######## instruction_fetch_unit_flat ########
<file path="config.mk">
export PLATFORM = sky130hd
export DESIGN_NAME = instruction_fetch_unit_flat
export DESIGN_NICKNAME = d
export VERILOG_FILES = /design/src/rtl/instruction_fetch_unit_if.sv /design/src/rtl/instruction_fetch_unit.sv /design/src/flat_wrapper.sv
export SDC_FILE = /design/constraint.sdc
export NUM_CORES = 1
export LEC_CHECK = 0
export ABC_AREA = 1
export CAP_MARGIN = 40
export CORE_MARGIN = 3
export CORE_UTILIZATION = 50
export CTS_CLUSTER_SIZE = 12
export DETAILED_ROUTE_END_ITERATION = 8
export PLACE_DENSITY = 0.86
export SETUP_SLACK_MARGIN = 0.2
export SYNTH_ARGS = -nofsm -noshare
export SYNTH_HDL_FRONTEND = slang
export SYNTH_SLANG_ARGS = --single-unit
</file>
<file path="constraint.sdc">
create_clock -name clk -period 11.8 [get_ports clk]
set_clock_uncertainty 0.05 [all_clocks]
set_input_delay 1.18 -clock clk [delete_from_list [all_inputs] [get_ports clk]]
set_output_delay 1.18 -clock clk [all_outputs]
set_load 0.01 [all_outputs]
</file>
<file path="src/rtl/instruction_fetch_unit_if.sv">
// ---------------------------------------------------------------------------
// instruction_fetch_unit_if
//   Instruction-memory fetch bus between the fetch unit and instruction memory.
//   A transfer completes on any rising edge where imem_req_o and imem_ack_i are
//   both high; the acknowledge may arrive in the same cycle as the request.
//
//   imem_req_o    fetch unit -> memory   request, held until acknowledged
//   imem_addr_o   fetch unit -> memory   word address, stable while requesting
//   imem_ack_i    memory -> fetch unit   transfer complete this cycle
//   imem_rdata_i  memory -> fetch unit   instruction word, valid with ack
//
//   master : the fetch unit
//   slave  : the instruction memory
// ---------------------------------------------------------------------------
interface instruction_fetch_unit_if;
   logic        imem_req_o;
   logic [31:0] imem_addr_o;
   logic        imem_ack_i;
   logic [31:0] imem_rdata_i;

   modport master (
      output imem_req_o,
      output imem_addr_o,
      input  imem_ack_i,
      input  imem_rdata_i
   );

   modport slave (
      input  imem_req_o,
      input  imem_addr_o,
      output imem_ack_i,
      output imem_rdata_i
   );
endinterface

</file>
<file path="src/rtl/instruction_fetch_unit.sv">
// ---------------------------------------------------------------------------
// instruction_fetch_unit
//   Upstream stage of the control unit. Holds the PC, fetches 32-bit words
//   over the imem req/ack bus and presents each word with its PC in an IF/ID
//   output register. Supports a decode stall, a one-entry skid buffer and
//   branch/jump redirect with a squash of any stale in-flight fetch.
//
//   Ports
//     clk            rising-edge clock
//     reset          asynchronous, active-high reset
//     imem           fetch bus (master side): req/addr out, ack/rdata in
//     stall_i        decode cannot accept; output register holds
//     redirect_i     one-cycle pulse: taken branch/jump, squash and refetch
//     redirect_pc_i  redirect target (bits [1:0] ignored)
//     inst_o         instruction to decode; NOP_INST when not valid
//     pc_o           PC of inst_o
//     pc_plus4_o     pc_o + 4, wrapping modulo 2^32
//     inst_valid_o   inst_o/pc_o hold a real instruction
// ---------------------------------------------------------------------------
module instruction_fetch_unit #(
   parameter logic [31:0] RESET_PC = 32'h0040_0000,
   parameter logic [31:0] NOP_INST = 32'h0000_0013
) (
   input  logic                            clk,
   input  logic                            reset,
   instruction_fetch_unit_if.master        imem,
   input  logic                            stall_i,
   input  logic                            redirect_i,
   input  logic [31:0]                     redirect_pc_i,
   output logic [31:0]                     inst_o,
   output logic [31:0]                     pc_o,
   output logic [31:0]                     pc_plus4_o,
   output logic                            inst_valid_o
);

   // FETCH : request outstanding (or about to be issued), words flow to output
   // HOLD  : a word sits in the skid buffer, no request until decode drains
   // DROP  : a stale request must finish before fetching the redirect target
   typedef enum logic [1:0] {
      ST_FETCH = 2'd0,
      ST_HOLD  = 2'd1,
      ST_DROP  = 2'd2
   } state_e;

   state_e      state_q,      state_d;
   logic [31:0] pc_q,         pc_d;
   logic [31:0] addr_q,       addr_d;
   logic        req_q,        req_d;
   logic [31:0] skid_inst_q,  skid_inst_d;
   logic [31:0] skid_pc_q,    skid_pc_d;
   logic        skid_valid_q, skid_valid_d;
   logic [31:0] out_inst_q,   out_inst_d;
   logic [31:0] out_pc_q,     out_pc_d;
   logic        out_valid_q,  out_valid_d;

   logic        ack;
   logic        out_free;
   logic        out_consume;
   logic [31:0] target_pc;
   logic [31:0] pc_next;

   // An ack only counts while our own request is asserted; this also makes
   // acks arriving during or just after reset harmless.
   assign ack         = req_q & imem.imem_ack_i;
   assign out_consume = out_valid_q & ~stall_i;
   assign out_free    = ~out_valid_q | ~stall_i;
   assign target_pc   = redirect_pc_i & ~32'h3;
   assign pc_next     = pc_q + 32'd4;

   always_comb begin
      state_d      = state_q;
      pc_d         = pc_q;
      addr_d       = addr_q;
      req_d        = req_q;
      skid_inst_d  = skid_inst_q;
      skid_pc_d    = skid_pc_q;
      skid_valid_d = skid_valid_q;
      out_inst_d   = out_inst_q;
      out_pc_d     = out_pc_q;
      out_valid_d  = out_valid_q;

      if (redirect_i) begin
         // Redirect outranks stall: the output register and skid are squashed
         // and any word acked in this same cycle is thrown away.
         pc_d         = target_pc;
         out_valid_d  = 1'b0;
         out_inst_d   = NOP_INST;
         skid_valid_d = 1'b0;
         case (state_q)
            ST_FETCH: begin
               if (ack || !req_q) begin
                  // Nothing left in flight: start at the target right away.
                  state_d = ST_FETCH;
                  req_d   = 1'b1;
                  addr_d  = target_pc;
               end else begin
                  // Request still pending at the old address; let it finish
                  // unchanged, then discard its data.
                  state_d = ST_DROP;
               end
            end
            ST_HOLD: begin
               state_d = ST_FETCH;
               req_d   = 1'b1;
               addr_d  = target_pc;
            end
            ST_DROP: begin
               if (ack) begin
                  state_d = ST_FETCH;
                  req_d   = 1'b1;
                  addr_d  = target_pc;
               end
            end
            default: begin
               state_d = ST_FETCH;
               req_d   = 1'b1;
               addr_d  = target_pc;
            end
         endcase
      end else begin
         case (state_q)
            ST_FETCH: begin
               if (!req_q) begin
                  // First cycle after reset: launch the initial request.
                  req_d  = 1'b1;
                  addr_d = pc_q;
               end else if (ack) begin
                  pc_d = pc_next;
                  if (out_free) begin
                     out_inst_d  = imem.imem_rdata_i;
                     out_pc_d    = addr_q;
                     out_valid_d = 1'b1;
                     // Back-to-back request keeps zero-wait memory at 1/cycle.
                     addr_d      = pc_next;
                  end else begin
                     skid_inst_d  = imem.imem_rdata_i;
                     skid_pc_d    = addr_q;
                     skid_valid_d = 1'b1;
                     req_d        = 1'b0;
                     state_d      = ST_HOLD;
                  end
               end else if (out_consume) begin
                  out_valid_d = 1'b0;
                  out_inst_d  = NOP_INST;
               end
            end
            ST_HOLD: begin
               if (!stall_i) begin
                  out_inst_d   = skid_valid_q ? skid_inst_q : NOP_INST;
                  out_pc_d     = skid_pc_q;
                  out_valid_d  = skid_valid_q;
                  skid_valid_d = 1'b0;
                  state_d      = ST_FETCH;
                  req_d        = 1'b1;
                  addr_d       = pc_q;
               end
            end
            ST_DROP: begin
               // Output is already invalid here; only wait out the stale ack.
               if (ack) begin
                  state_d = ST_FETCH;
                  req_d   = 1'b1;
                  addr_d  = pc_q;
               end
            end
            default: begin
               state_d = ST_FETCH;
               req_d   = 1'b0;
            end
         endcase
      end
   end

   always_ff @(posedge clk or posedge reset) begin
      if (reset) begin
         state_q      <= ST_FETCH;
         pc_q         <= RESET_PC;
         addr_q       <= RESET_PC;
         req_q        <= 1'b0;
         skid_inst_q  <= NOP_INST;
         skid_pc_q    <= '0;
         skid_valid_q <= 1'b0;
         out_inst_q   <= NOP_INST;
         out_pc_q     <= '0;
         out_valid_q  <= 1'b0;
      end else begin
         state_q      <= state_d;
         pc_q         <= pc_d;
         addr_q       <= addr_d;
         req_q        <= req_d;
         skid_inst_q  <= skid_inst_d;
         skid_pc_q    <= skid_pc_d;
         skid_valid_q <= skid_valid_d;
         out_inst_q   <= out_inst_d;
         out_pc_q     <= out_pc_d;
         out_valid_q  <= out_valid_d;
      end
   end

   assign imem.imem_req_o  = req_q;
   assign imem.imem_addr_o = addr_q;
   assign inst_o           = out_inst_q;
   assign pc_o             = out_pc_q;
   assign pc_plus4_o       = out_pc_q + 32'd4;
   assign inst_valid_o     = out_valid_q;

endmodule

</file>
<file path="src/flat_wrapper.sv">
// flat-port wrapper written by rule: the top's interface ports become plain ports
module instruction_fetch_unit_flat 
#(
   parameter logic [31:0] RESET_PC = 32'h0040_0000,
   parameter logic [31:0] NOP_INST = 32'h0000_0013
)
  (clk, reset, stall_i, redirect_i, redirect_pc_i, inst_o, pc_o, pc_plus4_o, inst_valid_o, imem_imem_req_o, imem_imem_addr_o, imem_imem_ack_i, imem_imem_rdata_i);
  instruction_fetch_unit_if imem_i ();
  input  logic clk;
  input  logic reset;
  input  logic stall_i;
  input  logic redirect_i;
  input  logic [31:0] redirect_pc_i;
  output logic [31:0] inst_o;
  output logic [31:0] pc_o;
  output logic [31:0] pc_plus4_o;
  output logic inst_valid_o;
  output wire logic [$bits(imem_i.imem_req_o)-1:0] imem_imem_req_o;
  output wire logic [$bits(imem_i.imem_addr_o)-1:0] imem_imem_addr_o;
  input wire logic [$bits(imem_i.imem_ack_i)-1:0] imem_imem_ack_i;
  input wire logic [$bits(imem_i.imem_rdata_i)-1:0] imem_imem_rdata_i;
  assign imem_imem_req_o = imem_i.imem_req_o;
  assign imem_imem_addr_o = imem_i.imem_addr_o;
  assign imem_i.imem_ack_i = imem_imem_ack_i;
  assign imem_i.imem_rdata_i = imem_imem_rdata_i;
  instruction_fetch_unit #(.RESET_PC(RESET_PC), .NOP_INST(NOP_INST)) u_core (.clk(clk), .reset(reset), .imem(imem_i), .stall_i(stall_i), .redirect_i(redirect_i), .redirect_pc_i(redirect_pc_i), .inst_o(inst_o), .pc_o(pc_o), .pc_plus4_o(pc_plus4_o), .inst_valid_o(inst_valid_o));
endmodule
</file>
######## pong_game_controller ########
### config.mk
export PLATFORM = sky130hd
export DESIGN_NAME = pong_game_controller
export DESIGN_NICKNAME = d
export VERILOG_FILES = /design/src/rtl/pong_pkg.sv /design/src/rtl/pong_tick_timer.sv /design/src/rtl/pong_game_controller.sv
export SDC_FILE = /design/constraint.sdc
export NUM_CORES = 1
export LEC_CHECK = 0
export CAP_MARGIN = 20
export CORE_UTILIZATION = 43
export CTS_BUF_LIST = sky130_fd_sc_hd__clkbuf_4 sky130_fd_sc_hd__clkbuf_8 sky130_fd_sc_hd__clkbuf_16
export DETAILED_ROUTE_END_ITERATION = 7
export HOLD_SLACK_MARGIN = 0.05
export PLACE_DENSITY = 0.79
export SYNTH_ARGS = -nofsm -noshare
export SYNTH_HDL_FRONTEND = slang
export SYNTH_SLANG_ARGS = --single-unit
### constraint.sdc
create_clock -name Game_Clock -period 1.7 [get_ports Game_Clock]
set_input_delay 0.255 -clock Game_Clock [delete_from_list [all_inputs] [get_ports Game_Clock]]
set_output_delay 0.255 -clock Game_Clock [all_outputs]
set_load 0.05 [all_outputs]
### src/rtl/pong_pkg.sv
// Shared Pong types and constants.
// State codes, screen geometry and the default miss line.
package pong_pkg;

  typedef enum logic [2:0] {
    ST_IDLE  = 3'd0,
    ST_SERVE = 3'd1,
    ST_PLAY  = 3'd2,
    ST_PAUSE = 3'd3,
    ST_MISS  = 3'd4,
    ST_OVER  = 3'd5
  } state_e;

  localparam int SCREEN_H   = 480;
  localparam int SCREEN_W   = 640;
  localparam int MISS_Y_DEF = SCREEN_H;

  function automatic int max2(input int a, input int b);
    return (a > b) ? a : b;
  endfunction

endpackage

### src/rtl/pong_tick_timer.sv
// Loadable frame-tick down-counter; stops at 0.
// Ports: clk, rst_n, load, load_val, frame_tick -> zero, last.
module pong_tick_timer
  import pong_pkg::*;
#(
  parameter int W = 8
) (
  input  logic         clk,
  input  logic         rst_n,
  input  logic         load,
  input  logic [W-1:0] load_val,
  input  logic         frame_tick,
  output logic         zero,
  output logic         last
);

  logic [W-1:0] cnt_q;
  logic [W-1:0] cnt_d;

  always_comb begin
    cnt_d = cnt_q;
    if (load) begin
      cnt_d = load_val;
    end else if (frame_tick && (cnt_q != '0)) begin
      cnt_d = cnt_q - W'(1);
    end
  end

  always_ff @(posedge clk or negedge rst_n) begin
    if (!rst_n) begin
      cnt_q <= '0;
    end else begin
      cnt_q <= cnt_d;
    end
  end

  assign zero = (cnt_q == '0);
  // last: the next frame tick empties the counter
  assign last = (cnt_q == W'(1));

endmodule

### src/rtl/pong_game_controller.sv
// Pong game sequencer: serve, play, pause, miss, game over.
// Ports: clock/reset, frame_tick, start_btn, ball_y, score_counter
//        -> ball_run, ball_restart, lives, high_score, game_state.
module pong_game_controller
  import pong_pkg::*;
#(
  parameter int LIVES_INIT  = 3,
  parameter int SERVE_TICKS = 120,
  parameter int OVER_TICKS  = 180,
  parameter int MISS_Y      = MISS_Y_DEF
) (
  input  logic       Game_Clock,
  input  logic       Game_Reset_n,
  input  logic       frame_tick,
  input  logic       start_btn,
  input  logic [9:0] ball_y,
  input  logic [7:0] score_counter,
  output logic       ball_run,
  output logic       ball_restart,
  output logic [1:0] lives,
  output logic [7:0] high_score,
  output logic [2:0] game_state
);

  localparam int TW =
    $clog2(max2(SERVE_TICKS, OVER_TICKS) + 1);

  state_e       state_q, state_d;
  logic [1:0]   lives_q, lives_d;
  logic [7:0]   high_q, high_d;
  logic         run_q, run_d;
  logic         rst_q, rst_d;
  logic         prev_q;
  logic         start_edge;
  logic         tmr_load;
  logic [TW-1:0] tmr_val;
  logic         tmr_zero;
  logic         tmr_last;

  assign start_edge = start_btn && !prev_q;

  pong_tick_timer #(.W(TW)) u_timer (
    .clk        (Game_Clock),
    .rst_n      (Game_Reset_n),
    .load       (tmr_load),
    .load_val   (tmr_val),
    .frame_tick (frame_tick),
    .zero       (tmr_zero),
    .last       (tmr_last)
  );

  always_comb begin
    state_d  = state_q;
    lives_d  = lives_q;
    high_d   = high_q;
    rst_d    = 1'b0;
    tmr_load = 1'b0;
    tmr_val  = TW'(SERVE_TICKS);
    case (state_q)
      ST_IDLE: begin
        if (start_edge) begin
          state_d  = ST_SERVE;
          lives_d  = 2'(LIVES_INIT);
          rst_d    = 1'b1;
          tmr_load = 1'b1;
        end
      end
      ST_SERVE: begin
        if (frame_tick && tmr_last) begin
          state_d = ST_PLAY;
        end
      end
      ST_PLAY: begin
        // a miss outranks a pause request
        if (ball_y >= 10'(MISS_Y)) begin
          state_d = ST_MISS;
          if (lives_q != 2'd0) begin
            lives_d = lives_q - 2'd1;
          end
          if (score_counter > high_q) begin
            high_d = score_counter;
          end
        end else if (start_edge) begin
          state_d = ST_PAUSE;
        end
      end
      ST_PAUSE: begin
        if (start_edge) begin
          state_d = ST_PLAY;
        end
      end
      ST_MISS: begin
        tmr_load = 1'b1;
        if (lives_q == 2'd0) begin
          state_d = ST_OVER;
          tmr_val = TW'(OVER_TICKS);
        end else begin
          state_d = ST_SERVE;
          rst_d   = 1'b1;
        end
      end
      ST_OVER: begin
        if (start_edge && tmr_zero) begin
          state_d = ST_IDLE;
        end
      end
      default: begin
        state_d = ST_IDLE;
      end
    endcase
    run_d = (state_d == ST_PLAY);
  end

  always_ff @(posedge Game_Clock or negedge Game_Reset_n) begin
    if (!Game_Reset_n) begin
      state_q <= ST_IDLE;
      lives_q <= 2'(LIVES_INIT);
      high_q  <= '0;
      run_q   <= 1'b0;
      rst_q   <= 1'b0;
      // held button through reset must not look like a press
      prev_q  <= 1'b1;
    end else begin
      state_q <= state_d;
      lives_q <= lives_d;
      high_q  <= high_d;
      run_q   <= run_d;
      rst_q   <= rst_d;
      prev_q  <= start_btn;
    end
  end

  assign ball_run     = run_q;
  assign ball_restart = rst_q;
  assign lives        = lives_q;
  assign high_score   = high_q;
  assign game_state   = state_q;

endmodule

######## accum_write_fsm_flat ########
File: src/rtl/accum_write_if.sv
// accum_write_if: bundles the accumulation write controller's config, psum stream, bank strobes and bank-switch handshake.
// master: psum source / main FSM side; slave: accum_write_fsm side.
`timescale 1ns/1ps
interface accum_write_if #(
  parameter int ADDR_W = 8,
  parameter int PASS_W = 16
);
  logic              config_en;
  logic [ADDR_W-1:0] config_depth_m1;
  logic [PASS_W-1:0] config_passes_m1;
  logic              psum_valid;
  logic              psum_ready;
  logic              acc_ren;
  logic [ADDR_W-1:0] acc_raddr;
  logic              acc_wen;
  logic [ADDR_W-1:0] acc_waddr;
  logic              acc_first;
  logic              write_bank_done;
  logic              write_bank_ready_to_switch;
  logic              ready_to_switch;
  logic              start_new_write_bank;
  modport master (
    output config_en, config_depth_m1, config_passes_m1, psum_valid,
           ready_to_switch, start_new_write_bank,
    input  psum_ready, acc_ren, acc_raddr, acc_wen, acc_waddr, acc_first,
           write_bank_done, write_bank_ready_to_switch
  );
  modport slave (
    input  config_en, config_depth_m1, config_passes_m1, psum_valid,
           ready_to_switch, start_new_write_bank,
    output psum_ready, acc_ren, acc_raddr, acc_wen, acc_waddr, acc_first,
           write_bank_done, write_bank_ready_to_switch
  );
endinterface

File: src/rtl/accum_write_fsm.sv
// accum_write_fsm: write-side read-modify-write controller that accumulates each bank word over all passes.
// Ports: clk, rst_n (sync, active-low); bus (slave) carries config, psum handshake, read/write strobes,
// bank-done pulse and the ready-to-switch / start-new-bank handshake with the main FSM.
`timescale 1ns/1ps
module accum_write_fsm #(
  parameter int ADDR_W = 8,
  parameter int PASS_W = 16
) (
  input logic          clk,
  input logic          rst_n,
  accum_write_if.slave bus
);
  typedef enum logic [2:0] {RESET, WAIT_START, ACCUM, DRAIN, DONE, WAIT_SWITCH} state_t;
  state_t            state, state_nxt;
  logic [ADDR_W-1:0] addr_cnt, depth_m1, wr_addr;
  logic [PASS_W-1:0] pass_cnt, passes_m1;
  logic              wr_pend, wr_first, accept, hazard, last_word, wrap, cfg_ok;
  always_comb begin
    // With a single-word bank the next pass would read the word still being written; stall one cycle.
    hazard = wr_pend && wr_addr == addr_cnt;
    bus.psum_ready = state == ACCUM && !hazard;
    accept = bus.psum_valid && bus.psum_ready;
    wrap = addr_cnt == depth_m1;
    last_word = wrap && pass_cnt == passes_m1;
    cfg_ok = bus.config_en && (state == RESET || state == WAIT_START);
    bus.acc_ren = accept && pass_cnt != '0;
    bus.acc_raddr = addr_cnt;
    bus.acc_wen = wr_pend;
    bus.acc_waddr = wr_addr;
    bus.acc_first = wr_first;
    bus.write_bank_done = state == DONE;
    bus.write_bank_ready_to_switch = state == WAIT_SWITCH;
    state_nxt = state;
    case (state)
      RESET:       state_nxt = WAIT_START;
      WAIT_START:  state_nxt = bus.start_new_write_bank ? ACCUM : WAIT_START;
      ACCUM:       state_nxt = accept && last_word ? DRAIN : ACCUM;
      DRAIN:       state_nxt = DONE;
      DONE:        state_nxt = WAIT_SWITCH;
      WAIT_SWITCH: state_nxt = bus.ready_to_switch ? WAIT_START : WAIT_SWITCH;
      default:     state_nxt = RESET;
    endcase
  end
  always_ff @(posedge clk) begin
    if (!rst_n) begin
      state <= RESET;
      addr_cnt <= '0;
      pass_cnt <= '0;
      depth_m1 <= '0;
      passes_m1 <= '0;
      wr_pend <= 1'b0;
      wr_addr <= '0;
      wr_first <= 1'b0;
    end else begin
      state <= state_nxt;
      if (cfg_ok) begin
        depth_m1 <= bus.config_depth_m1;
        passes_m1 <= bus.config_passes_m1;
      end
      if (state == WAIT_START && bus.start_new_write_bank) begin
        addr_cnt <= '0;
        pass_cnt <= '0;
      end else if (accept) begin
        addr_cnt <= wrap ? '0 : addr_cnt + 1'b1;
        pass_cnt <= wrap ? pass_cnt + 1'b1 : pass_cnt;
      end
      wr_pend <= accept;
      if (accept) begin
        wr_addr <= addr_cnt;
        wr_first <= pass_cnt == '0;
      end
    end
  end
endmodule

File: src/flat_wrapper.sv
// flat-port wrapper written by rule: the top's interface ports become plain ports
module accum_write_fsm_flat 
#(
  parameter int ADDR_W = 8,
  parameter int PASS_W = 16
)
  (clk, rst_n, bus_config_en, bus_config_depth_m1, bus_config_passes_m1, bus_psum_valid, bus_ready_to_switch, bus_start_new_write_bank, bus_psum_ready, bus_acc_ren, bus_acc_raddr, bus_acc_wen, bus_acc_waddr, bus_acc_first, bus_write_bank_done, bus_write_bank_ready_to_switch);
  accum_write_if #(.ADDR_W(ADDR_W), .PASS_W(PASS_W)) bus_i ();
  input logic clk;
  input logic rst_n;
  input wire logic [$bits(bus_i.config_en)-1:0] bus_config_en;
  input wire logic [$bits(bus_i.config_depth_m1)-1:0] bus_config_depth_m1;
  input wire logic [$bits(bus_i.config_passes_m1)-1:0] bus_config_passes_m1;
  input wire logic [$bits(bus_i.psum_valid)-1:0] bus_psum_valid;
  input wire logic [$bits(bus_i.ready_to_switch)-1:0] bus_ready_to_switch;
  input wire logic [$bits(bus_i.start_new_write_bank)-1:0] bus_start_new_write_bank;
  output wire logic [$bits(bus_i.psum_ready)-1:0] bus_psum_ready;
  output wire logic [$bits(bus_i.acc_ren)-1:0] bus_acc_ren;
  output wire logic [$bits(bus_i.acc_raddr)-1:0] bus_acc_raddr;
  output wire logic [$bits(bus_i.acc_wen)-1:0] bus_acc_wen;
  output wire logic [$bits(bus_i.acc_waddr)-1:0] bus_acc_waddr;
  output wire logic [$bits(bus_i.acc_first)-1:0] bus_acc_first;
  output wire logic [$bits(bus_i.write_bank_done)-1:0] bus_write_bank_done;
  output wire logic [$bits(bus_i.write_bank_ready_to_switch)-1:0] bus_write_bank_ready_to_switch;
  assign bus_i.config_en = bus_config_en;
  assign bus_i.config_depth_m1 = bus_config_depth_m1;
  assign bus_i.config_passes_m1 = bus_config_passes_m1;
  assign bus_i.psum_valid = bus_psum_valid;
  assign bus_i.ready_to_switch = bus_ready_to_switch;
  assign bus_i.start_new_write_bank = bus_start_new_write_bank;
  assign bus_psum_ready = bus_i.psum_ready;
  assign bus_acc_ren = bus_i.acc_ren;
  assign bus_acc_raddr = bus_i.acc_raddr;
  assign bus_acc_wen = bus_i.acc_wen;
  assign bus_acc_waddr = bus_i.acc_waddr;
  assign bus_acc_first = bus_i.acc_first;
  assign bus_write_bank_done = bus_i.write_bank_done;
  assign bus_write_bank_ready_to_switch = bus_i.write_bank_ready_to_switch;
  accum_write_fsm #(.ADDR_W(ADDR_W), .PASS_W(PASS_W)) u_core (.clk(clk), .rst_n(rst_n), .bus(bus_i));
endmodule
File: config.mk
export PLATFORM = sky130hd
export DESIGN_NAME = accum_write_fsm_flat
export DESIGN_NICKNAME = d
export VERILOG_FILES = /design/src/rtl/accum_write_if.sv /design/src/rtl/accum_write_fsm.sv /design/src/flat_wrapper.sv
export SDC_FILE = /design/constraint.sdc
export NUM_CORES = 1
export LEC_CHECK = 0
export ABC_AREA = 1
export CAP_MARGIN = 20
export CORE_MARGIN = 2
export CORE_UTILIZATION = 40
export CTS_CLUSTER_DIAMETER = 200
export CTS_CLUSTER_SIZE = 30
export DETAILED_ROUTE_END_ITERATION = 10
export SETUP_SLACK_MARGIN = 0.3
export SLEW_MARGIN = 25
export SYNTH_ARGS = -nofsm -noshare
export SYNTH_HDL_FRONTEND = slang
export SYNTH_SLANG_ARGS = --single-unit
File: constraint.sdc
create_clock -name clk -period 3.2 [get_ports clk]
set_input_delay 0.32 -clock clk [delete_from_list [all_inputs] [get_ports clk]]
set_output_delay 0.32 -clock clk [all_outputs]
set_load 0.03 [all_outputs]

==> gallery <==
Signal wires on met3.
(a)
Drawn at 4 px/um.
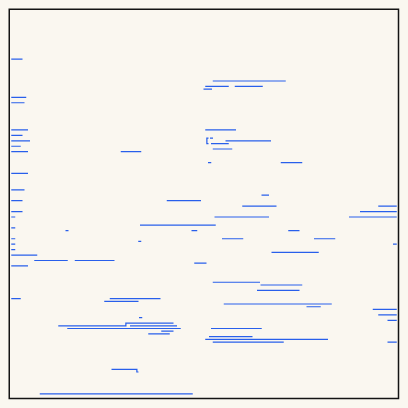
(b)
Drawn at 6 px/um.
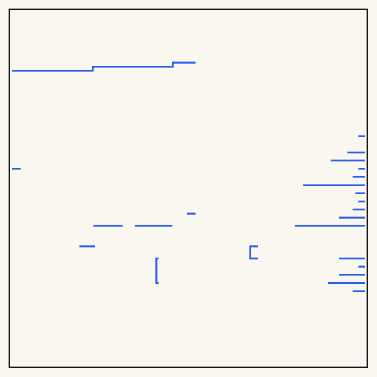
(c)
Drawn at 2 px/um.
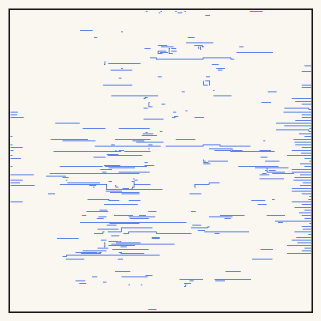
(c): instruction_fetch_unit_flat
(a): accum_write_fsm_flat
(b): pong_game_controller

pong_game_controller/placement.png
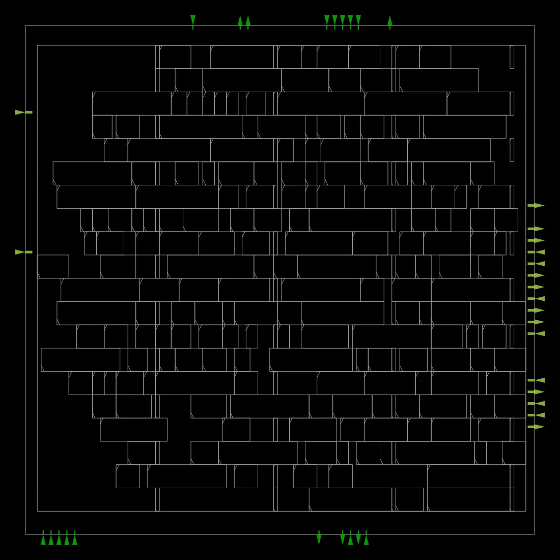
Tap Cells: 44
fin cells: 248
core area: 3100 um2

==> changes_impl.md, pong_game_controller <==
### Metrics

* Vias in the first global route at 1302
* DRC violations left at 0
* Failing checks: negative setup slack
* Delay-heaviest family, CP: AND-OR/OR-AND gates
* Final setup violation count at 8
* Met2 Use GR at 41.4%
* Crit path setup slack, layout at -0.101 ns
* Unrepaired setup endpoints after global routing: yes
* Clk root buf: clkbuf_4
* Routed WL at 3.87 mm
* Die Y at 59.4 um
* Hold_buf cts at 0
* Fin nets at 239
* Top sig layer: met4
* Outcome: finished with violations
* Cell chain of the critical path: inv_2 -> ha_4 -> nor2b_4 -> o211ai_1 -> a21o_1 -> a21oi_4 -> buf_6 -> mux2_4
## pong_game_controller: synthesized netlist by cell type (3+ instances only)
library cell,number,area share [%]
ha_1,12,11
o211ai_1,3,1.6
a31oi_1,3,1.3
dfstp_2,3,5.6
xnor2_1,5,3.1
nand2_1,4,1.1
mux2_2,9,7.1
nand3_1,3,1.1
inv_1,16,4.2
nor4_1,4,1.8
nor2_1,8,2.1
dfrtp_1,21,37
a21oi_1,12,4.2
## pong_game_controller: layout make-up
type	instances	area [um2]
sequential	24	616
fill	202	801
inverter	17	63.8
tap	44	55.1
multi-input combinational	93	941
timing repair buffer	66	591
clock buffer	4	36.3
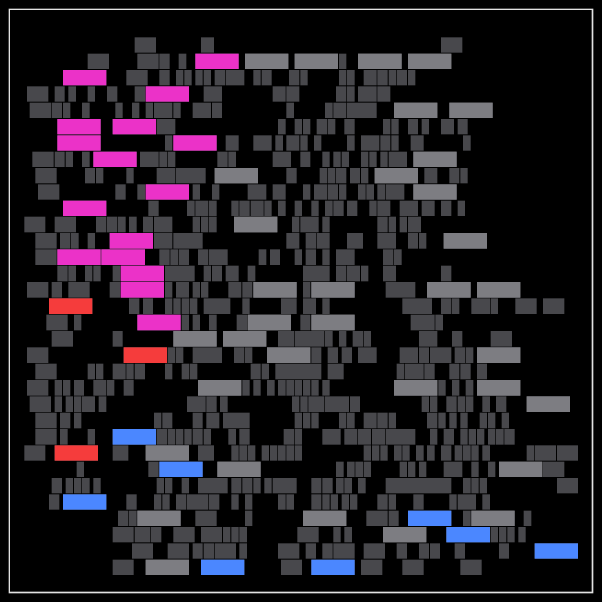
accum_write_fsm_flat/flops_by_reg.png
Drawn at 6 px/um.
Key: u_core.state = red [placed flops 3]; u_core.passes_m1 = magenta [placed flops 16]; u_core.depth_m1 = blue [placed flops 8]
Another 34 sequential cells are not coloured.
register area: 1220 um2
seq pwr: 812 uW
Final Util: 50.6%
sequential share of cell area: 29.1%

==> changes_impl.md, accum_write_fsm_flat <==
### Metrics

* Max incr delay on CP at 0.61 ns
* Met2 wire length at 3.83 mm
* Outcome: complete, no violations
* Hold_buf cts at 0
* Final hold vios at 0
* Die area at 9400 um2
* CP most frequent cell: nand2_1
* FMAX at 378 MHz
* Post-cts resize count at 0
* Total Power at 1.75 mW
* Simple share at 35.2%
* Tap Cells at 105
* Reg2reg end: u_core.state[0]
* Req. time, crit path at 2.88 ns
* Area share, top type at 35.3%
* Biggest Area Class: multi-input combinational cells
accum_write_fsm_flat: where the power goes:
group          leakage (nW)  switching [mW]  internal, mW  total, mW
clock network        0.0991           0.341         0.386      0.727
registers             0.498          0.0215         0.790      0.812
logic                  1.04           0.126        0.0862      0.212
accum_write_fsm_flat: metrics by stage:
stage	cell area, um2	utilization (%)	std cells
5_1_grt	4200	50.6	678
4_1_cts	4200	50.6	678
2_1_floorplan	3460	-	526
3_3_place_gp	3990	48.0	662
6_report	4200	50.6	678
3_5_place_dp	3990	48.0	662
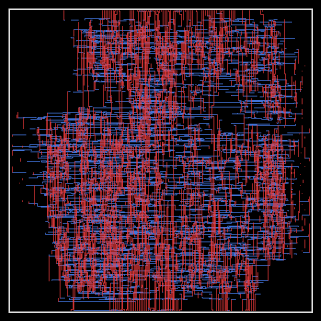
instruction_fetch_unit_flat/wires.png
Drawn at 2 px/um. Two of the layers only.
Key: metal 1 = blue [wire length 12400 um]; metal 2 = red [wire length 14200 um]
Routed WL: 29.6 mm
Total GRT Usage: 25.7%
vias: 10100
routed len/inst: 16.2 um

==> changes_impl.md, instruction_fetch_unit_flat <==
### Metrics

* Register area at 4810 um2
* Die width at 151 um
* Die Y at 151 um
* Adder share at 0.717%
* Initial antenna violation count at 0
* Post-place setup slack at 7.83 ns
* First-pass GRT wire length at 47.0 mm
* Met2 Use GR at 42.2%
* Flop pwr share at 35.7%
* FF-to-FF Start: u_core.state_q[0]
* Mapped Area at 10500 um2
* Final Util at 64.5%
* Outcome: complete, no violations
* MUX share of area at 0.538%
* Kind of critical path: flop to primary output
instruction_fetch_unit_flat: final cells by class:
cell class	instances	area share [%]
Clock buffer	19	3.44
Tap cell	270	2.56
Timing Repair Buffer	208	16.1
Clock inverter	13	1.09
Sequential cell	192	36.5
Multi-Input combinational cell	944	35.1
Inverter	183	5.25
instruction_fetch_unit_flat: worst max-delay path, cell delays in order, from the launching register on:
cell and delay [ns]:
dfrtp_1 0.45, ha_1 0.20, nand2_1 0.09, inv_2 0.08, nand3_2 0.13, nor3_1 0.61, nand3_1 0.19, xor2_1 0.20
clkdlybuf4s50_1 0.56

######## ber_sweep_seq ########
ber_sweep_seq/placement_by_type.png
Drawn at 1.5 px/um.
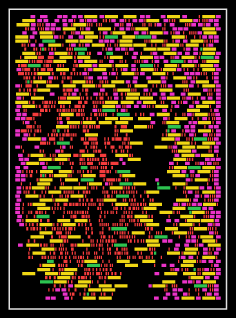

**src/rtl/ber_sweep_seq.sv**
```systemverilog
// ber_sweep_seq: steps MAIN_MODE/SUB_MODE through a host-programmed range for the
// stimulus/LVDS BER block. Each point is a settle window (CLR high) followed by a
// dwell (CLR low); at the end of the dwell the error counters are snapshotted into
// a result record handed downstream over valid/ready.
module ber_sweep_seq #(
  parameter int unsigned SETTLE    = 16,
  parameter int unsigned DWELL_W   = 32,
  parameter logic [7:0]  IDLE_MODE = 8'd0
) (
  input  logic               RSTX,
  input  logic               CLK,
  input  logic               START,
  input  logic               ABORT,
  input  logic [7:0]         MAIN_FIRST,
  input  logic [7:0]         MAIN_LAST,
  input  logic [7:0]         SUB_LAST,
  input  logic [DWELL_W-1:0] DWELL,
  output logic [7:0]         MAIN_MODE,
  output logic [7:0]         SUB_MODE,
  output logic               CLR,
  input  logic [57:0]        RECV_CNT,
  input  logic [63:0]        ERR_CNT,
  output logic               RES_VALID,
  input  logic               RES_READY,
  output logic [7:0]         RES_MAIN,
  output logic [7:0]         RES_SUB,
  output logic [57:0]        RES_RECV,
  output logic [63:0]        RES_ERR,
  output logic               RES_LAST,
  output logic               BUSY,
  output logic               DONE,
  output logic               ABORTED
);

  localparam int unsigned SET_W = $clog2(SETTLE + 1);

  typedef enum logic [1:0] {
    S_IDLE   = 2'd0,
    S_SETTLE = 2'd1,
    S_DWELL  = 2'd2,
    S_REPORT = 2'd3
  } state_t;

  state_t             r_state,     w_state;
  logic [7:0]         r_main,      w_main;
  logic [7:0]         r_sub,       w_sub;
  logic               r_clr,       w_clr;
  logic               r_res_valid, w_res_valid;
  logic [7:0]         r_res_main,  w_res_main;
  logic [7:0]         r_res_sub,   w_res_sub;
  logic [57:0]        r_res_recv,  w_res_recv;
  logic [63:0]        r_res_err,   w_res_err;
  logic               r_res_last,  w_res_last;
  logic               r_busy,      w_busy;
  logic               r_done,      w_done;
  logic               r_aborted,   w_aborted;
  logic [7:0]         r_main_last, w_main_last;
  logic [7:0]         r_sub_last,  w_sub_last;
  logic [DWELL_W-1:0] r_dwell,     w_dwell;
  logic [SET_W-1:0]   r_set_cnt,   w_set_cnt;
  logic [DWELL_W-1:0] r_dwl_cnt,   w_dwl_cnt;

  // State and output registers; reset leaves the stimulus block cleared and idle.
  always_ff @(posedge CLK or negedge RSTX) begin
    if (!RSTX) begin
      r_state     <= S_IDLE;
      r_main      <= IDLE_MODE;
      r_sub       <= 8'd0;
      r_clr       <= 1'b1;
      r_res_valid <= 1'b0;
      r_res_main  <= 8'd0;
      r_res_sub   <= 8'd0;
      r_res_recv  <= 58'd0;
      r_res_err   <= 64'd0;
      r_res_last  <= 1'b0;
      r_busy      <= 1'b0;
      r_done      <= 1'b0;
      r_aborted   <= 1'b0;
      r_main_last <= 8'd0;
      r_sub_last  <= 8'd0;
      r_dwell     <= DWELL_W'(1);
      r_set_cnt   <= SET_W'(0);
      r_dwl_cnt   <= DWELL_W'(0);
    end else begin
      r_state     <= w_state;
      r_main      <= w_main;
      r_sub       <= w_sub;
      r_clr       <= w_clr;
      r_res_valid <= w_res_valid;
      r_res_main  <= w_res_main;
      r_res_sub   <= w_res_sub;
      r_res_recv  <= w_res_recv;
      r_res_err   <= w_res_err;
      r_res_last  <= w_res_last;
      r_busy      <= w_busy;
      r_done      <= w_done;
      r_aborted   <= w_aborted;
      r_main_last <= w_main_last;
      r_sub_last  <= w_sub_last;
      r_dwell     <= w_dwell;
      r_set_cnt   <= w_set_cnt;
      r_dwl_cnt   <= w_dwl_cnt;
    end
  end

  // Next-state and next-output logic; abort overrides everything outside IDLE.
  always_comb begin
    w_state     = r_state;
    w_main      = r_main;
    w_sub       = r_sub;
    w_clr       = r_clr;
    w_res_valid = r_res_valid;
    w_res_main  = r_res_main;
    w_res_sub   = r_res_sub;
    w_res_recv  = r_res_recv;
    w_res_err   = r_res_err;
    w_res_last  = r_res_last;
    w_done      = 1'b0;
    w_aborted   = r_aborted;
    w_main_last = r_main_last;
    w_sub_last  = r_sub_last;
    w_dwell     = r_dwell;
    w_set_cnt   = r_set_cnt;
    w_dwl_cnt   = r_dwl_cnt;

    case (r_state)
      S_IDLE: begin
        w_clr  = 1'b1;
        w_main = IDLE_MODE;
        w_sub  = 8'd0;
        if (START) begin
          w_main_last = MAIN_LAST;
          w_sub_last  = SUB_LAST;
          w_dwell     = (DWELL == DWELL_W'(0)) ? DWELL_W'(1) : DWELL;
          w_aborted   = 1'b0;
          if (MAIN_FIRST > MAIN_LAST) begin
            w_done = 1'b1;
          end else begin
            w_main    = MAIN_FIRST;
            w_sub     = 8'd0;
            w_set_cnt = SET_W'(SETTLE);
            w_state   = S_SETTLE;
          end
        end
      end
      S_SETTLE: begin
        if (r_set_cnt == SET_W'(1)) begin
          w_clr     = 1'b0;
          w_dwl_cnt = r_dwell;
          w_state   = S_DWELL;
        end else begin
          w_set_cnt = r_set_cnt - SET_W'(1);
        end
      end
      S_DWELL: begin
        if (r_dwl_cnt == DWELL_W'(1)) begin
          w_res_recv  = RECV_CNT;
          w_res_err   = ERR_CNT;
          w_res_main  = r_main;
          w_res_sub   = r_sub;
          w_res_last  = (r_main == r_main_last) && (r_sub == r_sub_last);
          w_res_valid = 1'b1;
          w_clr       = 1'b1;
          w_state     = S_REPORT;
        end else begin
          w_dwl_cnt = r_dwl_cnt - DWELL_W'(1);
        end
      end
      S_REPORT: begin
        if (r_res_valid && RES_READY) begin
          w_res_valid = 1'b0;
          if (r_res_last) begin
            w_done  = 1'b1;
            w_main  = IDLE_MODE;
            w_sub   = 8'd0;
            w_state = S_IDLE;
          end else begin
            // Advance only while below the bound, so 255 limits never wrap.
            if (r_sub < r_sub_last) begin
              w_sub = r_sub + 8'd1;
            end else begin
              w_sub  = 8'd0;
              w_main = r_main + 8'd1;
            end
            w_set_cnt = SET_W'(SETTLE);
            w_state   = S_SETTLE;
          end
        end
      end
      default: begin
        w_state = S_IDLE;
      end
    endcase

    if (ABORT && (r_state != S_IDLE)) begin
      w_state     = S_IDLE;
      w_clr       = 1'b1;
      w_main      = IDLE_MODE;
      w_sub       = 8'd0;
      w_res_valid = 1'b0;
      w_aborted   = 1'b1;
      w_done      = 1'b1;
    end

    w_busy = (w_state != S_IDLE);
  end

  assign MAIN_MODE = r_main;
  assign SUB_MODE  = r_sub;
  assign CLR       = r_clr;
  assign RES_VALID = r_res_valid;
  assign RES_MAIN  = r_res_main;
  assign RES_SUB   = r_res_sub;
  assign RES_RECV  = r_res_recv;
  assign RES_ERR   = r_res_err;
  assign RES_LAST  = r_res_last;
  assign BUSY      = r_busy;
  assign DONE      = r_done;
  assign ABORTED   = r_aborted;

endmodule

```
**config.mk**
```make
export PLATFORM = sky130hd
export DESIGN_NAME = ber_sweep_seq
export DESIGN_NICKNAME = d
export VERILOG_FILES = /design/src/rtl/ber_sweep_seq.sv
export SDC_FILE = /design/constraint.sdc
export NUM_CORES = 1
export LEC_CHECK = 0
export ABC_AREA = 1
export CAP_MARGIN = 20
export CORE_ASPECT_RATIO = 1.4
export CORE_MARGIN = 3
export CORE_UTILIZATION = 45
export CTS_CLUSTER_SIZE = 12
export DETAILED_ROUTE_END_ITERATION = 8
export PLACE_DENSITY = 0.73
export SLEW_MARGIN = 20
export SYNTH_ARGS = -nofsm -noshare
export SYNTH_HDL_FRONTEND = slang
export SYNTH_SLANG_ARGS = --single-unit
```
**constraint.sdc**
```tcl
create_clock -name CLK -period 6.05 [get_ports CLK]
set_clock_uncertainty 0.2 [all_clocks]
set_input_delay 1.21 -clock CLK [delete_from_list [all_inputs] [get_ports CLK]]
set_output_delay 1.21 -clock CLK [all_outputs]
set_load 0.02 [all_outputs]
```
######## rpm_control ########
==> src/rtl/rpm_control.sv <==
// Motor RPM setpoint combiner: dir_rpm minus signed alt_rpm, clamped to [0, RPM_MAX],
// then registered. Active-high asynchronous reset clears the setpoint.
module rpm_control #(
  parameter int unsigned      WIDTH   = 16,
  parameter logic [WIDTH-1:0] RPM_MAX = {WIDTH{1'b1}}
) (
  input  logic             clk,
  input  logic             resetn,
  input  logic [WIDTH-1:0] dir_rpm,
  input  logic [WIDTH-1:0] alt_rpm,
  output logic [WIDTH-1:0] rpm_set
);

  logic signed [WIDTH+1:0] raw;
  logic signed [WIDTH+1:0] max_ext;
  logic        [WIDTH-1:0] rpm_set_d;
  logic        [WIDTH-1:0] rpm_set_q;

  // Two guard bits: neither the subtraction nor the clamp comparison can overflow.
  always_comb begin
    max_ext   = $signed({2'b00, RPM_MAX});
    raw       = $signed({2'b00, dir_rpm}) - $signed({{2{alt_rpm[WIDTH-1]}}, alt_rpm});
    rpm_set_d = raw[WIDTH-1:0];
    if (raw[WIDTH+1]) begin
      rpm_set_d = '0;
    end else if (raw > max_ext) begin
      rpm_set_d = RPM_MAX;
    end
  end

  always_ff @(posedge clk or posedge resetn) begin
    if (resetn) begin
      rpm_set_q <= '0;
    end else begin
      rpm_set_q <= rpm_set_d;
    end
  end

  assign rpm_set = rpm_set_q;

endmodule

==> config.mk <==
export PLATFORM = sky130hd
export DESIGN_NAME = rpm_control
export DESIGN_NICKNAME = d
export VERILOG_FILES = /design/src/rtl/rpm_control.sv
export SDC_FILE = /design/constraint.sdc
export NUM_CORES = 1
export LEC_CHECK = 0
export ABC_CLOCK_PERIOD_IN_PS = 800
export CORE_MARGIN = 3
export CORE_UTILIZATION = 43
export CTS_BUF_LIST = sky130_fd_sc_hd__clkbuf_8 sky130_fd_sc_hd__clkbuf_16
export DETAILED_ROUTE_END_ITERATION = 16
export GPL_TIMING_DRIVEN = 0
export PLACE_DENSITY = 0.75
export SYNTH_ARGS = -nofsm -noshare
export SYNTH_HDL_FRONTEND = slang
export SYNTH_SLANG_ARGS = --single-unit
==> constraint.sdc <==
create_clock -name clk -period 0.8 [get_ports clk]
set_input_delay 0.16 -clock clk [delete_from_list [all_inputs] [get_ports clk]]
set_output_delay 0.16 -clock clk [all_outputs]
set_load 0.005 [all_outputs]
ber_sweep_seq/placement.png
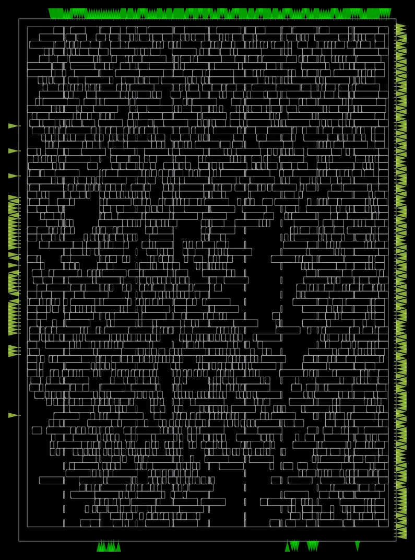
Row Count: 70
sequential share of cell area: 37.9%
fin cells: 2195
Final Util: 62.3%

## Picture notes: ber_sweep_seq/placement_by_type.png
Key: other buffers and delay cells = magenta [cells 350, share of their area 22%]; clock drivers and dummy loads = green [cells 45, share of their area 5.1%]; flops = yellow [cells 247, share of their area 39%]; combinational and other logic = red [cells 1227, share of their area 34%]

==> changes_impl.md, ber_sweep_seq <==
### Metrics

* Async S/R FF share, synth at 100%
* R2R Setup Slk at 2.49 ns
* Hold_buf cts at 0
* Antenna cells at 2
* Worst vdd ir at 0.252 mV
* Die Y at 199 um
* Flop count at 247
* Antenna Nets Post-Route at 0
* Adder share at 2.83%
* Post-place setup slack at 2.50 ns
* Outcome: complete, no violations
* MUX share of area at 0%
* Kind of critical path: flop to flop
* Vias in the first global route at 10400
* Non-clk buf share at 21.4%
* Non-Clock Buffer Count at 350
* Total GRT Usage at 24.7%
* Total CTS buffers at 26
* Syn-to-layout area delta at 36.4%
* Clock Path Buffers at 3
* I/O Buffers at 342
* Met2 Use GR at 42.5%
* Simple share at 31.1%
* Logic cell area at 4980 um2
* # fillers at 2308
* XOR Share, Synth at 1.25%
==> ber_sweep_seq: metrics by stage <==
stage	util (%)	hold slack, ns	area, um2	instances	total power [mW]
after global placement	59.2	0.260	15500	2148	4.29
final	62.3	0.274	16300	2195	5.89
after CTS	62.3	0.279	16300	2193	5.92
after global routing	62.3	0.288	16300	2194	6.34
after detailed placement	59.2	0.264	15500	2148	4.34
after floorplan	-	0.245	12000	1532	3.69
==> ber_sweep_seq: report_power, final <==
group / internal, mW / total (mW) / switching [mW]
registers: 1.99 / 2.28 / 0.294
clock network: 0.907 / 1.56 / 0.654
logic: 0.763 / 2.05 / 1.28
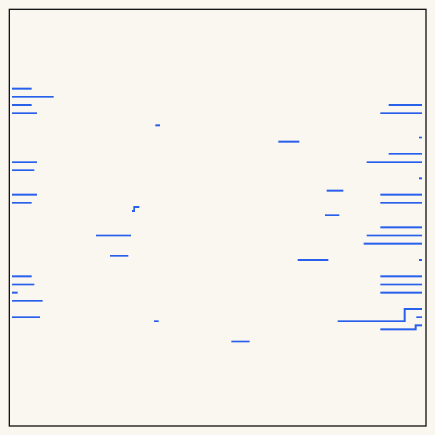
rpm_control/layer_met3.png
Drawn at 6 px/um.
The longest straight run is 11.0 um. The layer carries 182 um of wire. 38 nets have wire on it. The layer holds 3.9% of the routed length. The wires run mostly horizontal.
vias: 1795
GR Util met3: 3.62%

==> changes_impl.md, rpm_control <==
### Metrics

* Switching power at 1.30 mW
* Worst slew pin tran at 0.534 ns
* Outcome: finished with violations
* Mapped Area at 1720 um2
* Failing checks: negative setup slack
* Post-Route M1 WL at 2.03 mm
* Register area share after synthesis at 23.3%
* WP data arrival at 2.35 ns
* Initial Util at 45.9%
* Die width at 69.2 um
* Crit path setup slack, layout at -1.39 ns
* Tool warning count at 30
* Met2 wire length at 2.38 mm
* Synth Register Bits at 16
* Logic cell area at 1540 um2
* Final Cell Area at 2790 um2
* Final setup violation count at 32
* Static leakage at 1.28 nW
* Syn avg cell area at 8.18 um2
* Post-layout period usage at 274%
* Top cells by count, synth: nor2_1 (31), inv_1 (21), a21oi_1 (19)
* Slew HR at 64.4%
* Vias/cell at 5.33
* Biggest area cells: dfrtp_1 (23%), ha_1 (12%), o22ai_2 (7.3%)
* Drt first pass iters at 4
rpm_control: timing repair:
action,CTS,global route
resized,154,25
setup endpoints to repair,32,32
buffers inserted,21,7
gates cloned,3,0
pin swaps,38,22
hold endpoints to repair,0,0
rpm_control: cell type report:
type	instances	share of cell area [%]
clock buffer	3	1.48
timing repair buffer	78	22.4
multi-input combinational	168	55.1
tap	48	2.15
inverter	21	3.45
buffer	3	0.987
sequential	16	14.4
rpm_control: stage by stage:
step,setup slack (ns),std cells
floorplan,-1.28,210
global placement,-2.10,307
detailed placement,-2.14,307
CTS,-1.29,332
global route,-1.43,337
finish,-1.39,337

==> notes/layouts.md <==
Pictures saved along the way, in no particular order.

Signal wires by layer.
panel A
Drawn at 2 px/um. Two of the layers only.
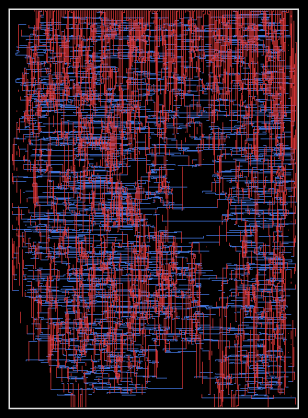
panel B
Drawn at 6 px/um. Two of the layers only.
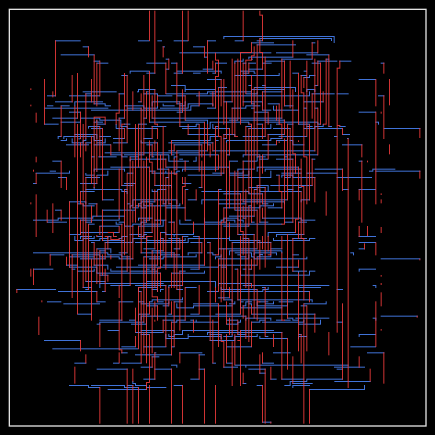
Of these, largest die: panel A
Of these, most wire: panel A
| picture | from |
|---|---|
| panel B | rpm_control |
| panel A | ber_sweep_seq |


######## bpsk_deinterleaver ########
bpsk_deinterleaver/flops_by_reg.png
Drawn at 6 px/um.
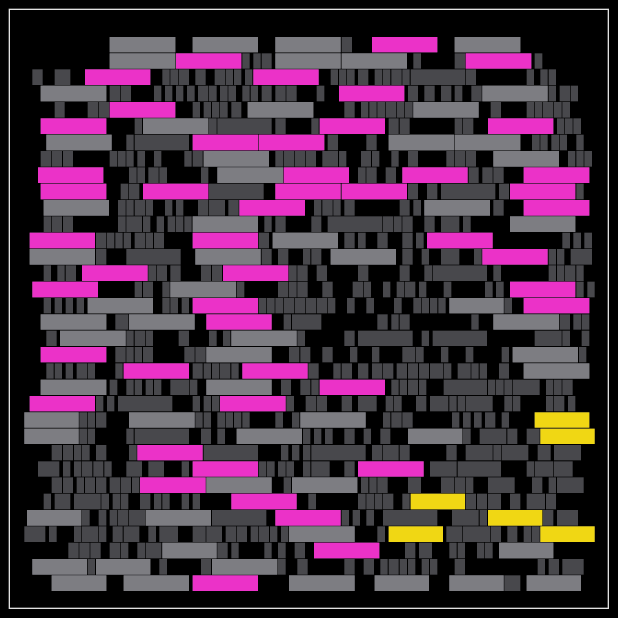

## src/rtl/bpsk_deinterleaver_pkg.sv

```systemverilog
// Shared 802.11a PHY constants for the BPSK rate-1/2 deinterleaver.
// It also holds the read-side FSM type and the read-address helper.
package bpsk_deinterleaver_pkg;

    localparam int N_CBPS = 48;
    localparam int N_COL  = 16;
    localparam int N_ROW  = 3;
    localparam int ADDR_W = $clog2(N_COL * N_ROW);

    typedef enum logic {
        RD_IDLE = 1'b0,
        RD_READ = 1'b1
    } rd_state_t;

    // Bank address holding output bit k: 3*(k mod 16) + floor(k/16), built as (c<<1)+c+row.
    function automatic logic [ADDR_W-1:0] deint_addr(input logic [ADDR_W-1:0] k);
        logic [ADDR_W-1:0] col;
        col = {2'b00, k[3:0]};
        return (col << 1) + col + {4'b0000, k[5:4]};
    endfunction

endpackage

```

## src/rtl/bpsk_deinterleaver_bank.sv

```systemverilog
// 48x1 symbol bank: one synchronous write port and a combinational read port.
// The contents are deliberately not reset.
module deint_bank
    import bpsk_deinterleaver_pkg::*;
(
    input  logic              clk,
    input  logic              we,
    input  logic [ADDR_W-1:0] waddr,
    input  logic              din,
    input  logic [ADDR_W-1:0] raddr,
    output logic              dout
);

    logic [N_CBPS-1:0] mem_q;
    logic [N_CBPS-1:0] mem_d;

    always_comb begin
        mem_d = mem_q;
        if (we) begin
            mem_d[waddr] = din;
        end
    end

    always_ff @(posedge clk) begin
        mem_q <= mem_d;
    end

    assign dout = mem_q[raddr];

endmodule

```

## src/rtl/bpsk_deinterleaver.sv

```systemverilog
// BPSK 802.11a deinterleaver: ping-pong 48-bit banks on the write side and a
// read FSM that streams each filled bank out as one gap-free 48-cycle burst.
module bpsk_deinterleaver #(
    parameter int N_CBPS = 48
) (
    input  logic Clk,
    input  logic Reset,
    input  logic x,
    input  logic x_valid,
    output logic y,
    output logic Valid,
    output logic sym_start
);

    import bpsk_deinterleaver_pkg::*;

    localparam logic [ADDR_W-1:0] LAST_IDX = ADDR_W'(N_CBPS - 1);

    logic [ADDR_W-1:0] wr_idx_q, wr_idx_d;
    logic              wr_bank_q, wr_bank_d;
    logic              pend_q, pend_d;
    logic              rd_bank_q, rd_bank_d;
    logic [ADDR_W-1:0] k_q, k_d;
    rd_state_t         state_q, state_d;
    logic              y_q, y_d;
    logic              valid_q, valid_d;
    logic              sym_start_q, sym_start_d;

    logic              handoff;
    logic              rd_sel;
    logic [ADDR_W-1:0] raddr;
    logic              dout0, dout1, rd_bit;

    assign handoff = x_valid && (wr_idx_q == LAST_IDX);

    deint_bank u_bank0 (
        .clk   (Clk),
        .we    (x_valid && !wr_bank_q),
        .waddr (wr_idx_q),
        .din   (x),
        .raddr (raddr),
        .dout  (dout0)
    );

    deint_bank u_bank1 (
        .clk   (Clk),
        .we    (x_valid && wr_bank_q),
        .waddr (wr_idx_q),
        .din   (x),
        .raddr (raddr),
        .dout  (dout1)
    );

    always_comb begin
        wr_idx_d  = wr_idx_q;
        wr_bank_d = wr_bank_q;
        if (x_valid) begin
            if (handoff) begin
                wr_idx_d  = '0;
                wr_bank_d = ~wr_bank_q;
            end else begin
                wr_idx_d = wr_idx_q + 1'b1;
            end
        end
    end

    // From IDLE, k=0 is read out of the bank being completed on this very edge;
    // address 0 was written long before, so the same-edge write of bit 47 is harmless.
    always_comb begin
        if (state_q == RD_IDLE) begin
            rd_sel = wr_bank_q;
            raddr  = '0;
        end else begin
            rd_sel = rd_bank_q;
            raddr  = deint_addr(k_q);
        end
    end

    assign rd_bit = rd_sel ? dout1 : dout0;

    always_comb begin
        state_d     = state_q;
        k_d         = k_q;
        rd_bank_d   = rd_bank_q;
        pend_d      = pend_q;
        y_d         = 1'b0;
        valid_d     = 1'b0;
        sym_start_d = 1'b0;
        case (state_q)
            RD_IDLE: begin
                if (handoff) begin
                    y_d         = rd_bit;
                    valid_d     = 1'b1;
                    sym_start_d = 1'b1;
                    state_d     = RD_READ;
                    k_d         = 6'd1;
                    rd_bank_d   = wr_bank_q;
                end
            end
            RD_READ: begin
                y_d         = rd_bit;
                valid_d     = 1'b1;
                sym_start_d = (k_q == '0);
                if (k_q == LAST_IDX) begin
                    k_d = '0;
                    if (pend_q || handoff) begin
                        state_d   = RD_READ;
                        rd_bank_d = ~rd_bank_q;
                        pend_d    = 1'b0;
                    end else begin
                        state_d = RD_IDLE;
                    end
                end else begin
                    k_d = k_q + 1'b1;
                    if (handoff) begin
                        pend_d = 1'b1;
                    end
                end
            end
            default: state_d = RD_IDLE;
        endcase
    end

    always_ff @(posedge Clk or posedge Reset) begin
        if (Reset) begin
            wr_idx_q    <= '0;
            wr_bank_q   <= 1'b0;
            pend_q      <= 1'b0;
            rd_bank_q   <= 1'b0;
            k_q         <= '0;
            state_q     <= RD_IDLE;
            y_q         <= 1'b0;
            valid_q     <= 1'b0;
            sym_start_q <= 1'b0;
        end else begin
            wr_idx_q    <= wr_idx_d;
            wr_bank_q   <= wr_bank_d;
            pend_q      <= pend_d;
            rd_bank_q   <= rd_bank_d;
            k_q         <= k_d;
            state_q     <= state_d;
            y_q         <= y_d;
            valid_q     <= valid_d;
            sym_start_q <= sym_start_d;
        end
    end

    assign y         = y_q;
    assign Valid     = valid_q;
    assign sym_start = sym_start_q;

endmodule

```

## config.mk

```make
export PLATFORM = sky130hd
export DESIGN_NAME = bpsk_deinterleaver
export DESIGN_NICKNAME = d
export VERILOG_FILES = /design/src/rtl/bpsk_deinterleaver_pkg.sv /design/src/rtl/bpsk_deinterleaver_bank.sv /design/src/rtl/bpsk_deinterleaver.sv
export SDC_FILE = /design/constraint.sdc
export NUM_CORES = 1
export LEC_CHECK = 0
export ABC_AREA = 1
export CORE_MARGIN = 2
export CORE_UTILIZATION = 65
export CTS_CLUSTER_SIZE = 24
export DETAILED_ROUTE_END_ITERATION = 7
export PLACE_DENSITY_LB_ADDON = 0.12
export SYNTH_ARGS = -nofsm -noshare
export SYNTH_HDL_FRONTEND = slang
export SYNTH_SLANG_ARGS = --single-unit
```

## constraint.sdc

```tcl
create_clock -name Clk -period 5.3 [get_ports Clk]
set_input_delay 1.06 -clock Clk [delete_from_list [all_inputs] [get_ports Clk]]
set_output_delay 1.06 -clock Clk [all_outputs]
set_load 0.005 [all_outputs]
```

######## keystream_xor_flat ########
[config.mk]
export PLATFORM = sky130hd
export DESIGN_NAME = keystream_xor_flat
export DESIGN_NICKNAME = d
export VERILOG_FILES = /design/src/rtl/keystream_xor_pkg.sv /design/src/rtl/keystream_xor_if.sv /design/src/rtl/keystream_xor_byte_out_reg.sv /design/src/rtl/keystream_xor.sv /design/src/flat_wrapper.sv
export SDC_FILE = /design/constraint.sdc
export NUM_CORES = 1
export LEC_CHECK = 0
export ABC_AREA = 0
export CORE_ASPECT_RATIO = 0.5
export CORE_MARGIN = 2
export CORE_UTILIZATION = 35
export DETAILED_ROUTE_END_ITERATION = 16
export PLACE_DENSITY_LB_ADDON = 0.05
export SLEW_MARGIN = 5
export SYNTH_ARGS = -nofsm -noshare
export SYNTH_HDL_FRONTEND = slang
export SYNTH_SLANG_ARGS = --single-unit
[constraint.sdc]
create_clock -name clk -period 3.6 [get_ports clk]
set_input_delay 0.9 -clock clk [delete_from_list [all_inputs] [get_ports clk]]
set_output_delay 0.9 -clock clk [all_outputs]
set_load 0.05 [all_outputs]
[src/rtl/keystream_xor_pkg.sv]
// keystream_xor_pkg: state encoding, read-address field positions and block-size default
package keystream_xor_pkg;
  localparam int ADDR_W = 6;
  localparam int BLOCK_BYTES_DEF = 64;
  localparam int ROW_MSB = 5;
  localparam int ROW_LSB = 4;
  localparam int COL_MSB = 3;
  localparam int COL_LSB = 2;
  localparam int BYTE_MSB = 1;
  localparam int BYTE_LSB = 0;
  typedef enum logic [1:0] {
    IDLE     = 2'd0,
    STREAM   = 2'd1,
    WAIT_CLR = 2'd2
  } state_e;
  function automatic logic [ADDR_W-1:0] byte_addr(input logic [1:0] row, input logic [1:0] col, input logic [1:0] byt);
    return {row, col, byt};
  endfunction
endpackage

[src/rtl/keystream_xor_if.sv]
// keystream_xor_if: quarter read bus, block handshake and input/output byte streams
interface keystream_xor_if;
  import keystream_xor_pkg::*;
  logic              block_valid;
  logic              block_done;
  logic              core_hold;
  logic [ADDR_W-1:0] rd_addr;
  logic [7:0]        rd_data;
  logic              in_valid;
  logic [7:0]        in_data;
  logic              in_ready;
  logic              out_valid;
  logic [7:0]        out_data;
  logic              out_ready;
  modport master (
    output block_valid, rd_data, in_valid, in_data, out_ready,
    input  block_done, core_hold, rd_addr, in_ready, out_valid, out_data
  );
  modport slave (
    input  block_valid, rd_data, in_valid, in_data, out_ready,
    output block_done, core_hold, rd_addr, in_ready, out_valid, out_data
  );
endinterface

[src/rtl/keystream_xor_byte_out_reg.sv]
// keystream_xor_byte_out_reg: single-entry valid/ready byte register without skid buffer
module keystream_xor_byte_out_reg (
  input  logic       clk,
  input  logic       rst_n,
  input  logic       load_i,
  input  logic [7:0] data_i,
  input  logic       ready_i,
  output logic       valid_o,
  output logic [7:0] data_o,
  output logic       can_load_o
);
  logic       valid_q, valid_d;
  logic [7:0] data_q, data_d;
  assign can_load_o = !valid_q || ready_i;
  assign valid_d = load_i || (valid_q && !ready_i);
  assign data_d = load_i ? data_i : data_q;
  assign valid_o = valid_q;
  assign data_o = data_q;
  // hold the byte until accepted; a new load may replace it in the accepting cycle
  always_ff @(posedge clk or negedge rst_n) begin
    if (!rst_n) begin
      valid_q <= 1'b0;
      data_q  <= '0;
    end else begin
      valid_q <= valid_d;
      data_q  <= data_d;
    end
  end
endmodule

[src/rtl/keystream_xor.sv]
// keystream_xor: XORs a byte stream with a keystream block read from the quarters (flush port under KEYSTREAM_FLUSH_EN)
module keystream_xor
  import keystream_xor_pkg::*;
#(
  parameter int BLOCK_BYTES = BLOCK_BYTES_DEF
) (
  input logic clk,
  input logic rst_n,
`ifdef KEYSTREAM_FLUSH_EN
  input logic flush,
`endif
  keystream_xor_if.slave bus
);
  localparam logic [ADDR_W-1:0] LAST = ADDR_W'(BLOCK_BYTES - 1);
  state_e            state_q;
  logic [ADDR_W-1:0] n_q;
  logic              core_hold_q, block_done_q;
  logic              can_load, xfer, flush_hit, end_blk;
`ifdef KEYSTREAM_FLUSH_EN
  assign flush_hit = (state_q == STREAM) && flush;
`else
  assign flush_hit = 1'b0;
`endif
  assign bus.in_ready = (state_q == STREAM) && can_load;
  assign xfer = bus.in_valid && bus.in_ready;
  assign end_blk = (xfer && n_q == LAST) || flush_hit;
  assign bus.rd_addr = n_q;
  assign bus.core_hold = core_hold_q;
  assign bus.block_done = block_done_q;
  keystream_xor_byte_out_reg u_out (
    .clk       (clk),
    .rst_n     (rst_n),
    .load_i    (xfer),
    .data_i    (bus.in_data ^ bus.rd_data),
    .ready_i   (bus.out_ready),
    .valid_o   (bus.out_valid),
    .data_o    (bus.out_data),
    .can_load_o(can_load)
  );
  // block FSM: wait for a block, walk its bytes, then wait for block_valid to clear
  always_ff @(posedge clk or negedge rst_n) begin
    if (!rst_n) begin
      state_q      <= IDLE;
      n_q          <= '0;
      core_hold_q  <= 1'b0;
      block_done_q <= 1'b0;
    end else begin
      block_done_q <= end_blk;
      case (state_q)
        IDLE: if (bus.block_valid) begin
          state_q     <= STREAM;
          core_hold_q <= 1'b1;
        end
        STREAM: if (end_blk) begin
          state_q     <= WAIT_CLR;
          n_q         <= '0;
          core_hold_q <= 1'b0;
        end else if (xfer) n_q <= n_q + ADDR_W'(1);
        WAIT_CLR: if (!bus.block_valid) state_q <= IDLE;
        default: begin
          state_q     <= IDLE;
          n_q         <= '0;
          core_hold_q <= 1'b0;
        end
      endcase
    end
  end
endmodule
[src/flat_wrapper.sv]
// flat-port wrapper written by rule: the top's interface ports become plain ports
module keystream_xor_flat import keystream_xor_pkg::*;
#(
  parameter int BLOCK_BYTES = BLOCK_BYTES_DEF
)
  (clk, rst_n, bus_block_valid, bus_rd_data, bus_in_valid, bus_in_data, bus_out_ready, bus_block_done, bus_core_hold, bus_rd_addr, bus_in_ready, bus_out_valid, bus_out_data);
  keystream_xor_if bus_i ();
  input logic clk;
  input logic rst_n;
  input wire logic [$bits(bus_i.block_valid)-1:0] bus_block_valid;
  input wire logic [$bits(bus_i.rd_data)-1:0] bus_rd_data;
  input wire logic [$bits(bus_i.in_valid)-1:0] bus_in_valid;
  input wire logic [$bits(bus_i.in_data)-1:0] bus_in_data;
  input wire logic [$bits(bus_i.out_ready)-1:0] bus_out_ready;
  output wire logic [$bits(bus_i.block_done)-1:0] bus_block_done;
  output wire logic [$bits(bus_i.core_hold)-1:0] bus_core_hold;
  output wire logic [$bits(bus_i.rd_addr)-1:0] bus_rd_addr;
  output wire logic [$bits(bus_i.in_ready)-1:0] bus_in_ready;
  output wire logic [$bits(bus_i.out_valid)-1:0] bus_out_valid;
  output wire logic [$bits(bus_i.out_data)-1:0] bus_out_data;
  assign bus_i.block_valid = bus_block_valid;
  assign bus_i.rd_data = bus_rd_data;
  assign bus_i.in_valid = bus_in_valid;
  assign bus_i.in_data = bus_in_data;
  assign bus_i.out_ready = bus_out_ready;
  assign bus_block_done = bus_i.block_done;
  assign bus_core_hold = bus_i.core_hold;
  assign bus_rd_addr = bus_i.rd_addr;
  assign bus_in_ready = bus_i.in_ready;
  assign bus_out_valid = bus_i.out_valid;
  assign bus_out_data = bus_i.out_data;
  keystream_xor #(.BLOCK_BYTES(BLOCK_BYTES)) u_core (.clk(clk), .rst_n(rst_n), .bus(bus_i));
endmodule
######## dpram_port_arbiter_flat ########
`config.mk`:
```
export PLATFORM = sky130hd
export DESIGN_NAME = dpram_port_arbiter_flat
export DESIGN_NICKNAME = d
export VERILOG_FILES = /design/src/rtl/dpram_pkg.sv /design/src/rtl/dpram_port_arbiter_if.sv /design/src/rtl/dpram_rr_arb2.sv /design/src/rtl/dpram_port_arbiter.sv /design/src/flat_wrapper.sv
export SDC_FILE = /design/constraint.sdc
export NUM_CORES = 1
export LEC_CHECK = 0
export ABC_CLOCK_PERIOD_IN_PS = 4540
export CAP_MARGIN = 5
export CORE_ASPECT_RATIO = 0.9
export CORE_MARGIN = 2
export CORE_UTILIZATION = 32
export CTS_CLUSTER_SIZE = 12
export DETAILED_ROUTE_END_ITERATION = 8
export GPL_TIMING_DRIVEN = 1
export PLACE_DENSITY_LB_ADDON = 0.12
export SLEW_MARGIN = 15
export SYNTH_ARGS = -nofsm -noshare
export SYNTH_HDL_FRONTEND = slang
export SYNTH_SLANG_ARGS = --single-unit
```
`constraint.sdc`:
```
create_clock -name clk -period 4.54 [get_ports clk]
set_input_delay 1.362 -clock clk [delete_from_list [all_inputs] [get_ports clk]]
set_output_delay 1.362 -clock clk [all_outputs]
set_load 0.005 [all_outputs]
```
`src/rtl/dpram_pkg.sv`:
```
// Shared constants and types for the dual-port RAM port arbiter.
// Priority encoding plus a helper that names the other client.
package dpram_pkg;

    localparam int DPRAM_DATA_W = 8;
    localparam int DPRAM_ADDR_W = 6;
    localparam int DPRAM_DEPTH  = 64;

    typedef enum logic {
        PRIO_A = 1'b0,
        PRIO_B = 1'b1
    } prio_e;

    function automatic prio_e prio_other(input prio_e p);
        prio_e r;
        case (p)
            PRIO_A:  r = PRIO_B;
            PRIO_B:  r = PRIO_A;
            default: r = PRIO_A;
        endcase
        return r;
    endfunction

endpackage

```
`src/rtl/dpram_port_arbiter_if.sv`:
```
// Client-side and RAM-side handshake bundle for the port arbiter.
// slave = arbiter view, master = client/RAM environment view.
interface dpram_port_arbiter_if #(
    parameter int DATA_W = dpram_pkg::DPRAM_DATA_W,
    parameter int ADDR_W = dpram_pkg::DPRAM_ADDR_W
) ();
    logic              req_a;
    logic              we_a;
    logic [ADDR_W-1:0] addr_a;
    logic [DATA_W-1:0] wdata_a;
    logic              ready_a;
    logic              rvalid_a;
    logic [DATA_W-1:0] rdata_a;

    logic              req_b;
    logic              we_b;
    logic [ADDR_W-1:0] addr_b;
    logic [DATA_W-1:0] wdata_b;
    logic              ready_b;
    logic              rvalid_b;
    logic [DATA_W-1:0] rdata_b;

    logic              ram_we_a;
    logic              ram_we_b;
    logic [ADDR_W-1:0] ram_addr_a;
    logic [ADDR_W-1:0] ram_addr_b;
    logic [DATA_W-1:0] ram_data_a;
    logic [DATA_W-1:0] ram_data_b;
    logic [DATA_W-1:0] ram_q_a;
    logic [DATA_W-1:0] ram_q_b;

    modport slave (
        input  req_a, we_a, addr_a, wdata_a,
        input  req_b, we_b, addr_b, wdata_b,
        input  ram_q_a, ram_q_b,
        output ready_a, rvalid_a, rdata_a,
        output ready_b, rvalid_b, rdata_b,
        output ram_we_a, ram_we_b, ram_addr_a, ram_addr_b, ram_data_a, ram_data_b
    );

    modport master (
        output req_a, we_a, addr_a, wdata_a,
        output req_b, we_b, addr_b, wdata_b,
        output ram_q_a, ram_q_b,
        input  ready_a, rvalid_a, rdata_a,
        input  ready_b, rvalid_b, rdata_b,
        input  ram_we_a, ram_we_b, ram_addr_a, ram_addr_b, ram_data_a, ram_data_b
    );
endinterface

```
`src/rtl/dpram_rr_arb2.sv`:
```
// Two-way round-robin arbiter: the priority holder wins a conflict and
// the loser becomes the next priority holder.
module dpram_rr_arb2
    import dpram_pkg::*;
(
    input  logic  conflict_i,
    input  prio_e prio_i,
    input  logic  rst_i,
    output prio_e winner_o,
    output prio_e prio_d_o
);

    // Winner selection and next priority state
    always_comb begin
        winner_o = prio_i;
        prio_d_o = prio_i;
        if (rst_i) begin
            prio_d_o = PRIO_A;
        end else if (conflict_i) begin
            prio_d_o = prio_other(prio_i);
        end else begin
            prio_d_o = prio_i;
        end
    end

endmodule

```
`src/rtl/dpram_port_arbiter.sv`:
```
// Maps two clients onto the two ports of a dual-port RAM, serializing
// same-address accesses involving a write with round-robin priority.
module dpram_port_arbiter
    import dpram_pkg::*;
#(
    parameter int DATA_W = DPRAM_DATA_W,
    parameter int ADDR_W = DPRAM_ADDR_W,
    parameter int CNT_W  = 16
) (
    input  logic                 clk,
    input  logic                 rst,
    dpram_port_arbiter_if.slave  bus,
    output logic [CNT_W-1:0]     conflict_count
);

    localparam logic [CNT_W-1:0] CNT_MAX = {CNT_W{1'b1}};
    localparam logic [CNT_W-1:0] CNT_ONE = {{(CNT_W-1){1'b0}}, 1'b1};

    logic             conflict_s;
    logic             ready_a_s;
    logic             ready_b_s;
    prio_e            prio_q;
    prio_e            prio_d;
    prio_e            winner_s;
    logic             rvalid_a_q;
    logic             rvalid_a_d;
    logic             rvalid_b_q;
    logic             rvalid_b_d;
    logic [CNT_W-1:0] cnt_q;
    logic [CNT_W-1:0] cnt_d;

    // Same-address pair where at least one side writes
    always_comb begin
        conflict_s = bus.req_a & bus.req_b & (bus.addr_a == bus.addr_b) & (bus.we_a | bus.we_b);
    end

    dpram_rr_arb2 u_arb (
        .conflict_i (conflict_s),
        .prio_i     (prio_q),
        .rst_i      (rst),
        .winner_o   (winner_s),
        .prio_d_o   (prio_d)
    );

    // Ready gating; combinational so an unconflicted request completes in its own cycle
    always_comb begin
        ready_a_s = 1'b0;
        ready_b_s = 1'b0;
        if (rst) begin
            ready_a_s = 1'b0;
            ready_b_s = 1'b0;
        end else if (conflict_s) begin
            ready_a_s = (winner_s == PRIO_A);
            ready_b_s = (winner_s == PRIO_B);
        end else begin
            ready_a_s = bus.req_a;
            ready_b_s = bus.req_b;
        end
    end

    // Read-valid and saturating conflict counter next state
    always_comb begin
        rvalid_a_d = ready_a_s & ~bus.we_a;
        rvalid_b_d = ready_b_s & ~bus.we_b;
        cnt_d      = cnt_q;
        if (conflict_s && (cnt_q != CNT_MAX)) begin
            cnt_d = cnt_q + CNT_ONE;
        end else begin
            cnt_d = cnt_q;
        end
    end

    // State registers with synchronous reset
    always_ff @(posedge clk) begin
        if (rst) begin
            prio_q     <= PRIO_A;
            rvalid_a_q <= 1'b0;
            rvalid_b_q <= 1'b0;
            cnt_q      <= {CNT_W{1'b0}};
        end else begin
            prio_q     <= prio_d;
            rvalid_a_q <= rvalid_a_d;
            rvalid_b_q <= rvalid_b_d;
            cnt_q      <= cnt_d;
        end
    end

    assign bus.ready_a    = ready_a_s;
    assign bus.ready_b    = ready_b_s;
    assign bus.ram_we_a   = ready_a_s & bus.we_a;
    assign bus.ram_we_b   = ready_b_s & bus.we_b;
    assign bus.ram_addr_a = ADDR_W'(bus.addr_a);
    assign bus.ram_addr_b = ADDR_W'(bus.addr_b);
    assign bus.ram_data_a = DATA_W'(bus.wdata_a);
    assign bus.ram_data_b = DATA_W'(bus.wdata_b);
    assign bus.rvalid_a   = rvalid_a_q;
    assign bus.rvalid_b   = rvalid_b_q;
    assign bus.rdata_a    = bus.ram_q_a;
    assign bus.rdata_b    = bus.ram_q_b;
    assign conflict_count = cnt_q;

endmodule

```
`src/flat_wrapper.sv`:
```
// flat-port wrapper written by rule: the top's interface ports become plain ports
module dpram_port_arbiter_flat import dpram_pkg::*;
#(
    parameter int DATA_W = DPRAM_DATA_W,
    parameter int ADDR_W = DPRAM_ADDR_W,
    parameter int CNT_W  = 16
)
  (clk, rst, conflict_count, bus_req_a, bus_we_a, bus_addr_a, bus_wdata_a, bus_req_b, bus_we_b, bus_addr_b, bus_wdata_b, bus_ram_q_a, bus_ram_q_b, bus_ready_a, bus_rvalid_a, bus_rdata_a, bus_ready_b, bus_rvalid_b, bus_rdata_b, bus_ram_we_a, bus_ram_we_b, bus_ram_addr_a, bus_ram_addr_b, bus_ram_data_a, bus_ram_data_b);
  dpram_port_arbiter_if #(.DATA_W(DATA_W), .ADDR_W(ADDR_W)) bus_i ();
  input  logic clk;
  input  logic rst;
  output logic [CNT_W-1:0] conflict_count;
  input wire logic [$bits(bus_i.req_a)-1:0] bus_req_a;
  input wire logic [$bits(bus_i.we_a)-1:0] bus_we_a;
  input wire logic [$bits(bus_i.addr_a)-1:0] bus_addr_a;
  input wire logic [$bits(bus_i.wdata_a)-1:0] bus_wdata_a;
  input wire logic [$bits(bus_i.req_b)-1:0] bus_req_b;
  input wire logic [$bits(bus_i.we_b)-1:0] bus_we_b;
  input wire logic [$bits(bus_i.addr_b)-1:0] bus_addr_b;
  input wire logic [$bits(bus_i.wdata_b)-1:0] bus_wdata_b;
  input wire logic [$bits(bus_i.ram_q_a)-1:0] bus_ram_q_a;
  input wire logic [$bits(bus_i.ram_q_b)-1:0] bus_ram_q_b;
  output wire logic [$bits(bus_i.ready_a)-1:0] bus_ready_a;
  output wire logic [$bits(bus_i.rvalid_a)-1:0] bus_rvalid_a;
  output wire logic [$bits(bus_i.rdata_a)-1:0] bus_rdata_a;
  output wire logic [$bits(bus_i.ready_b)-1:0] bus_ready_b;
  output wire logic [$bits(bus_i.rvalid_b)-1:0] bus_rvalid_b;
  output wire logic [$bits(bus_i.rdata_b)-1:0] bus_rdata_b;
  output wire logic [$bits(bus_i.ram_we_a)-1:0] bus_ram_we_a;
  output wire logic [$bits(bus_i.ram_we_b)-1:0] bus_ram_we_b;
  output wire logic [$bits(bus_i.ram_addr_a)-1:0] bus_ram_addr_a;
  output wire logic [$bits(bus_i.ram_addr_b)-1:0] bus_ram_addr_b;
  output wire logic [$bits(bus_i.ram_data_a)-1:0] bus_ram_data_a;
  output wire logic [$bits(bus_i.ram_data_b)-1:0] bus_ram_data_b;
  assign bus_i.req_a = bus_req_a;
  assign bus_i.we_a = bus_we_a;
  assign bus_i.addr_a = bus_addr_a;
  assign bus_i.wdata_a = bus_wdata_a;
  assign bus_i.req_b = bus_req_b;
  assign bus_i.we_b = bus_we_b;
  assign bus_i.addr_b = bus_addr_b;
  assign bus_i.wdata_b = bus_wdata_b;
  assign bus_i.ram_q_a = bus_ram_q_a;
  assign bus_i.ram_q_b = bus_ram_q_b;
  assign bus_ready_a = bus_i.ready_a;
  assign bus_rvalid_a = bus_i.rvalid_a;
  assign bus_rdata_a = bus_i.rdata_a;
  assign bus_ready_b = bus_i.ready_b;
  assign bus_rvalid_b = bus_i.rvalid_b;
  assign bus_rdata_b = bus_i.rdata_b;
  assign bus_ram_we_a = bus_i.ram_we_a;
  assign bus_ram_we_b = bus_i.ram_we_b;
  assign bus_ram_addr_a = bus_i.ram_addr_a;
  assign bus_ram_addr_b = bus_i.ram_addr_b;
  assign bus_ram_data_a = bus_i.ram_data_a;
  assign bus_ram_data_b = bus_i.ram_data_b;
  dpram_port_arbiter #(.DATA_W(DATA_W), .ADDR_W(ADDR_W), .CNT_W(CNT_W)) u_core (.clk(clk), .rst(rst), .bus(bus_i), .conflict_count(conflict_count));
endmodule
```
######## sqrt_output_wrapper ########
--- src/rtl/sqrt_output_wrapper.sv ---
// Result-side wrapper of the square-root unit: captures the core result, rounds
// (RNE when SQRT_OUT_ROUND_EN is defined, truncation otherwise), resolves specials,
// and holds the result under a valid/ready handshake.
module sqrt_output_wrapper #(
  parameter int ROOT_SIZE  = 54,
  parameter int OUT_M_SIZE = 53,
  parameter int EXP_SIZE   = 11
) (
  input  logic                  clk,
  input  logic                  rst,
  input  logic [ROOT_SIZE-1:0]  in_root,
  input  logic                  in_sticky,
  input  logic [EXP_SIZE-1:0]   in_exp,
  input  logic [2:0]            in_flags,
  input  logic                  in_type,
  input  logic                  in_sign,
  input  logic                  done,
  output logic                  core_ack,
  input  logic                  ready,
  output logic [OUT_M_SIZE-1:0] out_mantisa,
  output logic [EXP_SIZE-1:0]   out_exp,
  output logic [2:0]            out_flags,
  output logic                  out_type,
  output logic                  out_sign,
  output logic                  out_valid
);

  typedef enum logic [1:0] {
    IDLE  = 2'd0,
`ifdef SQRT_OUT_ROUND_EN
    ROUND = 2'd1,
`endif
    NORM  = 2'd2,
    HOLD  = 2'd3
  } state_t;

`ifdef SQRT_OUT_ROUND_EN
  localparam state_t POST_CAPTURE = ROUND;
`else
  localparam state_t POST_CAPTURE = NORM;
`endif

  state_t                state_q, state_d;
  logic [ROOT_SIZE-1:0]  root_q, root_d;
  logic                  sticky_q, sticky_d;
  logic [EXP_SIZE-1:0]   exp_q, exp_d;
  logic [2:0]            flags_q, flags_d;
  logic                  type_q, type_d;
  logic                  sign_q, sign_d;
  logic [OUT_M_SIZE-1:0] mant_q, mant_d;
  logic [EXP_SIZE-1:0]   oexp_q, oexp_d;
  logic [2:0]            oflags_q, oflags_d;
  logic                  otype_q, otype_d;
  logic                  osign_q, osign_d;
  logic                  valid_q, valid_d;
  logic                  ack_q, ack_d;
  logic                  capture;
  logic                  inexact;
`ifdef SQRT_OUT_ROUND_EN
  logic [OUT_M_SIZE:0]   sum_q, sum_d;
  logic                  inc;
`endif

  always_ff @(posedge clk or negedge rst) begin
    if (!rst) begin
      state_q  <= IDLE;
      root_q   <= '0;
      sticky_q <= 1'b0;
      exp_q    <= '0;
      flags_q  <= '0;
      type_q   <= 1'b0;
      sign_q   <= 1'b0;
      mant_q   <= '0;
      oexp_q   <= '0;
      oflags_q <= '0;
      otype_q  <= 1'b0;
      osign_q  <= 1'b0;
      valid_q  <= 1'b0;
      ack_q    <= 1'b0;
`ifdef SQRT_OUT_ROUND_EN
      sum_q    <= '0;
`endif
    end else begin
      state_q  <= state_d;
      root_q   <= root_d;
      sticky_q <= sticky_d;
      exp_q    <= exp_d;
      flags_q  <= flags_d;
      type_q   <= type_d;
      sign_q   <= sign_d;
      mant_q   <= mant_d;
      oexp_q   <= oexp_d;
      oflags_q <= oflags_d;
      otype_q  <= otype_d;
      osign_q  <= osign_d;
      valid_q  <= valid_d;
      ack_q    <= ack_d;
`ifdef SQRT_OUT_ROUND_EN
      sum_q    <= sum_d;
`endif
    end
  end

  always_comb begin
    state_d  = state_q;
    root_d   = root_q;
    sticky_d = sticky_q;
    exp_d    = exp_q;
    flags_d  = flags_q;
    type_d   = type_q;
    sign_d   = sign_q;
    mant_d   = mant_q;
    oexp_d   = oexp_q;
    oflags_d = oflags_q;
    otype_d  = otype_q;
    osign_d  = osign_q;
    valid_d  = valid_q;
    ack_d    = 1'b0;
    capture  = 1'b0;
    inexact  = root_q[0] | sticky_q;
`ifdef SQRT_OUT_ROUND_EN
    sum_d    = sum_q;
    inc      = root_q[0] & (sticky_q | root_q[1]);
`endif

    case (state_q)
      IDLE: capture = done;
`ifdef SQRT_OUT_ROUND_EN
      ROUND: begin
        sum_d   = {1'b0, root_q[ROOT_SIZE-1 -: OUT_M_SIZE]} + (OUT_M_SIZE+1)'(inc);
        state_d = NORM;
      end
`endif
      NORM: begin
        valid_d = 1'b1;
        state_d = HOLD;
        otype_d = type_q;
        // Specials outrank rounding: negative nonzero/-inf first, then zero, then +inf/NaN.
        if (sign_q & (flags_q[2] | flags_q[0])) begin
          mant_d   = {2'b11, {(OUT_M_SIZE-2){1'b0}}};
          oexp_d   = '1;
          oflags_d = 3'b011;
          osign_d  = 1'b0;
        end else if (flags_q[1]) begin
          mant_d   = '0;
          oexp_d   = '0;
          oflags_d = 3'b000;
          osign_d  = sign_q;
        end else if (flags_q[0]) begin
          mant_d   = root_q[ROOT_SIZE-1 -: OUT_M_SIZE];
          oexp_d   = '1;
          oflags_d = 3'b001;
          osign_d  = sign_q;
        end else begin
          oflags_d = {inexact, 2'b00};
          osign_d  = sign_q;
`ifdef SQRT_OUT_ROUND_EN
          if (sum_q[OUT_M_SIZE]) begin
            mant_d = sum_q[OUT_M_SIZE:1];
            oexp_d = exp_q + EXP_SIZE'(1);
          end else begin
            mant_d = sum_q[OUT_M_SIZE-1:0];
            oexp_d = exp_q;
          end
`else
          mant_d = root_q[ROOT_SIZE-1 -: OUT_M_SIZE];
          oexp_d = exp_q;
`endif
        end
      end
      HOLD: begin
        if (ready) begin
          valid_d = 1'b0;
          state_d = IDLE;
          capture = done;
        end
      end
      default: state_d = IDLE;
    endcase

    // A capture from IDLE or from a HOLD release overrides the state chosen above.
    if (capture) begin
      root_d   = in_root;
      sticky_d = in_sticky;
      exp_d    = in_exp;
      flags_d  = in_flags;
      type_d   = in_type;
      sign_d   = in_sign;
      ack_d    = 1'b1;
      state_d  = POST_CAPTURE;
    end
  end

  assign core_ack    = ack_q;
  assign out_mantisa = mant_q;
  assign out_exp     = oexp_q;
  assign out_flags   = oflags_q;
  assign out_type    = otype_q;
  assign out_sign    = osign_q;
  assign out_valid   = valid_q;

endmodule

--- config.mk ---
export PLATFORM = sky130hd
export DESIGN_NAME = sqrt_output_wrapper
export DESIGN_NICKNAME = d
export VERILOG_FILES = /design/src/rtl/sqrt_output_wrapper.sv
export SDC_FILE = /design/constraint.sdc
export NUM_CORES = 1
export LEC_CHECK = 0
export ABC_AREA = 0
export CAP_MARGIN = 20
export CELL_PAD_IN_SITES_DETAIL_PLACEMENT = 2
export CELL_PAD_IN_SITES_GLOBAL_PLACEMENT = 2
export CORE_MARGIN = 2
export CORE_UTILIZATION = 37
export DETAILED_ROUTE_END_ITERATION = 16
export PLACE_DENSITY_LB_ADDON = 0.2
export SYNTH_ARGS = -nofsm -noshare
export SYNTH_HDL_FRONTEND = slang
export SYNTH_SLANG_ARGS = --single-unit
--- constraint.sdc ---
create_clock -name clk -period 4.3 [get_ports clk]
set_clock_uncertainty 0.15 [all_clocks]
set_input_delay 0.86 -clock clk [delete_from_list [all_inputs] [get_ports clk]]
set_output_delay 0.86 -clock clk [all_outputs]
set_load 0.03 [all_outputs]
keystream_xor_flat/placement_by_type.png
Drawn at 4 px/um.
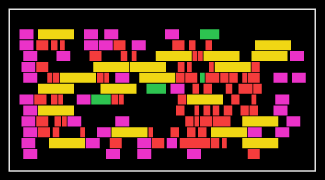
Key: flops = yellow [cells 19, share of their area 36%]; combinational and other logic = red [cells 68, share of their area 32%]; clock drivers and dummy loads = green [cells 4, share of their area 3.4%]; other buffers and delay cells = magenta [cells 38, share of their area 29%]
core area: 2340 um2
Final Cell Area: 1370 um2
Row Count: 12
Final Util: 58.4%

==> changes_impl.md, keystream_xor_flat <==
### Metrics

* Outcome: complete, no violations
* Register area share after synthesis at 52.2%
* Final setup skew at 0.00580 ns
* Cell taking the most area after synthesis: dfrtp_1
* Max power group: combinational cells
* I/O pin total at 39
* Clock Path Buffers at 2
* Req. time, crit path at 2.70 ns
* Worst setup endpoint: bus_in_ready
* Number of enable flip-flop cells at 0
* Crit path capture type: primary output
* Largest net degree at the start of global routing at 20
* XOR Share, Synth at 7.69%
* WP depth at 4
* Clk slew on worst S/H paths at 0.07 ns
* Unrepaired setup endpoints after global routing: no
## keystream_xor_flat: cell usage in the layout, fill, tap and decap left out, drive strengths merged, types with 3 or more instances in the layout
cell,count
inv,4
a31oi,6
and3,5
o21ai,9
xnor2,8
clkdlybuf4s50,37
nand2,13
nand3,3
clkbuf,4
dfrtp,19
## keystream_xor_flat: through the flow
stage | worst slack [ns] | total power, mW
after floorplan | 1.16 | 0.877
after global placement | 0.798 | 1.13
after detailed placement | 0.784 | 1.13
after CTS | 0.781 | 1.28
after global routing | 0.728 | 1.34
final | 0.786 | 1.27
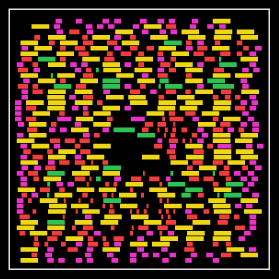
sqrt_output_wrapper/placement_by_type.png
Drawn at 2 px/um.
Key: other buffers and delay cells = magenta [cells 151, share of their area 20%]; clock drivers and dummy loads = green [cells 31, share of their area 7.3%]; flops = yellow [cells 144, share of their area 47%]; combinational and other logic = red [cells 192, share of their area 26%]

==> changes_impl.md, sqrt_output_wrapper <==
### Metrics

* Total Power at 6.46 mW
* Core area at 15300 um2
* Total CTS buffers at 17
* Logic cell area at 1940 um2
* Outcome: complete, no violations
* Initial antenna violation count at 0
* Hold_buf cts at 0
* Final setup violation count at 0
* Seq pwr at 2.33 mW
* Syn avg cell area at 16.2 um2
* Antenna Nets Post-Route at 0
* Bufs and invs on worst path at 2
* DP Area at 7350 um2
* Worst slew pin tran at 0.640 ns
* Reg2Reg Depth at 6
* Placed cell count at 697
* Met1 Track Usage GR at 23.4%
* Post-Syn Nets at 437
* Synth Register Bits at 144
* MUX share of area at 18.7%
* WP data arrival at 2.67 ns
* Vias at 3564
* GRT Max-Usage Layer: met2
* Post-synth top flop: dfrtp_1
* Static leakage at 3.51 nW
* Share of layout cells above drive strength 1 at 21.0%
## sqrt_output_wrapper: cell type report
class	count	share of cell area, %
inverter	7	0.332
tap	211	3.33
multi-input combinational	185	24.5
timing repair buffer	151	19.4
sequential	144	45.5
clock buffer	25	6.00
clock inverter	6	1.04
## sqrt_output_wrapper: how the worst max path moves through the flow
stage	from	endpoint	slack (ns)	cells past startpoint
final	ready	flags_q[2]	1.77	5
after global routing	ready	sign_q	1.70	5
after CTS	state_q[0]	out_mantisa[2]	1.76	5
after detailed placement	ready	sign_q	1.33	5
after global placement	ready	root_q[6]	1.37	5
after floorplan	done	root_q[19]	2.35	4
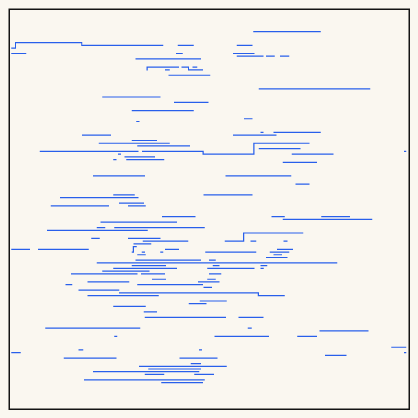
bpsk_deinterleaver/layer_met3.png
Drawn at 4 px/um.
The longest straight run is 59.8 um. The layer holds 8.5% of the routed length. The wires run mostly horizontal. 71 nets have wire on it.

Notes on bpsk_deinterleaver/flops_by_reg.png above:
Key: u_bank1.mem_q = magenta [placed flops 48, where all over the die]; k_q = yellow [placed flops 6, where lower right]
Another 61 sequential cells are not coloured.
sequential share of cell area: 51.3%
seq pwr: 1.06 mW
register area: 3360 um2
Final Util: 74.4%

==> changes_impl.md, bpsk_deinterleaver <==
### Metrics

* Outcome: complete, no violations
* Delay-heaviest family, CP: adder cells
* Final setup violation count at 0
* Mapped Area at 5940 um2
* XOR Share, Synth at 0.590%
* Max incr delay on CP at 0.55 ns
* WP depth at 16
* Fin. max-slew vios at 0
* Reg2Reg Depth at 16
* DRC violations left at 0
* Total GRT Usage at 30.5%
* HP Class: flop to flop
* Top cells excl fill/tap: nand2_1 (143), nand3_1 (96), edfxtp_1 (96)
* Slew HR at 45.0%
* Count leader, synth: nand2_1
-- bpsk_deinterleaver: how the worst min path moves through the flow --
stage / end / depth (start not counted)
4_1_cts: rd_bank_q / 2
3_5_place_dp: rd_bank_q / 2
6_report: rd_bank_q / 2
5_1_grt: rd_bank_q / 2
3_3_place_gp: rd_bank_q / 2
2_1_floorplan: rd_bank_q / 2
-- bpsk_deinterleaver: layer usage --
metal	global-route usage (%)	vias up
li1	-	2229
met1	39.6	2251
met2	50.2	240
met3	7.59	31
met4	11.0	0
met5	0	-
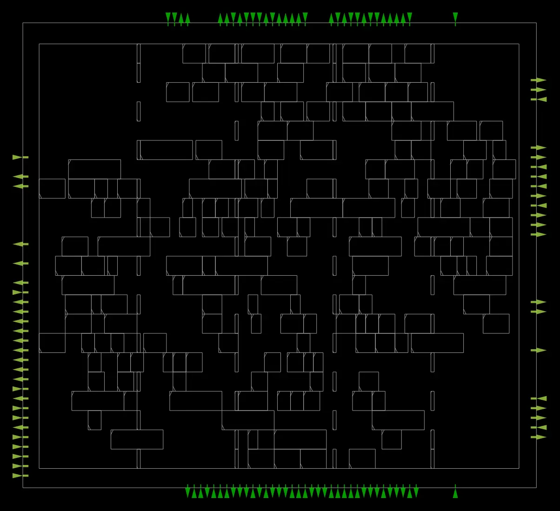
dpram_port_arbiter_flat/placement.png
Tap Cells: 48
sequential share of cell area: 22.6%
core area: 4050 um2
Row Count: 22

==> changes_impl.md, dpram_port_arbiter_flat <==
### Metrics

* Outcome: complete, no violations
* Vias in the first global route at 1069
* Cell chain of the critical path: clkdlybuf4s15_1 -> xor2_2 -> or4_4 -> or3_4 -> buf_6 -> nand2_2 -> inv_1 -> dlygate4sd2_1
* Pwr dens at 200 nW/um2
* Number of enable flip-flop cells at 0
* DP Area at 1610 um2
* Slew HR at 57.5%
* Hold endpoint: u_core.prio_q
* WP depth at 8
* Final setup TNS at 0 ns
* Antenna Nets Post-Route at 0
* # fillers at 433
* Met2 wire length at 1.53 mm
* Top cells by count, synth: buf_4 (44), dfxtp_1 (19), a21oi_1 (14)
* Worst hold start: u_core.prio_q
* Area share, top type at 28.3%
* Switching power at 77.2 uW
* Delay-heaviest family, CP: simple AND/OR/NAND/NOR gates
* Die Y at 65.5 um
## dpram_port_arbiter_flat: timing repair
| item | 4_1_cts | 5_1_grt |
|---|---|---|
| setup endpoints to repair | 4 | 3 |
| resized | 27 | 7 |
| pin swaps | 9 | 2 |
| buffers inserted | 2 | 1 |
## dpram_port_arbiter_flat: sequential cells by signal, summed over array words and instances (netlist names)
name / cells
u_core.bus.rvalid_b: 1
u_core.conflict_count: 16
u_core.bus.rvalid_a: 1
u_core.prio_q: 1

==> gallery <==
Signal wires by layer.
shot_01.png
Drawn at 4 px/um. Two of the layers only.
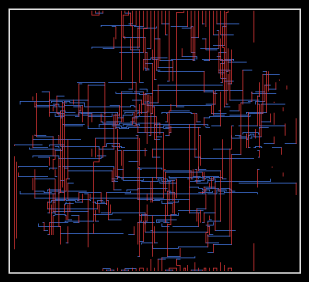
shot_02.png
Drawn at 4 px/um. Two of the layers only.
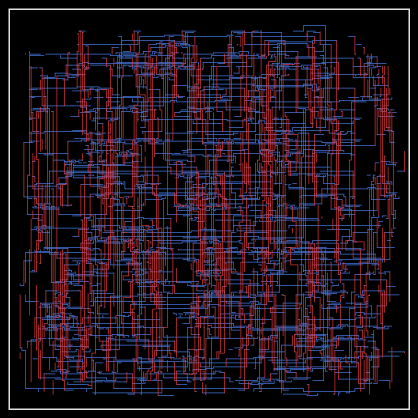
shot_03.png
Drawn at 6 px/um. Two of the layers only.
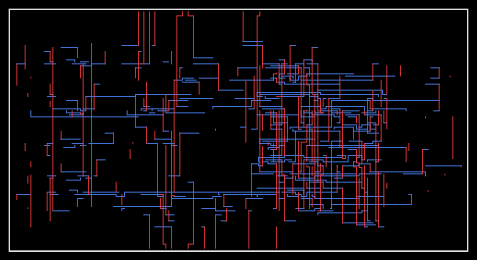
shot_04.png
Drawn at 3 px/um. Two of the layers only.
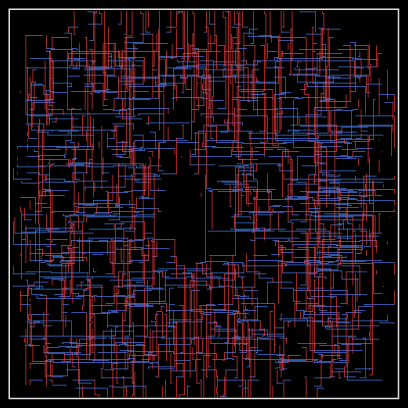
shot_03.png -> keystream_xor_flat
shot_04.png -> sqrt_output_wrapper
shot_01.png -> dpram_port_arbiter_flat
shot_02.png -> bpsk_deinterleaver


######## lsu_line_fill ########
lsu_line_fill/wires.png
Drawn at 1 px/um. Two of the layers only.
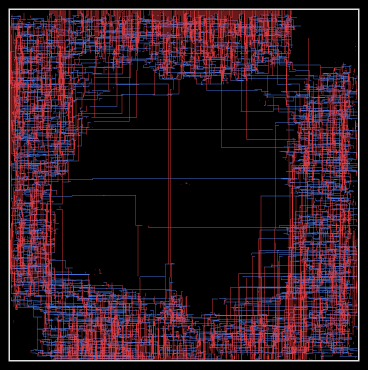

==> src/rtl/offnariscv_pkg.sv <==
// Shared ACE constants, RRESP bit positions and the line-fill state type.
package offnariscv_pkg;

    // ACE channel field widths
    localparam int unsigned ACE_XID_WIDTH     = 4;
    localparam int unsigned ACE_XUSER_WIDTH   = 1;
    localparam int unsigned ACE_XLEN_WIDTH    = 8;
    localparam int unsigned ACE_XSIZE_WIDTH   = 3;
    localparam int unsigned ACE_XBURST_WIDTH  = 2;
    localparam int unsigned ACE_XCACHE_WIDTH  = 4;
    localparam int unsigned ACE_XPROT_WIDTH   = 3;
    localparam int unsigned ACE_XQOS_WIDTH    = 4;
    localparam int unsigned ACE_XREGION_WIDTH = 4;
    localparam int unsigned ACE_ARSNOOP_WIDTH = 4;
    localparam int unsigned ACE_XDOMAIN_WIDTH = 2;
    localparam int unsigned ACE_XBAR_WIDTH    = 2;
    localparam int unsigned ACE_RRESP_WIDTH   = 4;

    // AR channel encodings used by line fills
    localparam logic [ACE_ARSNOOP_WIDTH-1:0] ARSNOOP_READSHARED = 4'b0001;
    localparam logic [ACE_ARSNOOP_WIDTH-1:0] ARSNOOP_READUNIQUE = 4'b0111;
    localparam logic [ACE_XBURST_WIDTH-1:0]  AXBURST_INCR       = 2'b01;
    localparam logic [ACE_XDOMAIN_WIDTH-1:0] DOMAIN_INNER       = 2'b01;
    localparam logic [ACE_XCACHE_WIDTH-1:0]  ARCACHE_FILL       = 4'b0011;

    // RRESP bit indices
    localparam int unsigned RRESP_ISSHARED  = 3;
    localparam int unsigned RRESP_PASSDIRTY = 2;
    localparam int unsigned RRESP_ERR       = 1;

    typedef enum logic [1:0] {
        FILL_IDLE,
        FILL_AR,
        FILL_DATA,
        FILL_RSP
    } fill_state_e;

endpackage

==> src/rtl/lsu_line_asm.sv <==
// Beat-indexed line register: each write replaces one bus-width slot.
module lsu_line_asm #(
    parameter int unsigned ACE_XDATA_WIDTH = 256,
    parameter int unsigned LINE_WIDTH      = 512,
    parameter int unsigned IDX_WIDTH       = 1
) (
    input  logic                       clk,
    input  logic                       rst_n,
    input  logic                       we,
    input  logic [IDX_WIDTH-1:0]       idx,
    input  logic [ACE_XDATA_WIDTH-1:0] wdata,
    output logic [LINE_WIDTH-1:0]      line
);

    logic [LINE_WIDTH-1:0] line_q;
    logic [LINE_WIDTH-1:0] line_d;

    // Merge the incoming beat into its slot; other slots keep their contents
    always_comb begin
        line_d = line_q;
        if (we) begin
            line_d[int'(idx) * ACE_XDATA_WIDTH +: ACE_XDATA_WIDTH] = wdata;
        end
    end

    // Line storage
    always_ff @(posedge clk) begin
        if (!rst_n) begin
            line_q <= '0;
        end else begin
            line_q <= line_d;
        end
    end

    assign line = line_q;

endmodule

==> src/rtl/lsu_line_fill.sv <==
// ACE cache-line fill engine: one ReadShared/ReadUnique INCR burst per request,
// beats assembled into a full line returned with merged coherence/error status.
module lsu_line_fill
    import offnariscv_pkg::*;
#(
    parameter int unsigned ACE_XDATA_WIDTH  = 256,
    parameter int unsigned LINE_WIDTH       = 512,
    parameter int unsigned ACE_AXADDR_WIDTH = 32,
    parameter logic [ACE_XID_WIDTH-1:0] FILL_ID = '0
) (
    input  logic                          clk,
    input  logic                          rst_n,
    input  logic                          req_valid,
    output logic                          req_ready,
    input  logic [ACE_AXADDR_WIDTH-1:0]   req_addr,
    input  logic                          req_unique,
    output logic                          lsu_ace_arvalid,
    input  logic                          lsu_ace_arready,
    output logic [ACE_XID_WIDTH-1:0]      lsu_ace_arid,
    output logic [ACE_AXADDR_WIDTH-1:0]   lsu_ace_araddr,
    output logic [ACE_XLEN_WIDTH-1:0]     lsu_ace_arlen,
    output logic [ACE_XSIZE_WIDTH-1:0]    lsu_ace_arsize,
    output logic [ACE_XBURST_WIDTH-1:0]   lsu_ace_arburst,
    output logic                          lsu_ace_arlock,
    output logic [ACE_XCACHE_WIDTH-1:0]   lsu_ace_arcache,
    output logic [ACE_XPROT_WIDTH-1:0]    lsu_ace_arprot,
    output logic [ACE_XQOS_WIDTH-1:0]     lsu_ace_arqos,
    output logic [ACE_XREGION_WIDTH-1:0]  lsu_ace_arregion,
    output logic [ACE_XUSER_WIDTH-1:0]    lsu_ace_aruser,
    output logic [ACE_ARSNOOP_WIDTH-1:0]  lsu_ace_arsnoop,
    output logic [ACE_XDOMAIN_WIDTH-1:0]  lsu_ace_ardomain,
    output logic [ACE_XBAR_WIDTH-1:0]     lsu_ace_arbar,
    input  logic                          lsu_ace_rvalid,
    output logic                          lsu_ace_rready,
    input  logic [ACE_XID_WIDTH-1:0]      lsu_ace_rid,
    input  logic [ACE_XDATA_WIDTH-1:0]    lsu_ace_rdata,
    input  logic [ACE_RRESP_WIDTH-1:0]    lsu_ace_rresp,
    input  logic                          lsu_ace_rlast,
    input  logic [ACE_XUSER_WIDTH-1:0]    lsu_ace_ruser,
    output logic                          lsu_ace_rack,
    output logic                          rsp_valid,
    input  logic                          rsp_ready,
    output logic [LINE_WIDTH-1:0]         rsp_line,
    output logic                          rsp_err,
    output logic                          rsp_shared,
    output logic                          rsp_dirty
);

    localparam int unsigned BEATS = LINE_WIDTH / ACE_XDATA_WIDTH;
    localparam int unsigned OFS   = $clog2(LINE_WIDTH / 8);
    localparam int unsigned BCW   = (BEATS > 1) ? $clog2(BEATS) : 1;
    localparam logic [BCW-1:0]             LAST_BEAT = BCW'(BEATS - 1);
    localparam logic [ACE_XLEN_WIDTH-1:0]  ARLEN     = ACE_XLEN_WIDTH'(BEATS - 1);
    localparam logic [ACE_XSIZE_WIDTH-1:0] ARSIZE    = ACE_XSIZE_WIDTH'($clog2(ACE_XDATA_WIDTH / 8));

    fill_state_e                 state_q, state_d;
    logic                        req_ready_q, req_ready_d;
    logic                        arvalid_q, arvalid_d;
    logic                        rready_q, rready_d;
    logic                        rack_q, rack_d;
    logic                        rsp_valid_q, rsp_valid_d;
    logic [ACE_AXADDR_WIDTH-1:0] addr_q, addr_d;
    logic                        unique_q, unique_d;
    logic [BCW-1:0]              beat_cnt_q, beat_cnt_d;
    logic                        err_q, err_d;
    logic                        shared_q, shared_d;
    logic                        dirty_q, dirty_d;

    logic                        r_hs;
    logic                        beat_last;
    logic                        beat_err;
    logic                        line_we;

    assign r_hs      = lsu_ace_rvalid && rready_q;
    assign beat_last = (beat_cnt_q == LAST_BEAT);
    // A burst whose rlast disagrees with the beat count is malformed either way
    assign beat_err  = lsu_ace_rresp[RRESP_ERR] || (lsu_ace_rid != FILL_ID)
                     || (lsu_ace_rlast != beat_last);

    // Next-state and next-output logic for the fill sequence
    always_comb begin
        state_d     = state_q;
        req_ready_d = req_ready_q;
        arvalid_d   = arvalid_q;
        rready_d    = rready_q;
        rack_d      = 1'b0;
        rsp_valid_d = rsp_valid_q;
        addr_d      = addr_q;
        unique_d    = unique_q;
        beat_cnt_d  = beat_cnt_q;
        err_d       = err_q;
        shared_d    = shared_q;
        dirty_d     = dirty_q;
        line_we     = 1'b0;

        case (state_q)
            FILL_IDLE: begin
                req_ready_d = 1'b1;
                if (req_valid && req_ready_q) begin
                    addr_d      = {req_addr[ACE_AXADDR_WIDTH-1:OFS], {OFS{1'b0}}};
                    unique_d    = req_unique;
                    req_ready_d = 1'b0;
                    arvalid_d   = 1'b1;
                    state_d     = FILL_AR;
                end
            end
            FILL_AR: begin
                if (lsu_ace_arready && arvalid_q) begin
                    arvalid_d  = 1'b0;
                    rready_d   = 1'b1;
                    beat_cnt_d = '0;
                    err_d      = 1'b0;
                    shared_d   = 1'b0;
                    dirty_d    = 1'b0;
                    state_d    = FILL_DATA;
                end
            end
            FILL_DATA: begin
                if (r_hs) begin
                    line_we  = 1'b1;
                    err_d    = err_q    || beat_err;
                    shared_d = shared_q || lsu_ace_rresp[RRESP_ISSHARED];
                    dirty_d  = dirty_q  || lsu_ace_rresp[RRESP_PASSDIRTY];
                    if (beat_last || lsu_ace_rlast) begin
                        rready_d    = 1'b0;
                        rsp_valid_d = 1'b1;
                        rack_d      = 1'b1;
                        beat_cnt_d  = '0;
                        state_d     = FILL_RSP;
                    end else begin
                        beat_cnt_d = beat_cnt_q + 1'b1;
                    end
                end
            end
            FILL_RSP: begin
                if (rsp_ready) begin
                    rsp_valid_d = 1'b0;
                    req_ready_d = 1'b1;
                    state_d     = FILL_IDLE;
                end
            end
            default: state_d = FILL_IDLE;
        endcase
    end

    // State and registered outputs
    always_ff @(posedge clk) begin
        if (!rst_n) begin
            state_q     <= FILL_IDLE;
            req_ready_q <= 1'b0;
            arvalid_q   <= 1'b0;
            rready_q    <= 1'b0;
            rack_q      <= 1'b0;
            rsp_valid_q <= 1'b0;
            addr_q      <= '0;
            unique_q    <= 1'b0;
            beat_cnt_q  <= '0;
            err_q       <= 1'b0;
            shared_q    <= 1'b0;
            dirty_q     <= 1'b0;
        end else begin
            state_q     <= state_d;
            req_ready_q <= req_ready_d;
            arvalid_q   <= arvalid_d;
            rready_q    <= rready_d;
            rack_q      <= rack_d;
            rsp_valid_q <= rsp_valid_d;
            addr_q      <= addr_d;
            unique_q    <= unique_d;
            beat_cnt_q  <= beat_cnt_d;
            err_q       <= err_d;
            shared_q    <= shared_d;
            dirty_q     <= dirty_d;
        end
    end

    lsu_line_asm #(
        .ACE_XDATA_WIDTH (ACE_XDATA_WIDTH),
        .LINE_WIDTH      (LINE_WIDTH),
        .IDX_WIDTH       (BCW)
    ) u_line_asm (
        .clk   (clk),
        .rst_n (rst_n),
        .we    (line_we),
        .idx   (beat_cnt_q),
        .wdata (lsu_ace_rdata),
        .line  (rsp_line)
    );

    assign req_ready        = req_ready_q;
    assign lsu_ace_arvalid  = arvalid_q;
    assign lsu_ace_araddr   = addr_q;
    // Constant AR fields are qualified by arvalid so they read 0 outside a request
    assign lsu_ace_arid     = arvalid_q ? FILL_ID      : '0;
    assign lsu_ace_arlen    = arvalid_q ? ARLEN        : '0;
    assign lsu_ace_arsize   = arvalid_q ? ARSIZE       : '0;
    assign lsu_ace_arburst  = arvalid_q ? AXBURST_INCR : '0;
    assign lsu_ace_arcache  = arvalid_q ? ARCACHE_FILL : '0;
    assign lsu_ace_ardomain = arvalid_q ? DOMAIN_INNER : '0;
    assign lsu_ace_arsnoop  = !arvalid_q ? '0 :
                              (unique_q ? ARSNOOP_READUNIQUE : ARSNOOP_READSHARED);
    assign lsu_ace_arlock   = 1'b0;
    assign lsu_ace_arprot   = '0;
    assign lsu_ace_arqos    = '0;
    assign lsu_ace_arregion = '0;
    assign lsu_ace_aruser   = '0;
    assign lsu_ace_arbar    = '0;
    assign lsu_ace_rready   = rready_q;
    assign lsu_ace_rack     = rack_q;
    assign rsp_valid        = rsp_valid_q;
    assign rsp_err          = err_q;
    assign rsp_shared       = shared_q;
    assign rsp_dirty        = dirty_q;

    logic unused_sigs;
    assign unused_sigs = ^{lsu_ace_ruser, lsu_ace_rresp[0], req_addr[OFS-1:0]};

endmodule

==> config.mk <==
export PLATFORM = sky130hd
export DESIGN_NAME = lsu_line_fill
export DESIGN_NICKNAME = d
export VERILOG_FILES = /design/src/rtl/offnariscv_pkg.sv /design/src/rtl/lsu_line_asm.sv /design/src/rtl/lsu_line_fill.sv
export SDC_FILE = /design/constraint.sdc
export NUM_CORES = 1
export LEC_CHECK = 0
export ABC_AREA = 1
export CAP_MARGIN = 20
export CORE_AREA = 2 2 346 348
export CTS_CLUSTER_SIZE = 40
export DETAILED_ROUTE_END_ITERATION = 8
export DIE_AREA = 0 0 348 350
export PLACE_DENSITY = 0.52
export RECOVER_POWER = 50
export SLEW_MARGIN = 20
export SYNTH_ARGS = -nofsm -noshare
export SYNTH_HDL_FRONTEND = slang
export SYNTH_HIERARCHICAL = 1
export SYNTH_SLANG_ARGS = --single-unit
==> constraint.sdc <==
create_clock -name clk -period 5.1 [get_ports clk]
set_input_delay 1.53 -clock clk [delete_from_list [all_inputs] [get_ports clk]]
set_output_delay 1.53 -clock clk [all_outputs]
set_load 0.02 [all_outputs]
######## cdb_rr ########
**src/rtl/cdb_rr.sv**
```systemverilog
// cdb_rr - common data bus with round-robin low-priority arbitration.
//
// One max-priority source and LP_N low-priority sources compete for a
// single registered broadcast that the ROB, the reservation stations and
// the issue-queue logic all snoop. The low-priority sources take turns in
// round-robin order. A bounded streak counter stops the max-priority
// source from starving them.
//
// Ports
//   clk_i, rst_i         clock, synchronous active-high reset
//   flush_i              pipeline flush: drops the held result, grants nothing
//   mp_*                 max-priority source (valid/ready + payload)
//   lp_*                 LP_N low-priority sources, packed per source
//   cdb_*                registered broadcast (valid/ready + payload + source)
//   dbg_rr_ptr           current round-robin pointer
//   dbg_streak           current max-priority streak count
//
// Handshake: a transfer happens in a cycle where valid && ready are both
// high. Readys are computed combinationally from the valids, cdb_ready_i,
// flush_i and internal state. A ready is never high without its valid.
// Sources keep valid and payload stable until they see ready. The
// broadcast side holds valid and payload stable while cdb_ready_i is low.

module cdb_rr #(
    parameter int LP_N        = 4,
    parameter int XLEN        = 64,
    parameter int ROB_IDX_LEN = 6,
    parameter int MAX_STREAK  = 4,
    localparam int PTR_W      = (LP_N > 1) ? $clog2(LP_N) : 1,
    localparam int SRC_W      = $clog2(LP_N + 1),
    localparam int STREAK_W   = $clog2(MAX_STREAK + 1)
) (
    input  logic                        clk_i,
    input  logic                        rst_i,
    input  logic                        flush_i,

    input  logic                        mp_valid_i,
    output logic                        mp_ready_o,
    input  logic [ROB_IDX_LEN-1:0]      mp_rob_idx_i,
    input  logic [XLEN-1:0]             mp_value_i,
    input  logic                        mp_except_i,

    input  logic [LP_N-1:0]             lp_valid_i,
    output logic [LP_N-1:0]             lp_ready_o,
    input  logic [LP_N*ROB_IDX_LEN-1:0] lp_rob_idx_i,
    input  logic [LP_N*XLEN-1:0]        lp_value_i,
    input  logic [LP_N-1:0]             lp_except_i,

    output logic                        cdb_valid_o,
    input  logic                        cdb_ready_i,
    output logic [ROB_IDX_LEN-1:0]      cdb_rob_idx_o,
    output logic [XLEN-1:0]             cdb_value_o,
    output logic                        cdb_except_o,
    output logic [SRC_W-1:0]            cdb_src_o,

    output logic [PTR_W-1:0]            dbg_rr_ptr,
    output logic [STREAK_W-1:0]         dbg_streak
);

    logic [PTR_W-1:0]    rr_ptr;
    logic [STREAK_W-1:0] streak;

    logic                free;
    logic                can_grant;
    logic                lp_any;
    logic                streak_full;
    logic                lp_found;
    logic [PTR_W-1:0]    lp_sel;
    logic                mp_win;
    logic                lp_win;

    assign free        = !cdb_valid_o || cdb_ready_i;
    // Reset also blocks grants so no source believes it was accepted.
    assign can_grant   = free && !flush_i && !rst_i;
    assign lp_any      = |lp_valid_i;
    assign streak_full = (streak == STREAK_W'(MAX_STREAK));

    // First requesting low-priority source, searching upward from rr_ptr.
    always_comb begin
        lp_found = 1'b0;
        lp_sel   = '0;
        for (int i = 0; i < LP_N; i++) begin
            if (!lp_found && lp_valid_i[(int'(rr_ptr) + i) % LP_N]) begin
                lp_found = 1'b1;
                lp_sel   = PTR_W'((int'(rr_ptr) + i) % LP_N);
            end
        end
    end

    // Max-priority yields only once its streak has saturated while a
    // low-priority source is waiting.
    assign mp_win = can_grant && mp_valid_i && !(streak_full && lp_any);
    assign lp_win = can_grant && lp_found && !mp_win;

    assign mp_ready_o = mp_win;

    always_comb begin
        lp_ready_o = '0;
        if (lp_win) begin
            lp_ready_o[lp_sel] = 1'b1;
        end
    end

    always_ff @(posedge clk_i) begin
        if (rst_i) begin
            cdb_valid_o   <= 1'b0;
            cdb_rob_idx_o <= '0;
            cdb_value_o   <= '0;
            cdb_except_o  <= 1'b0;
            cdb_src_o     <= '0;
            rr_ptr        <= '0;
            streak        <= '0;
        end else if (flush_i) begin
            // Held result is dropped even if the ROB is accepting it now.
            cdb_valid_o <= 1'b0;
            streak      <= '0;
        end else begin
            if (free) begin
                cdb_valid_o <= mp_win || lp_win;
            end
            if (mp_win) begin
                cdb_rob_idx_o <= mp_rob_idx_i;
                cdb_value_o   <= mp_value_i;
                cdb_except_o  <= mp_except_i;
                cdb_src_o     <= '0;
            end else if (lp_win) begin
                cdb_rob_idx_o <= lp_rob_idx_i[lp_sel*ROB_IDX_LEN +: ROB_IDX_LEN];
                cdb_value_o   <= lp_value_i[lp_sel*XLEN +: XLEN];
                cdb_except_o  <= lp_except_i[lp_sel];
                cdb_src_o     <= SRC_W'(int'(lp_sel) + 1);
                rr_ptr        <= PTR_W'((int'(lp_sel) + 1) % LP_N);
            end

            // Streak counts only max-priority wins that made someone wait.
            if (lp_win || !lp_any) begin
                streak <= '0;
            end else if (mp_win && !streak_full) begin
                streak <= streak + STREAK_W'(1);
            end
        end
    end

    assign dbg_rr_ptr = rr_ptr;
    assign dbg_streak = streak;

endmodule

```
**config.mk**
```make
export PLATFORM = sky130hd
export DESIGN_NAME = cdb_rr
export DESIGN_NICKNAME = d
export VERILOG_FILES = /design/src/rtl/cdb_rr.sv
export SDC_FILE = /design/constraint.sdc
export NUM_CORES = 1
export LEC_CHECK = 0
export CAP_MARGIN = 0
export CORE_AREA = 2 2 174 176
export CTS_CLUSTER_SIZE = 30
export DETAILED_ROUTE_END_ITERATION = 8
export DIE_AREA = 0 0 176 178
export PLACE_DENSITY = 0.5
export RECOVER_POWER = 50
export SLEW_MARGIN = 20
export SYNTH_ARGS = -nofsm -noshare
export SYNTH_HDL_FRONTEND = slang
export SYNTH_SLANG_ARGS = --single-unit
```
**constraint.sdc**
```tcl
create_clock -name clk_i -period 2.7 [get_ports clk_i]
set_clock_uncertainty 0.2 [all_clocks]
set_input_delay 0.405 -clock clk_i [delete_from_list [all_inputs] [get_ports clk_i]]
set_output_delay 0.405 -clock clk_i [all_outputs]
set_load 0.02 [all_outputs]
```

==> notes/layouts.md <==
Pictures saved along the way, in no particular order.

Placed standard cells.
image #1
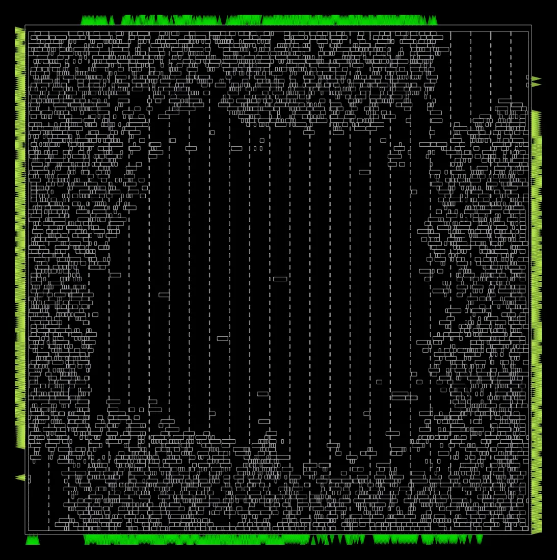
image #2
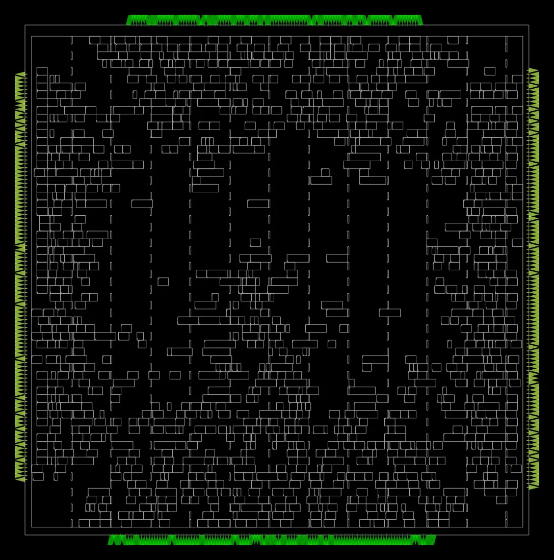
lsu_line_fill: image #1
cdb_rr: image #2
The one with the highest utilization is image #2.

lsu_line_fill/layer_met3.png
Drawn at 1 px/um.
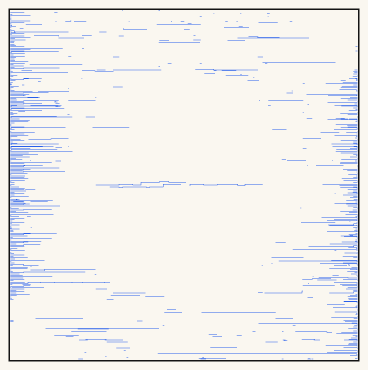
The layer carries 8410 um of wire. The layer holds 8.6% of the routed length.
vias: 22100
Routed WL: 97.5 mm
GR Util met3: 5.40%

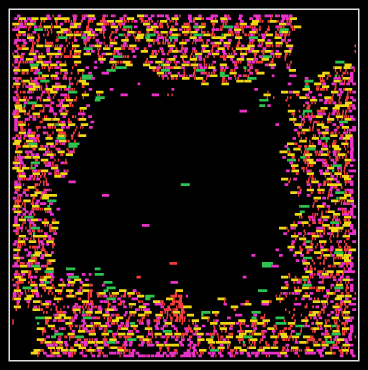
lsu_line_fill/placement_by_type.png
Drawn at 1 px/um.
Key: other buffers and delay cells = magenta [cells 901, share of their area 28%]; flops = yellow [cells 550, share of their area 34%]; combinational and other logic = red [cells 2256, share of their area 30%]; clock drivers and dummy loads = green [cells 128, share of their area 7.7%]
Final Util: 28.9%
Final Cell Area: 34100 um2
Row Count: 126

Notes on lsu_line_fill/wires.png above:
Key: metal 1 = blue [wire length 38.5 mm]; metal 2 = red [wire length 47.6 mm]
routed len/inst: 18.1 um
Total GRT Usage: 15.3%

==> changes_impl.md, lsu_line_fill <==
### Metrics

* Outcome: finished with violations
* Failing checks: max-capacitance violations, max-slew violations
* Final hold vios at 0
* Die area at 122000 um2
* Reg2Reg Depth at 4
* Drt first pass iters at 5
* Fin. max-slew vios at 36
* GRT Max-Usage Layer: met2
* Worst setup endpoint: u_line_asm/line[169]
* WP data arrival at 4.59 ns
* Max incr delay on CP at 0.86 ns
* Count leader, synth: nor2_1
* Met1 Track Usage GR at 17.3%
* Number of max-cap violations at 1
* Comb area leader: simple AND/OR/NAND/NOR gates
* CP Max Fanout at 51
## lsu_line_fill: logic make-up (layout without fill, tap and decap cells)
| kind of cell | Yosys count | in the layout |
|---|---|---|
| simple gates | 1334 | 1334 |
| compound gates | 576 | 576 |
| other cells | 1 | 41 |
| buf+inv | 584 | 1331 |
| fa+ha+maj | 6 | 6 |
| flops | 550 | 550 |
## lsu_line_fill: worst register-to-register path, stage by stage, from the launching register on
cell and delay [ns]:
dfxtp_4 0.86, clkbuf_1 1.48, buf_4 0.86, a21oi_1 0.23, nor2_1 0.14
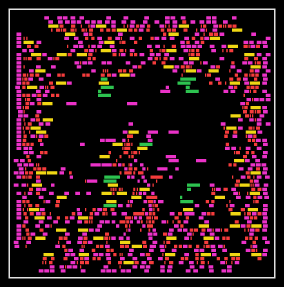
cdb_rr/placement_by_type.png
Drawn at 1.5 px/um.
Key: flops = yellow [cells 80, share of their area 16%]; clock drivers and dummy loads = green [cells 16, share of their area 3.2%]; other buffers and delay cells = magenta [cells 501, share of their area 49%]; combinational and other logic = red [cells 494, share of their area 32%]

==> changes_impl.md, cdb_rr <==
### Metrics

* Top Registers: cdb_value_o: 64 flops, cdb_rob_idx_o: 6 flops
* Total Power at 4.16 mW
* CTS tree: done
* Cell taking the most area after synthesis: dfxtp_1
* Met2 wire length at 15.5 mm
* Final Util at 36.6%
* Total GRT Usage at 19.0%
* Top sig layer: met4
* DP Wirelength at 22.5 mm
* Fin. max-slew vios at 0
* Simple share at 24.6%
* Crit path setup slack, layout at 0.0898 ns
* Register area share after synthesis at 31.0%
* Vias in the first global route at 7535
* Hold slack at 0.285 ns
* Outcome: complete, no violations
* Number of max-cap violations at 0
* Clk slew on worst S/H paths at 0.07 ns
* Initial Util at 17.6%
* Worst slew pin tran at 0.804 ns
* Post-layout period usage at 96.7%
* Largest net degree at the start of global routing at 72
* Clock Path Buffers at 2
* Vias/cell at 4.84
* Drt first pass iters at 4
* Flop pwr share at 31.4%
* Comb area leader: AND-OR/OR-AND gates
* Core area at 29400 um2
* Hold_buf cts at 0
==> cdb_rr: tightest hold or removal path, delay by kind of cell, from the launching register on <==
kind,cells,cell delay (ns)
flip-flops,1,0.33
AND-OR/OR-AND,1,0.05
AND/OR/NAND/NOR,1,0.06
==> cdb_rr: layout make-up <==
class,instances,area (um2)
well taps,390,488
clock inverters,6,90.1
fillers,3039,18600
clock buffers,10,239
inverters,6,25.0
repair buffers,501,5040
multi-input cells,488,3290
flip-flops and latches,80,1600
diodes,1,2.50


## Gallery

Placed standard cells.
picture 1
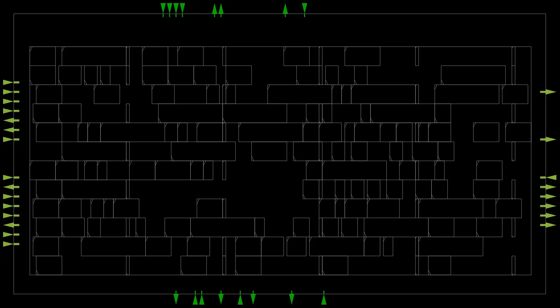
picture 2
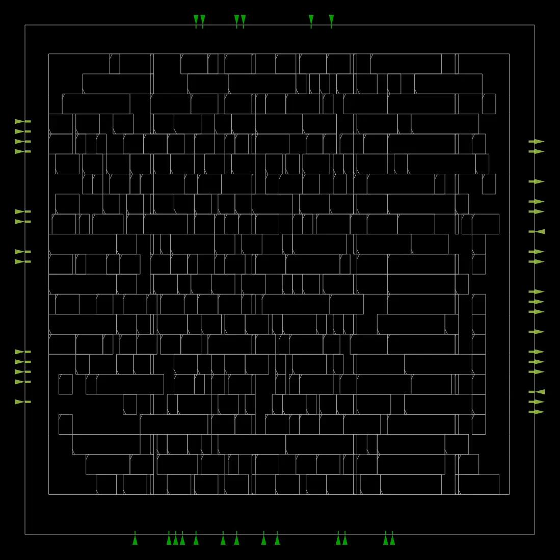
picture 3
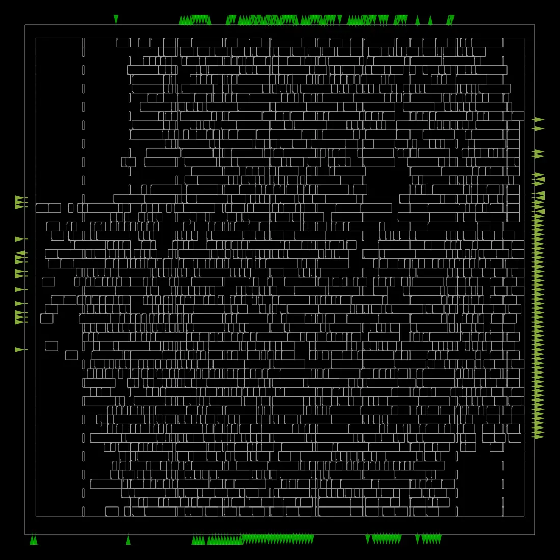
picture 4
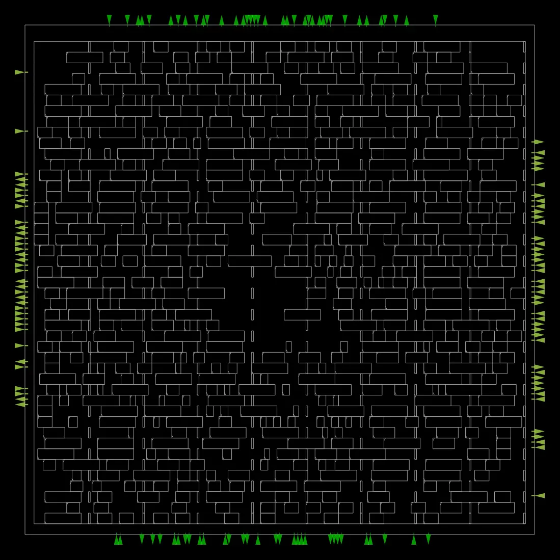
picture 5
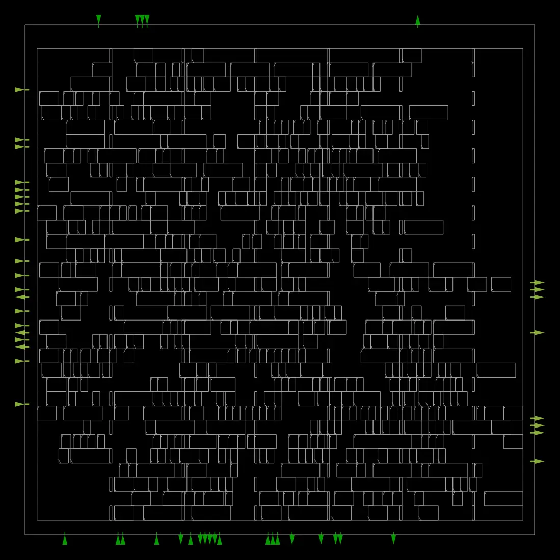
sqrt_output_wrapper -> picture 4
instruction_fetch_unit_flat -> picture 3
accum_write_fsm_flat -> picture 5
rpm_control -> picture 2
keystream_xor_flat -> picture 1
Of these, fewest cells: picture 1
Of these, most cells: picture 3


==> gallery <==
Signal wires by layer.
Plate I
Drawn at 4 px/um. Two of the layers only.
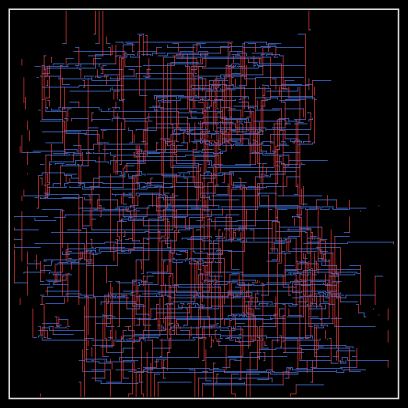
Plate II
Drawn at 2 px/um. Two of the layers only.
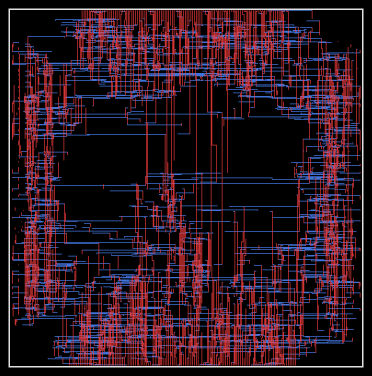
Plate III
Drawn at 6 px/um. Two of the layers only.
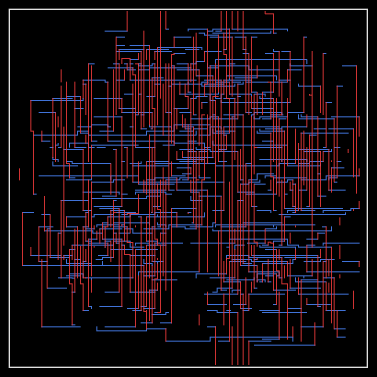
cdb_rr -> Plate II
accum_write_fsm_flat -> Plate I
pong_game_controller -> Plate III
The one with the least wire is Plate III.
The one with the largest die is Plate II.

Key to Plate II:
Key: metal 2 = red [wire length 15500 um]; metal 1 = blue [wire length 12100 um]

Power figures rest on the tool's default switching activity, not on a simulated workload.
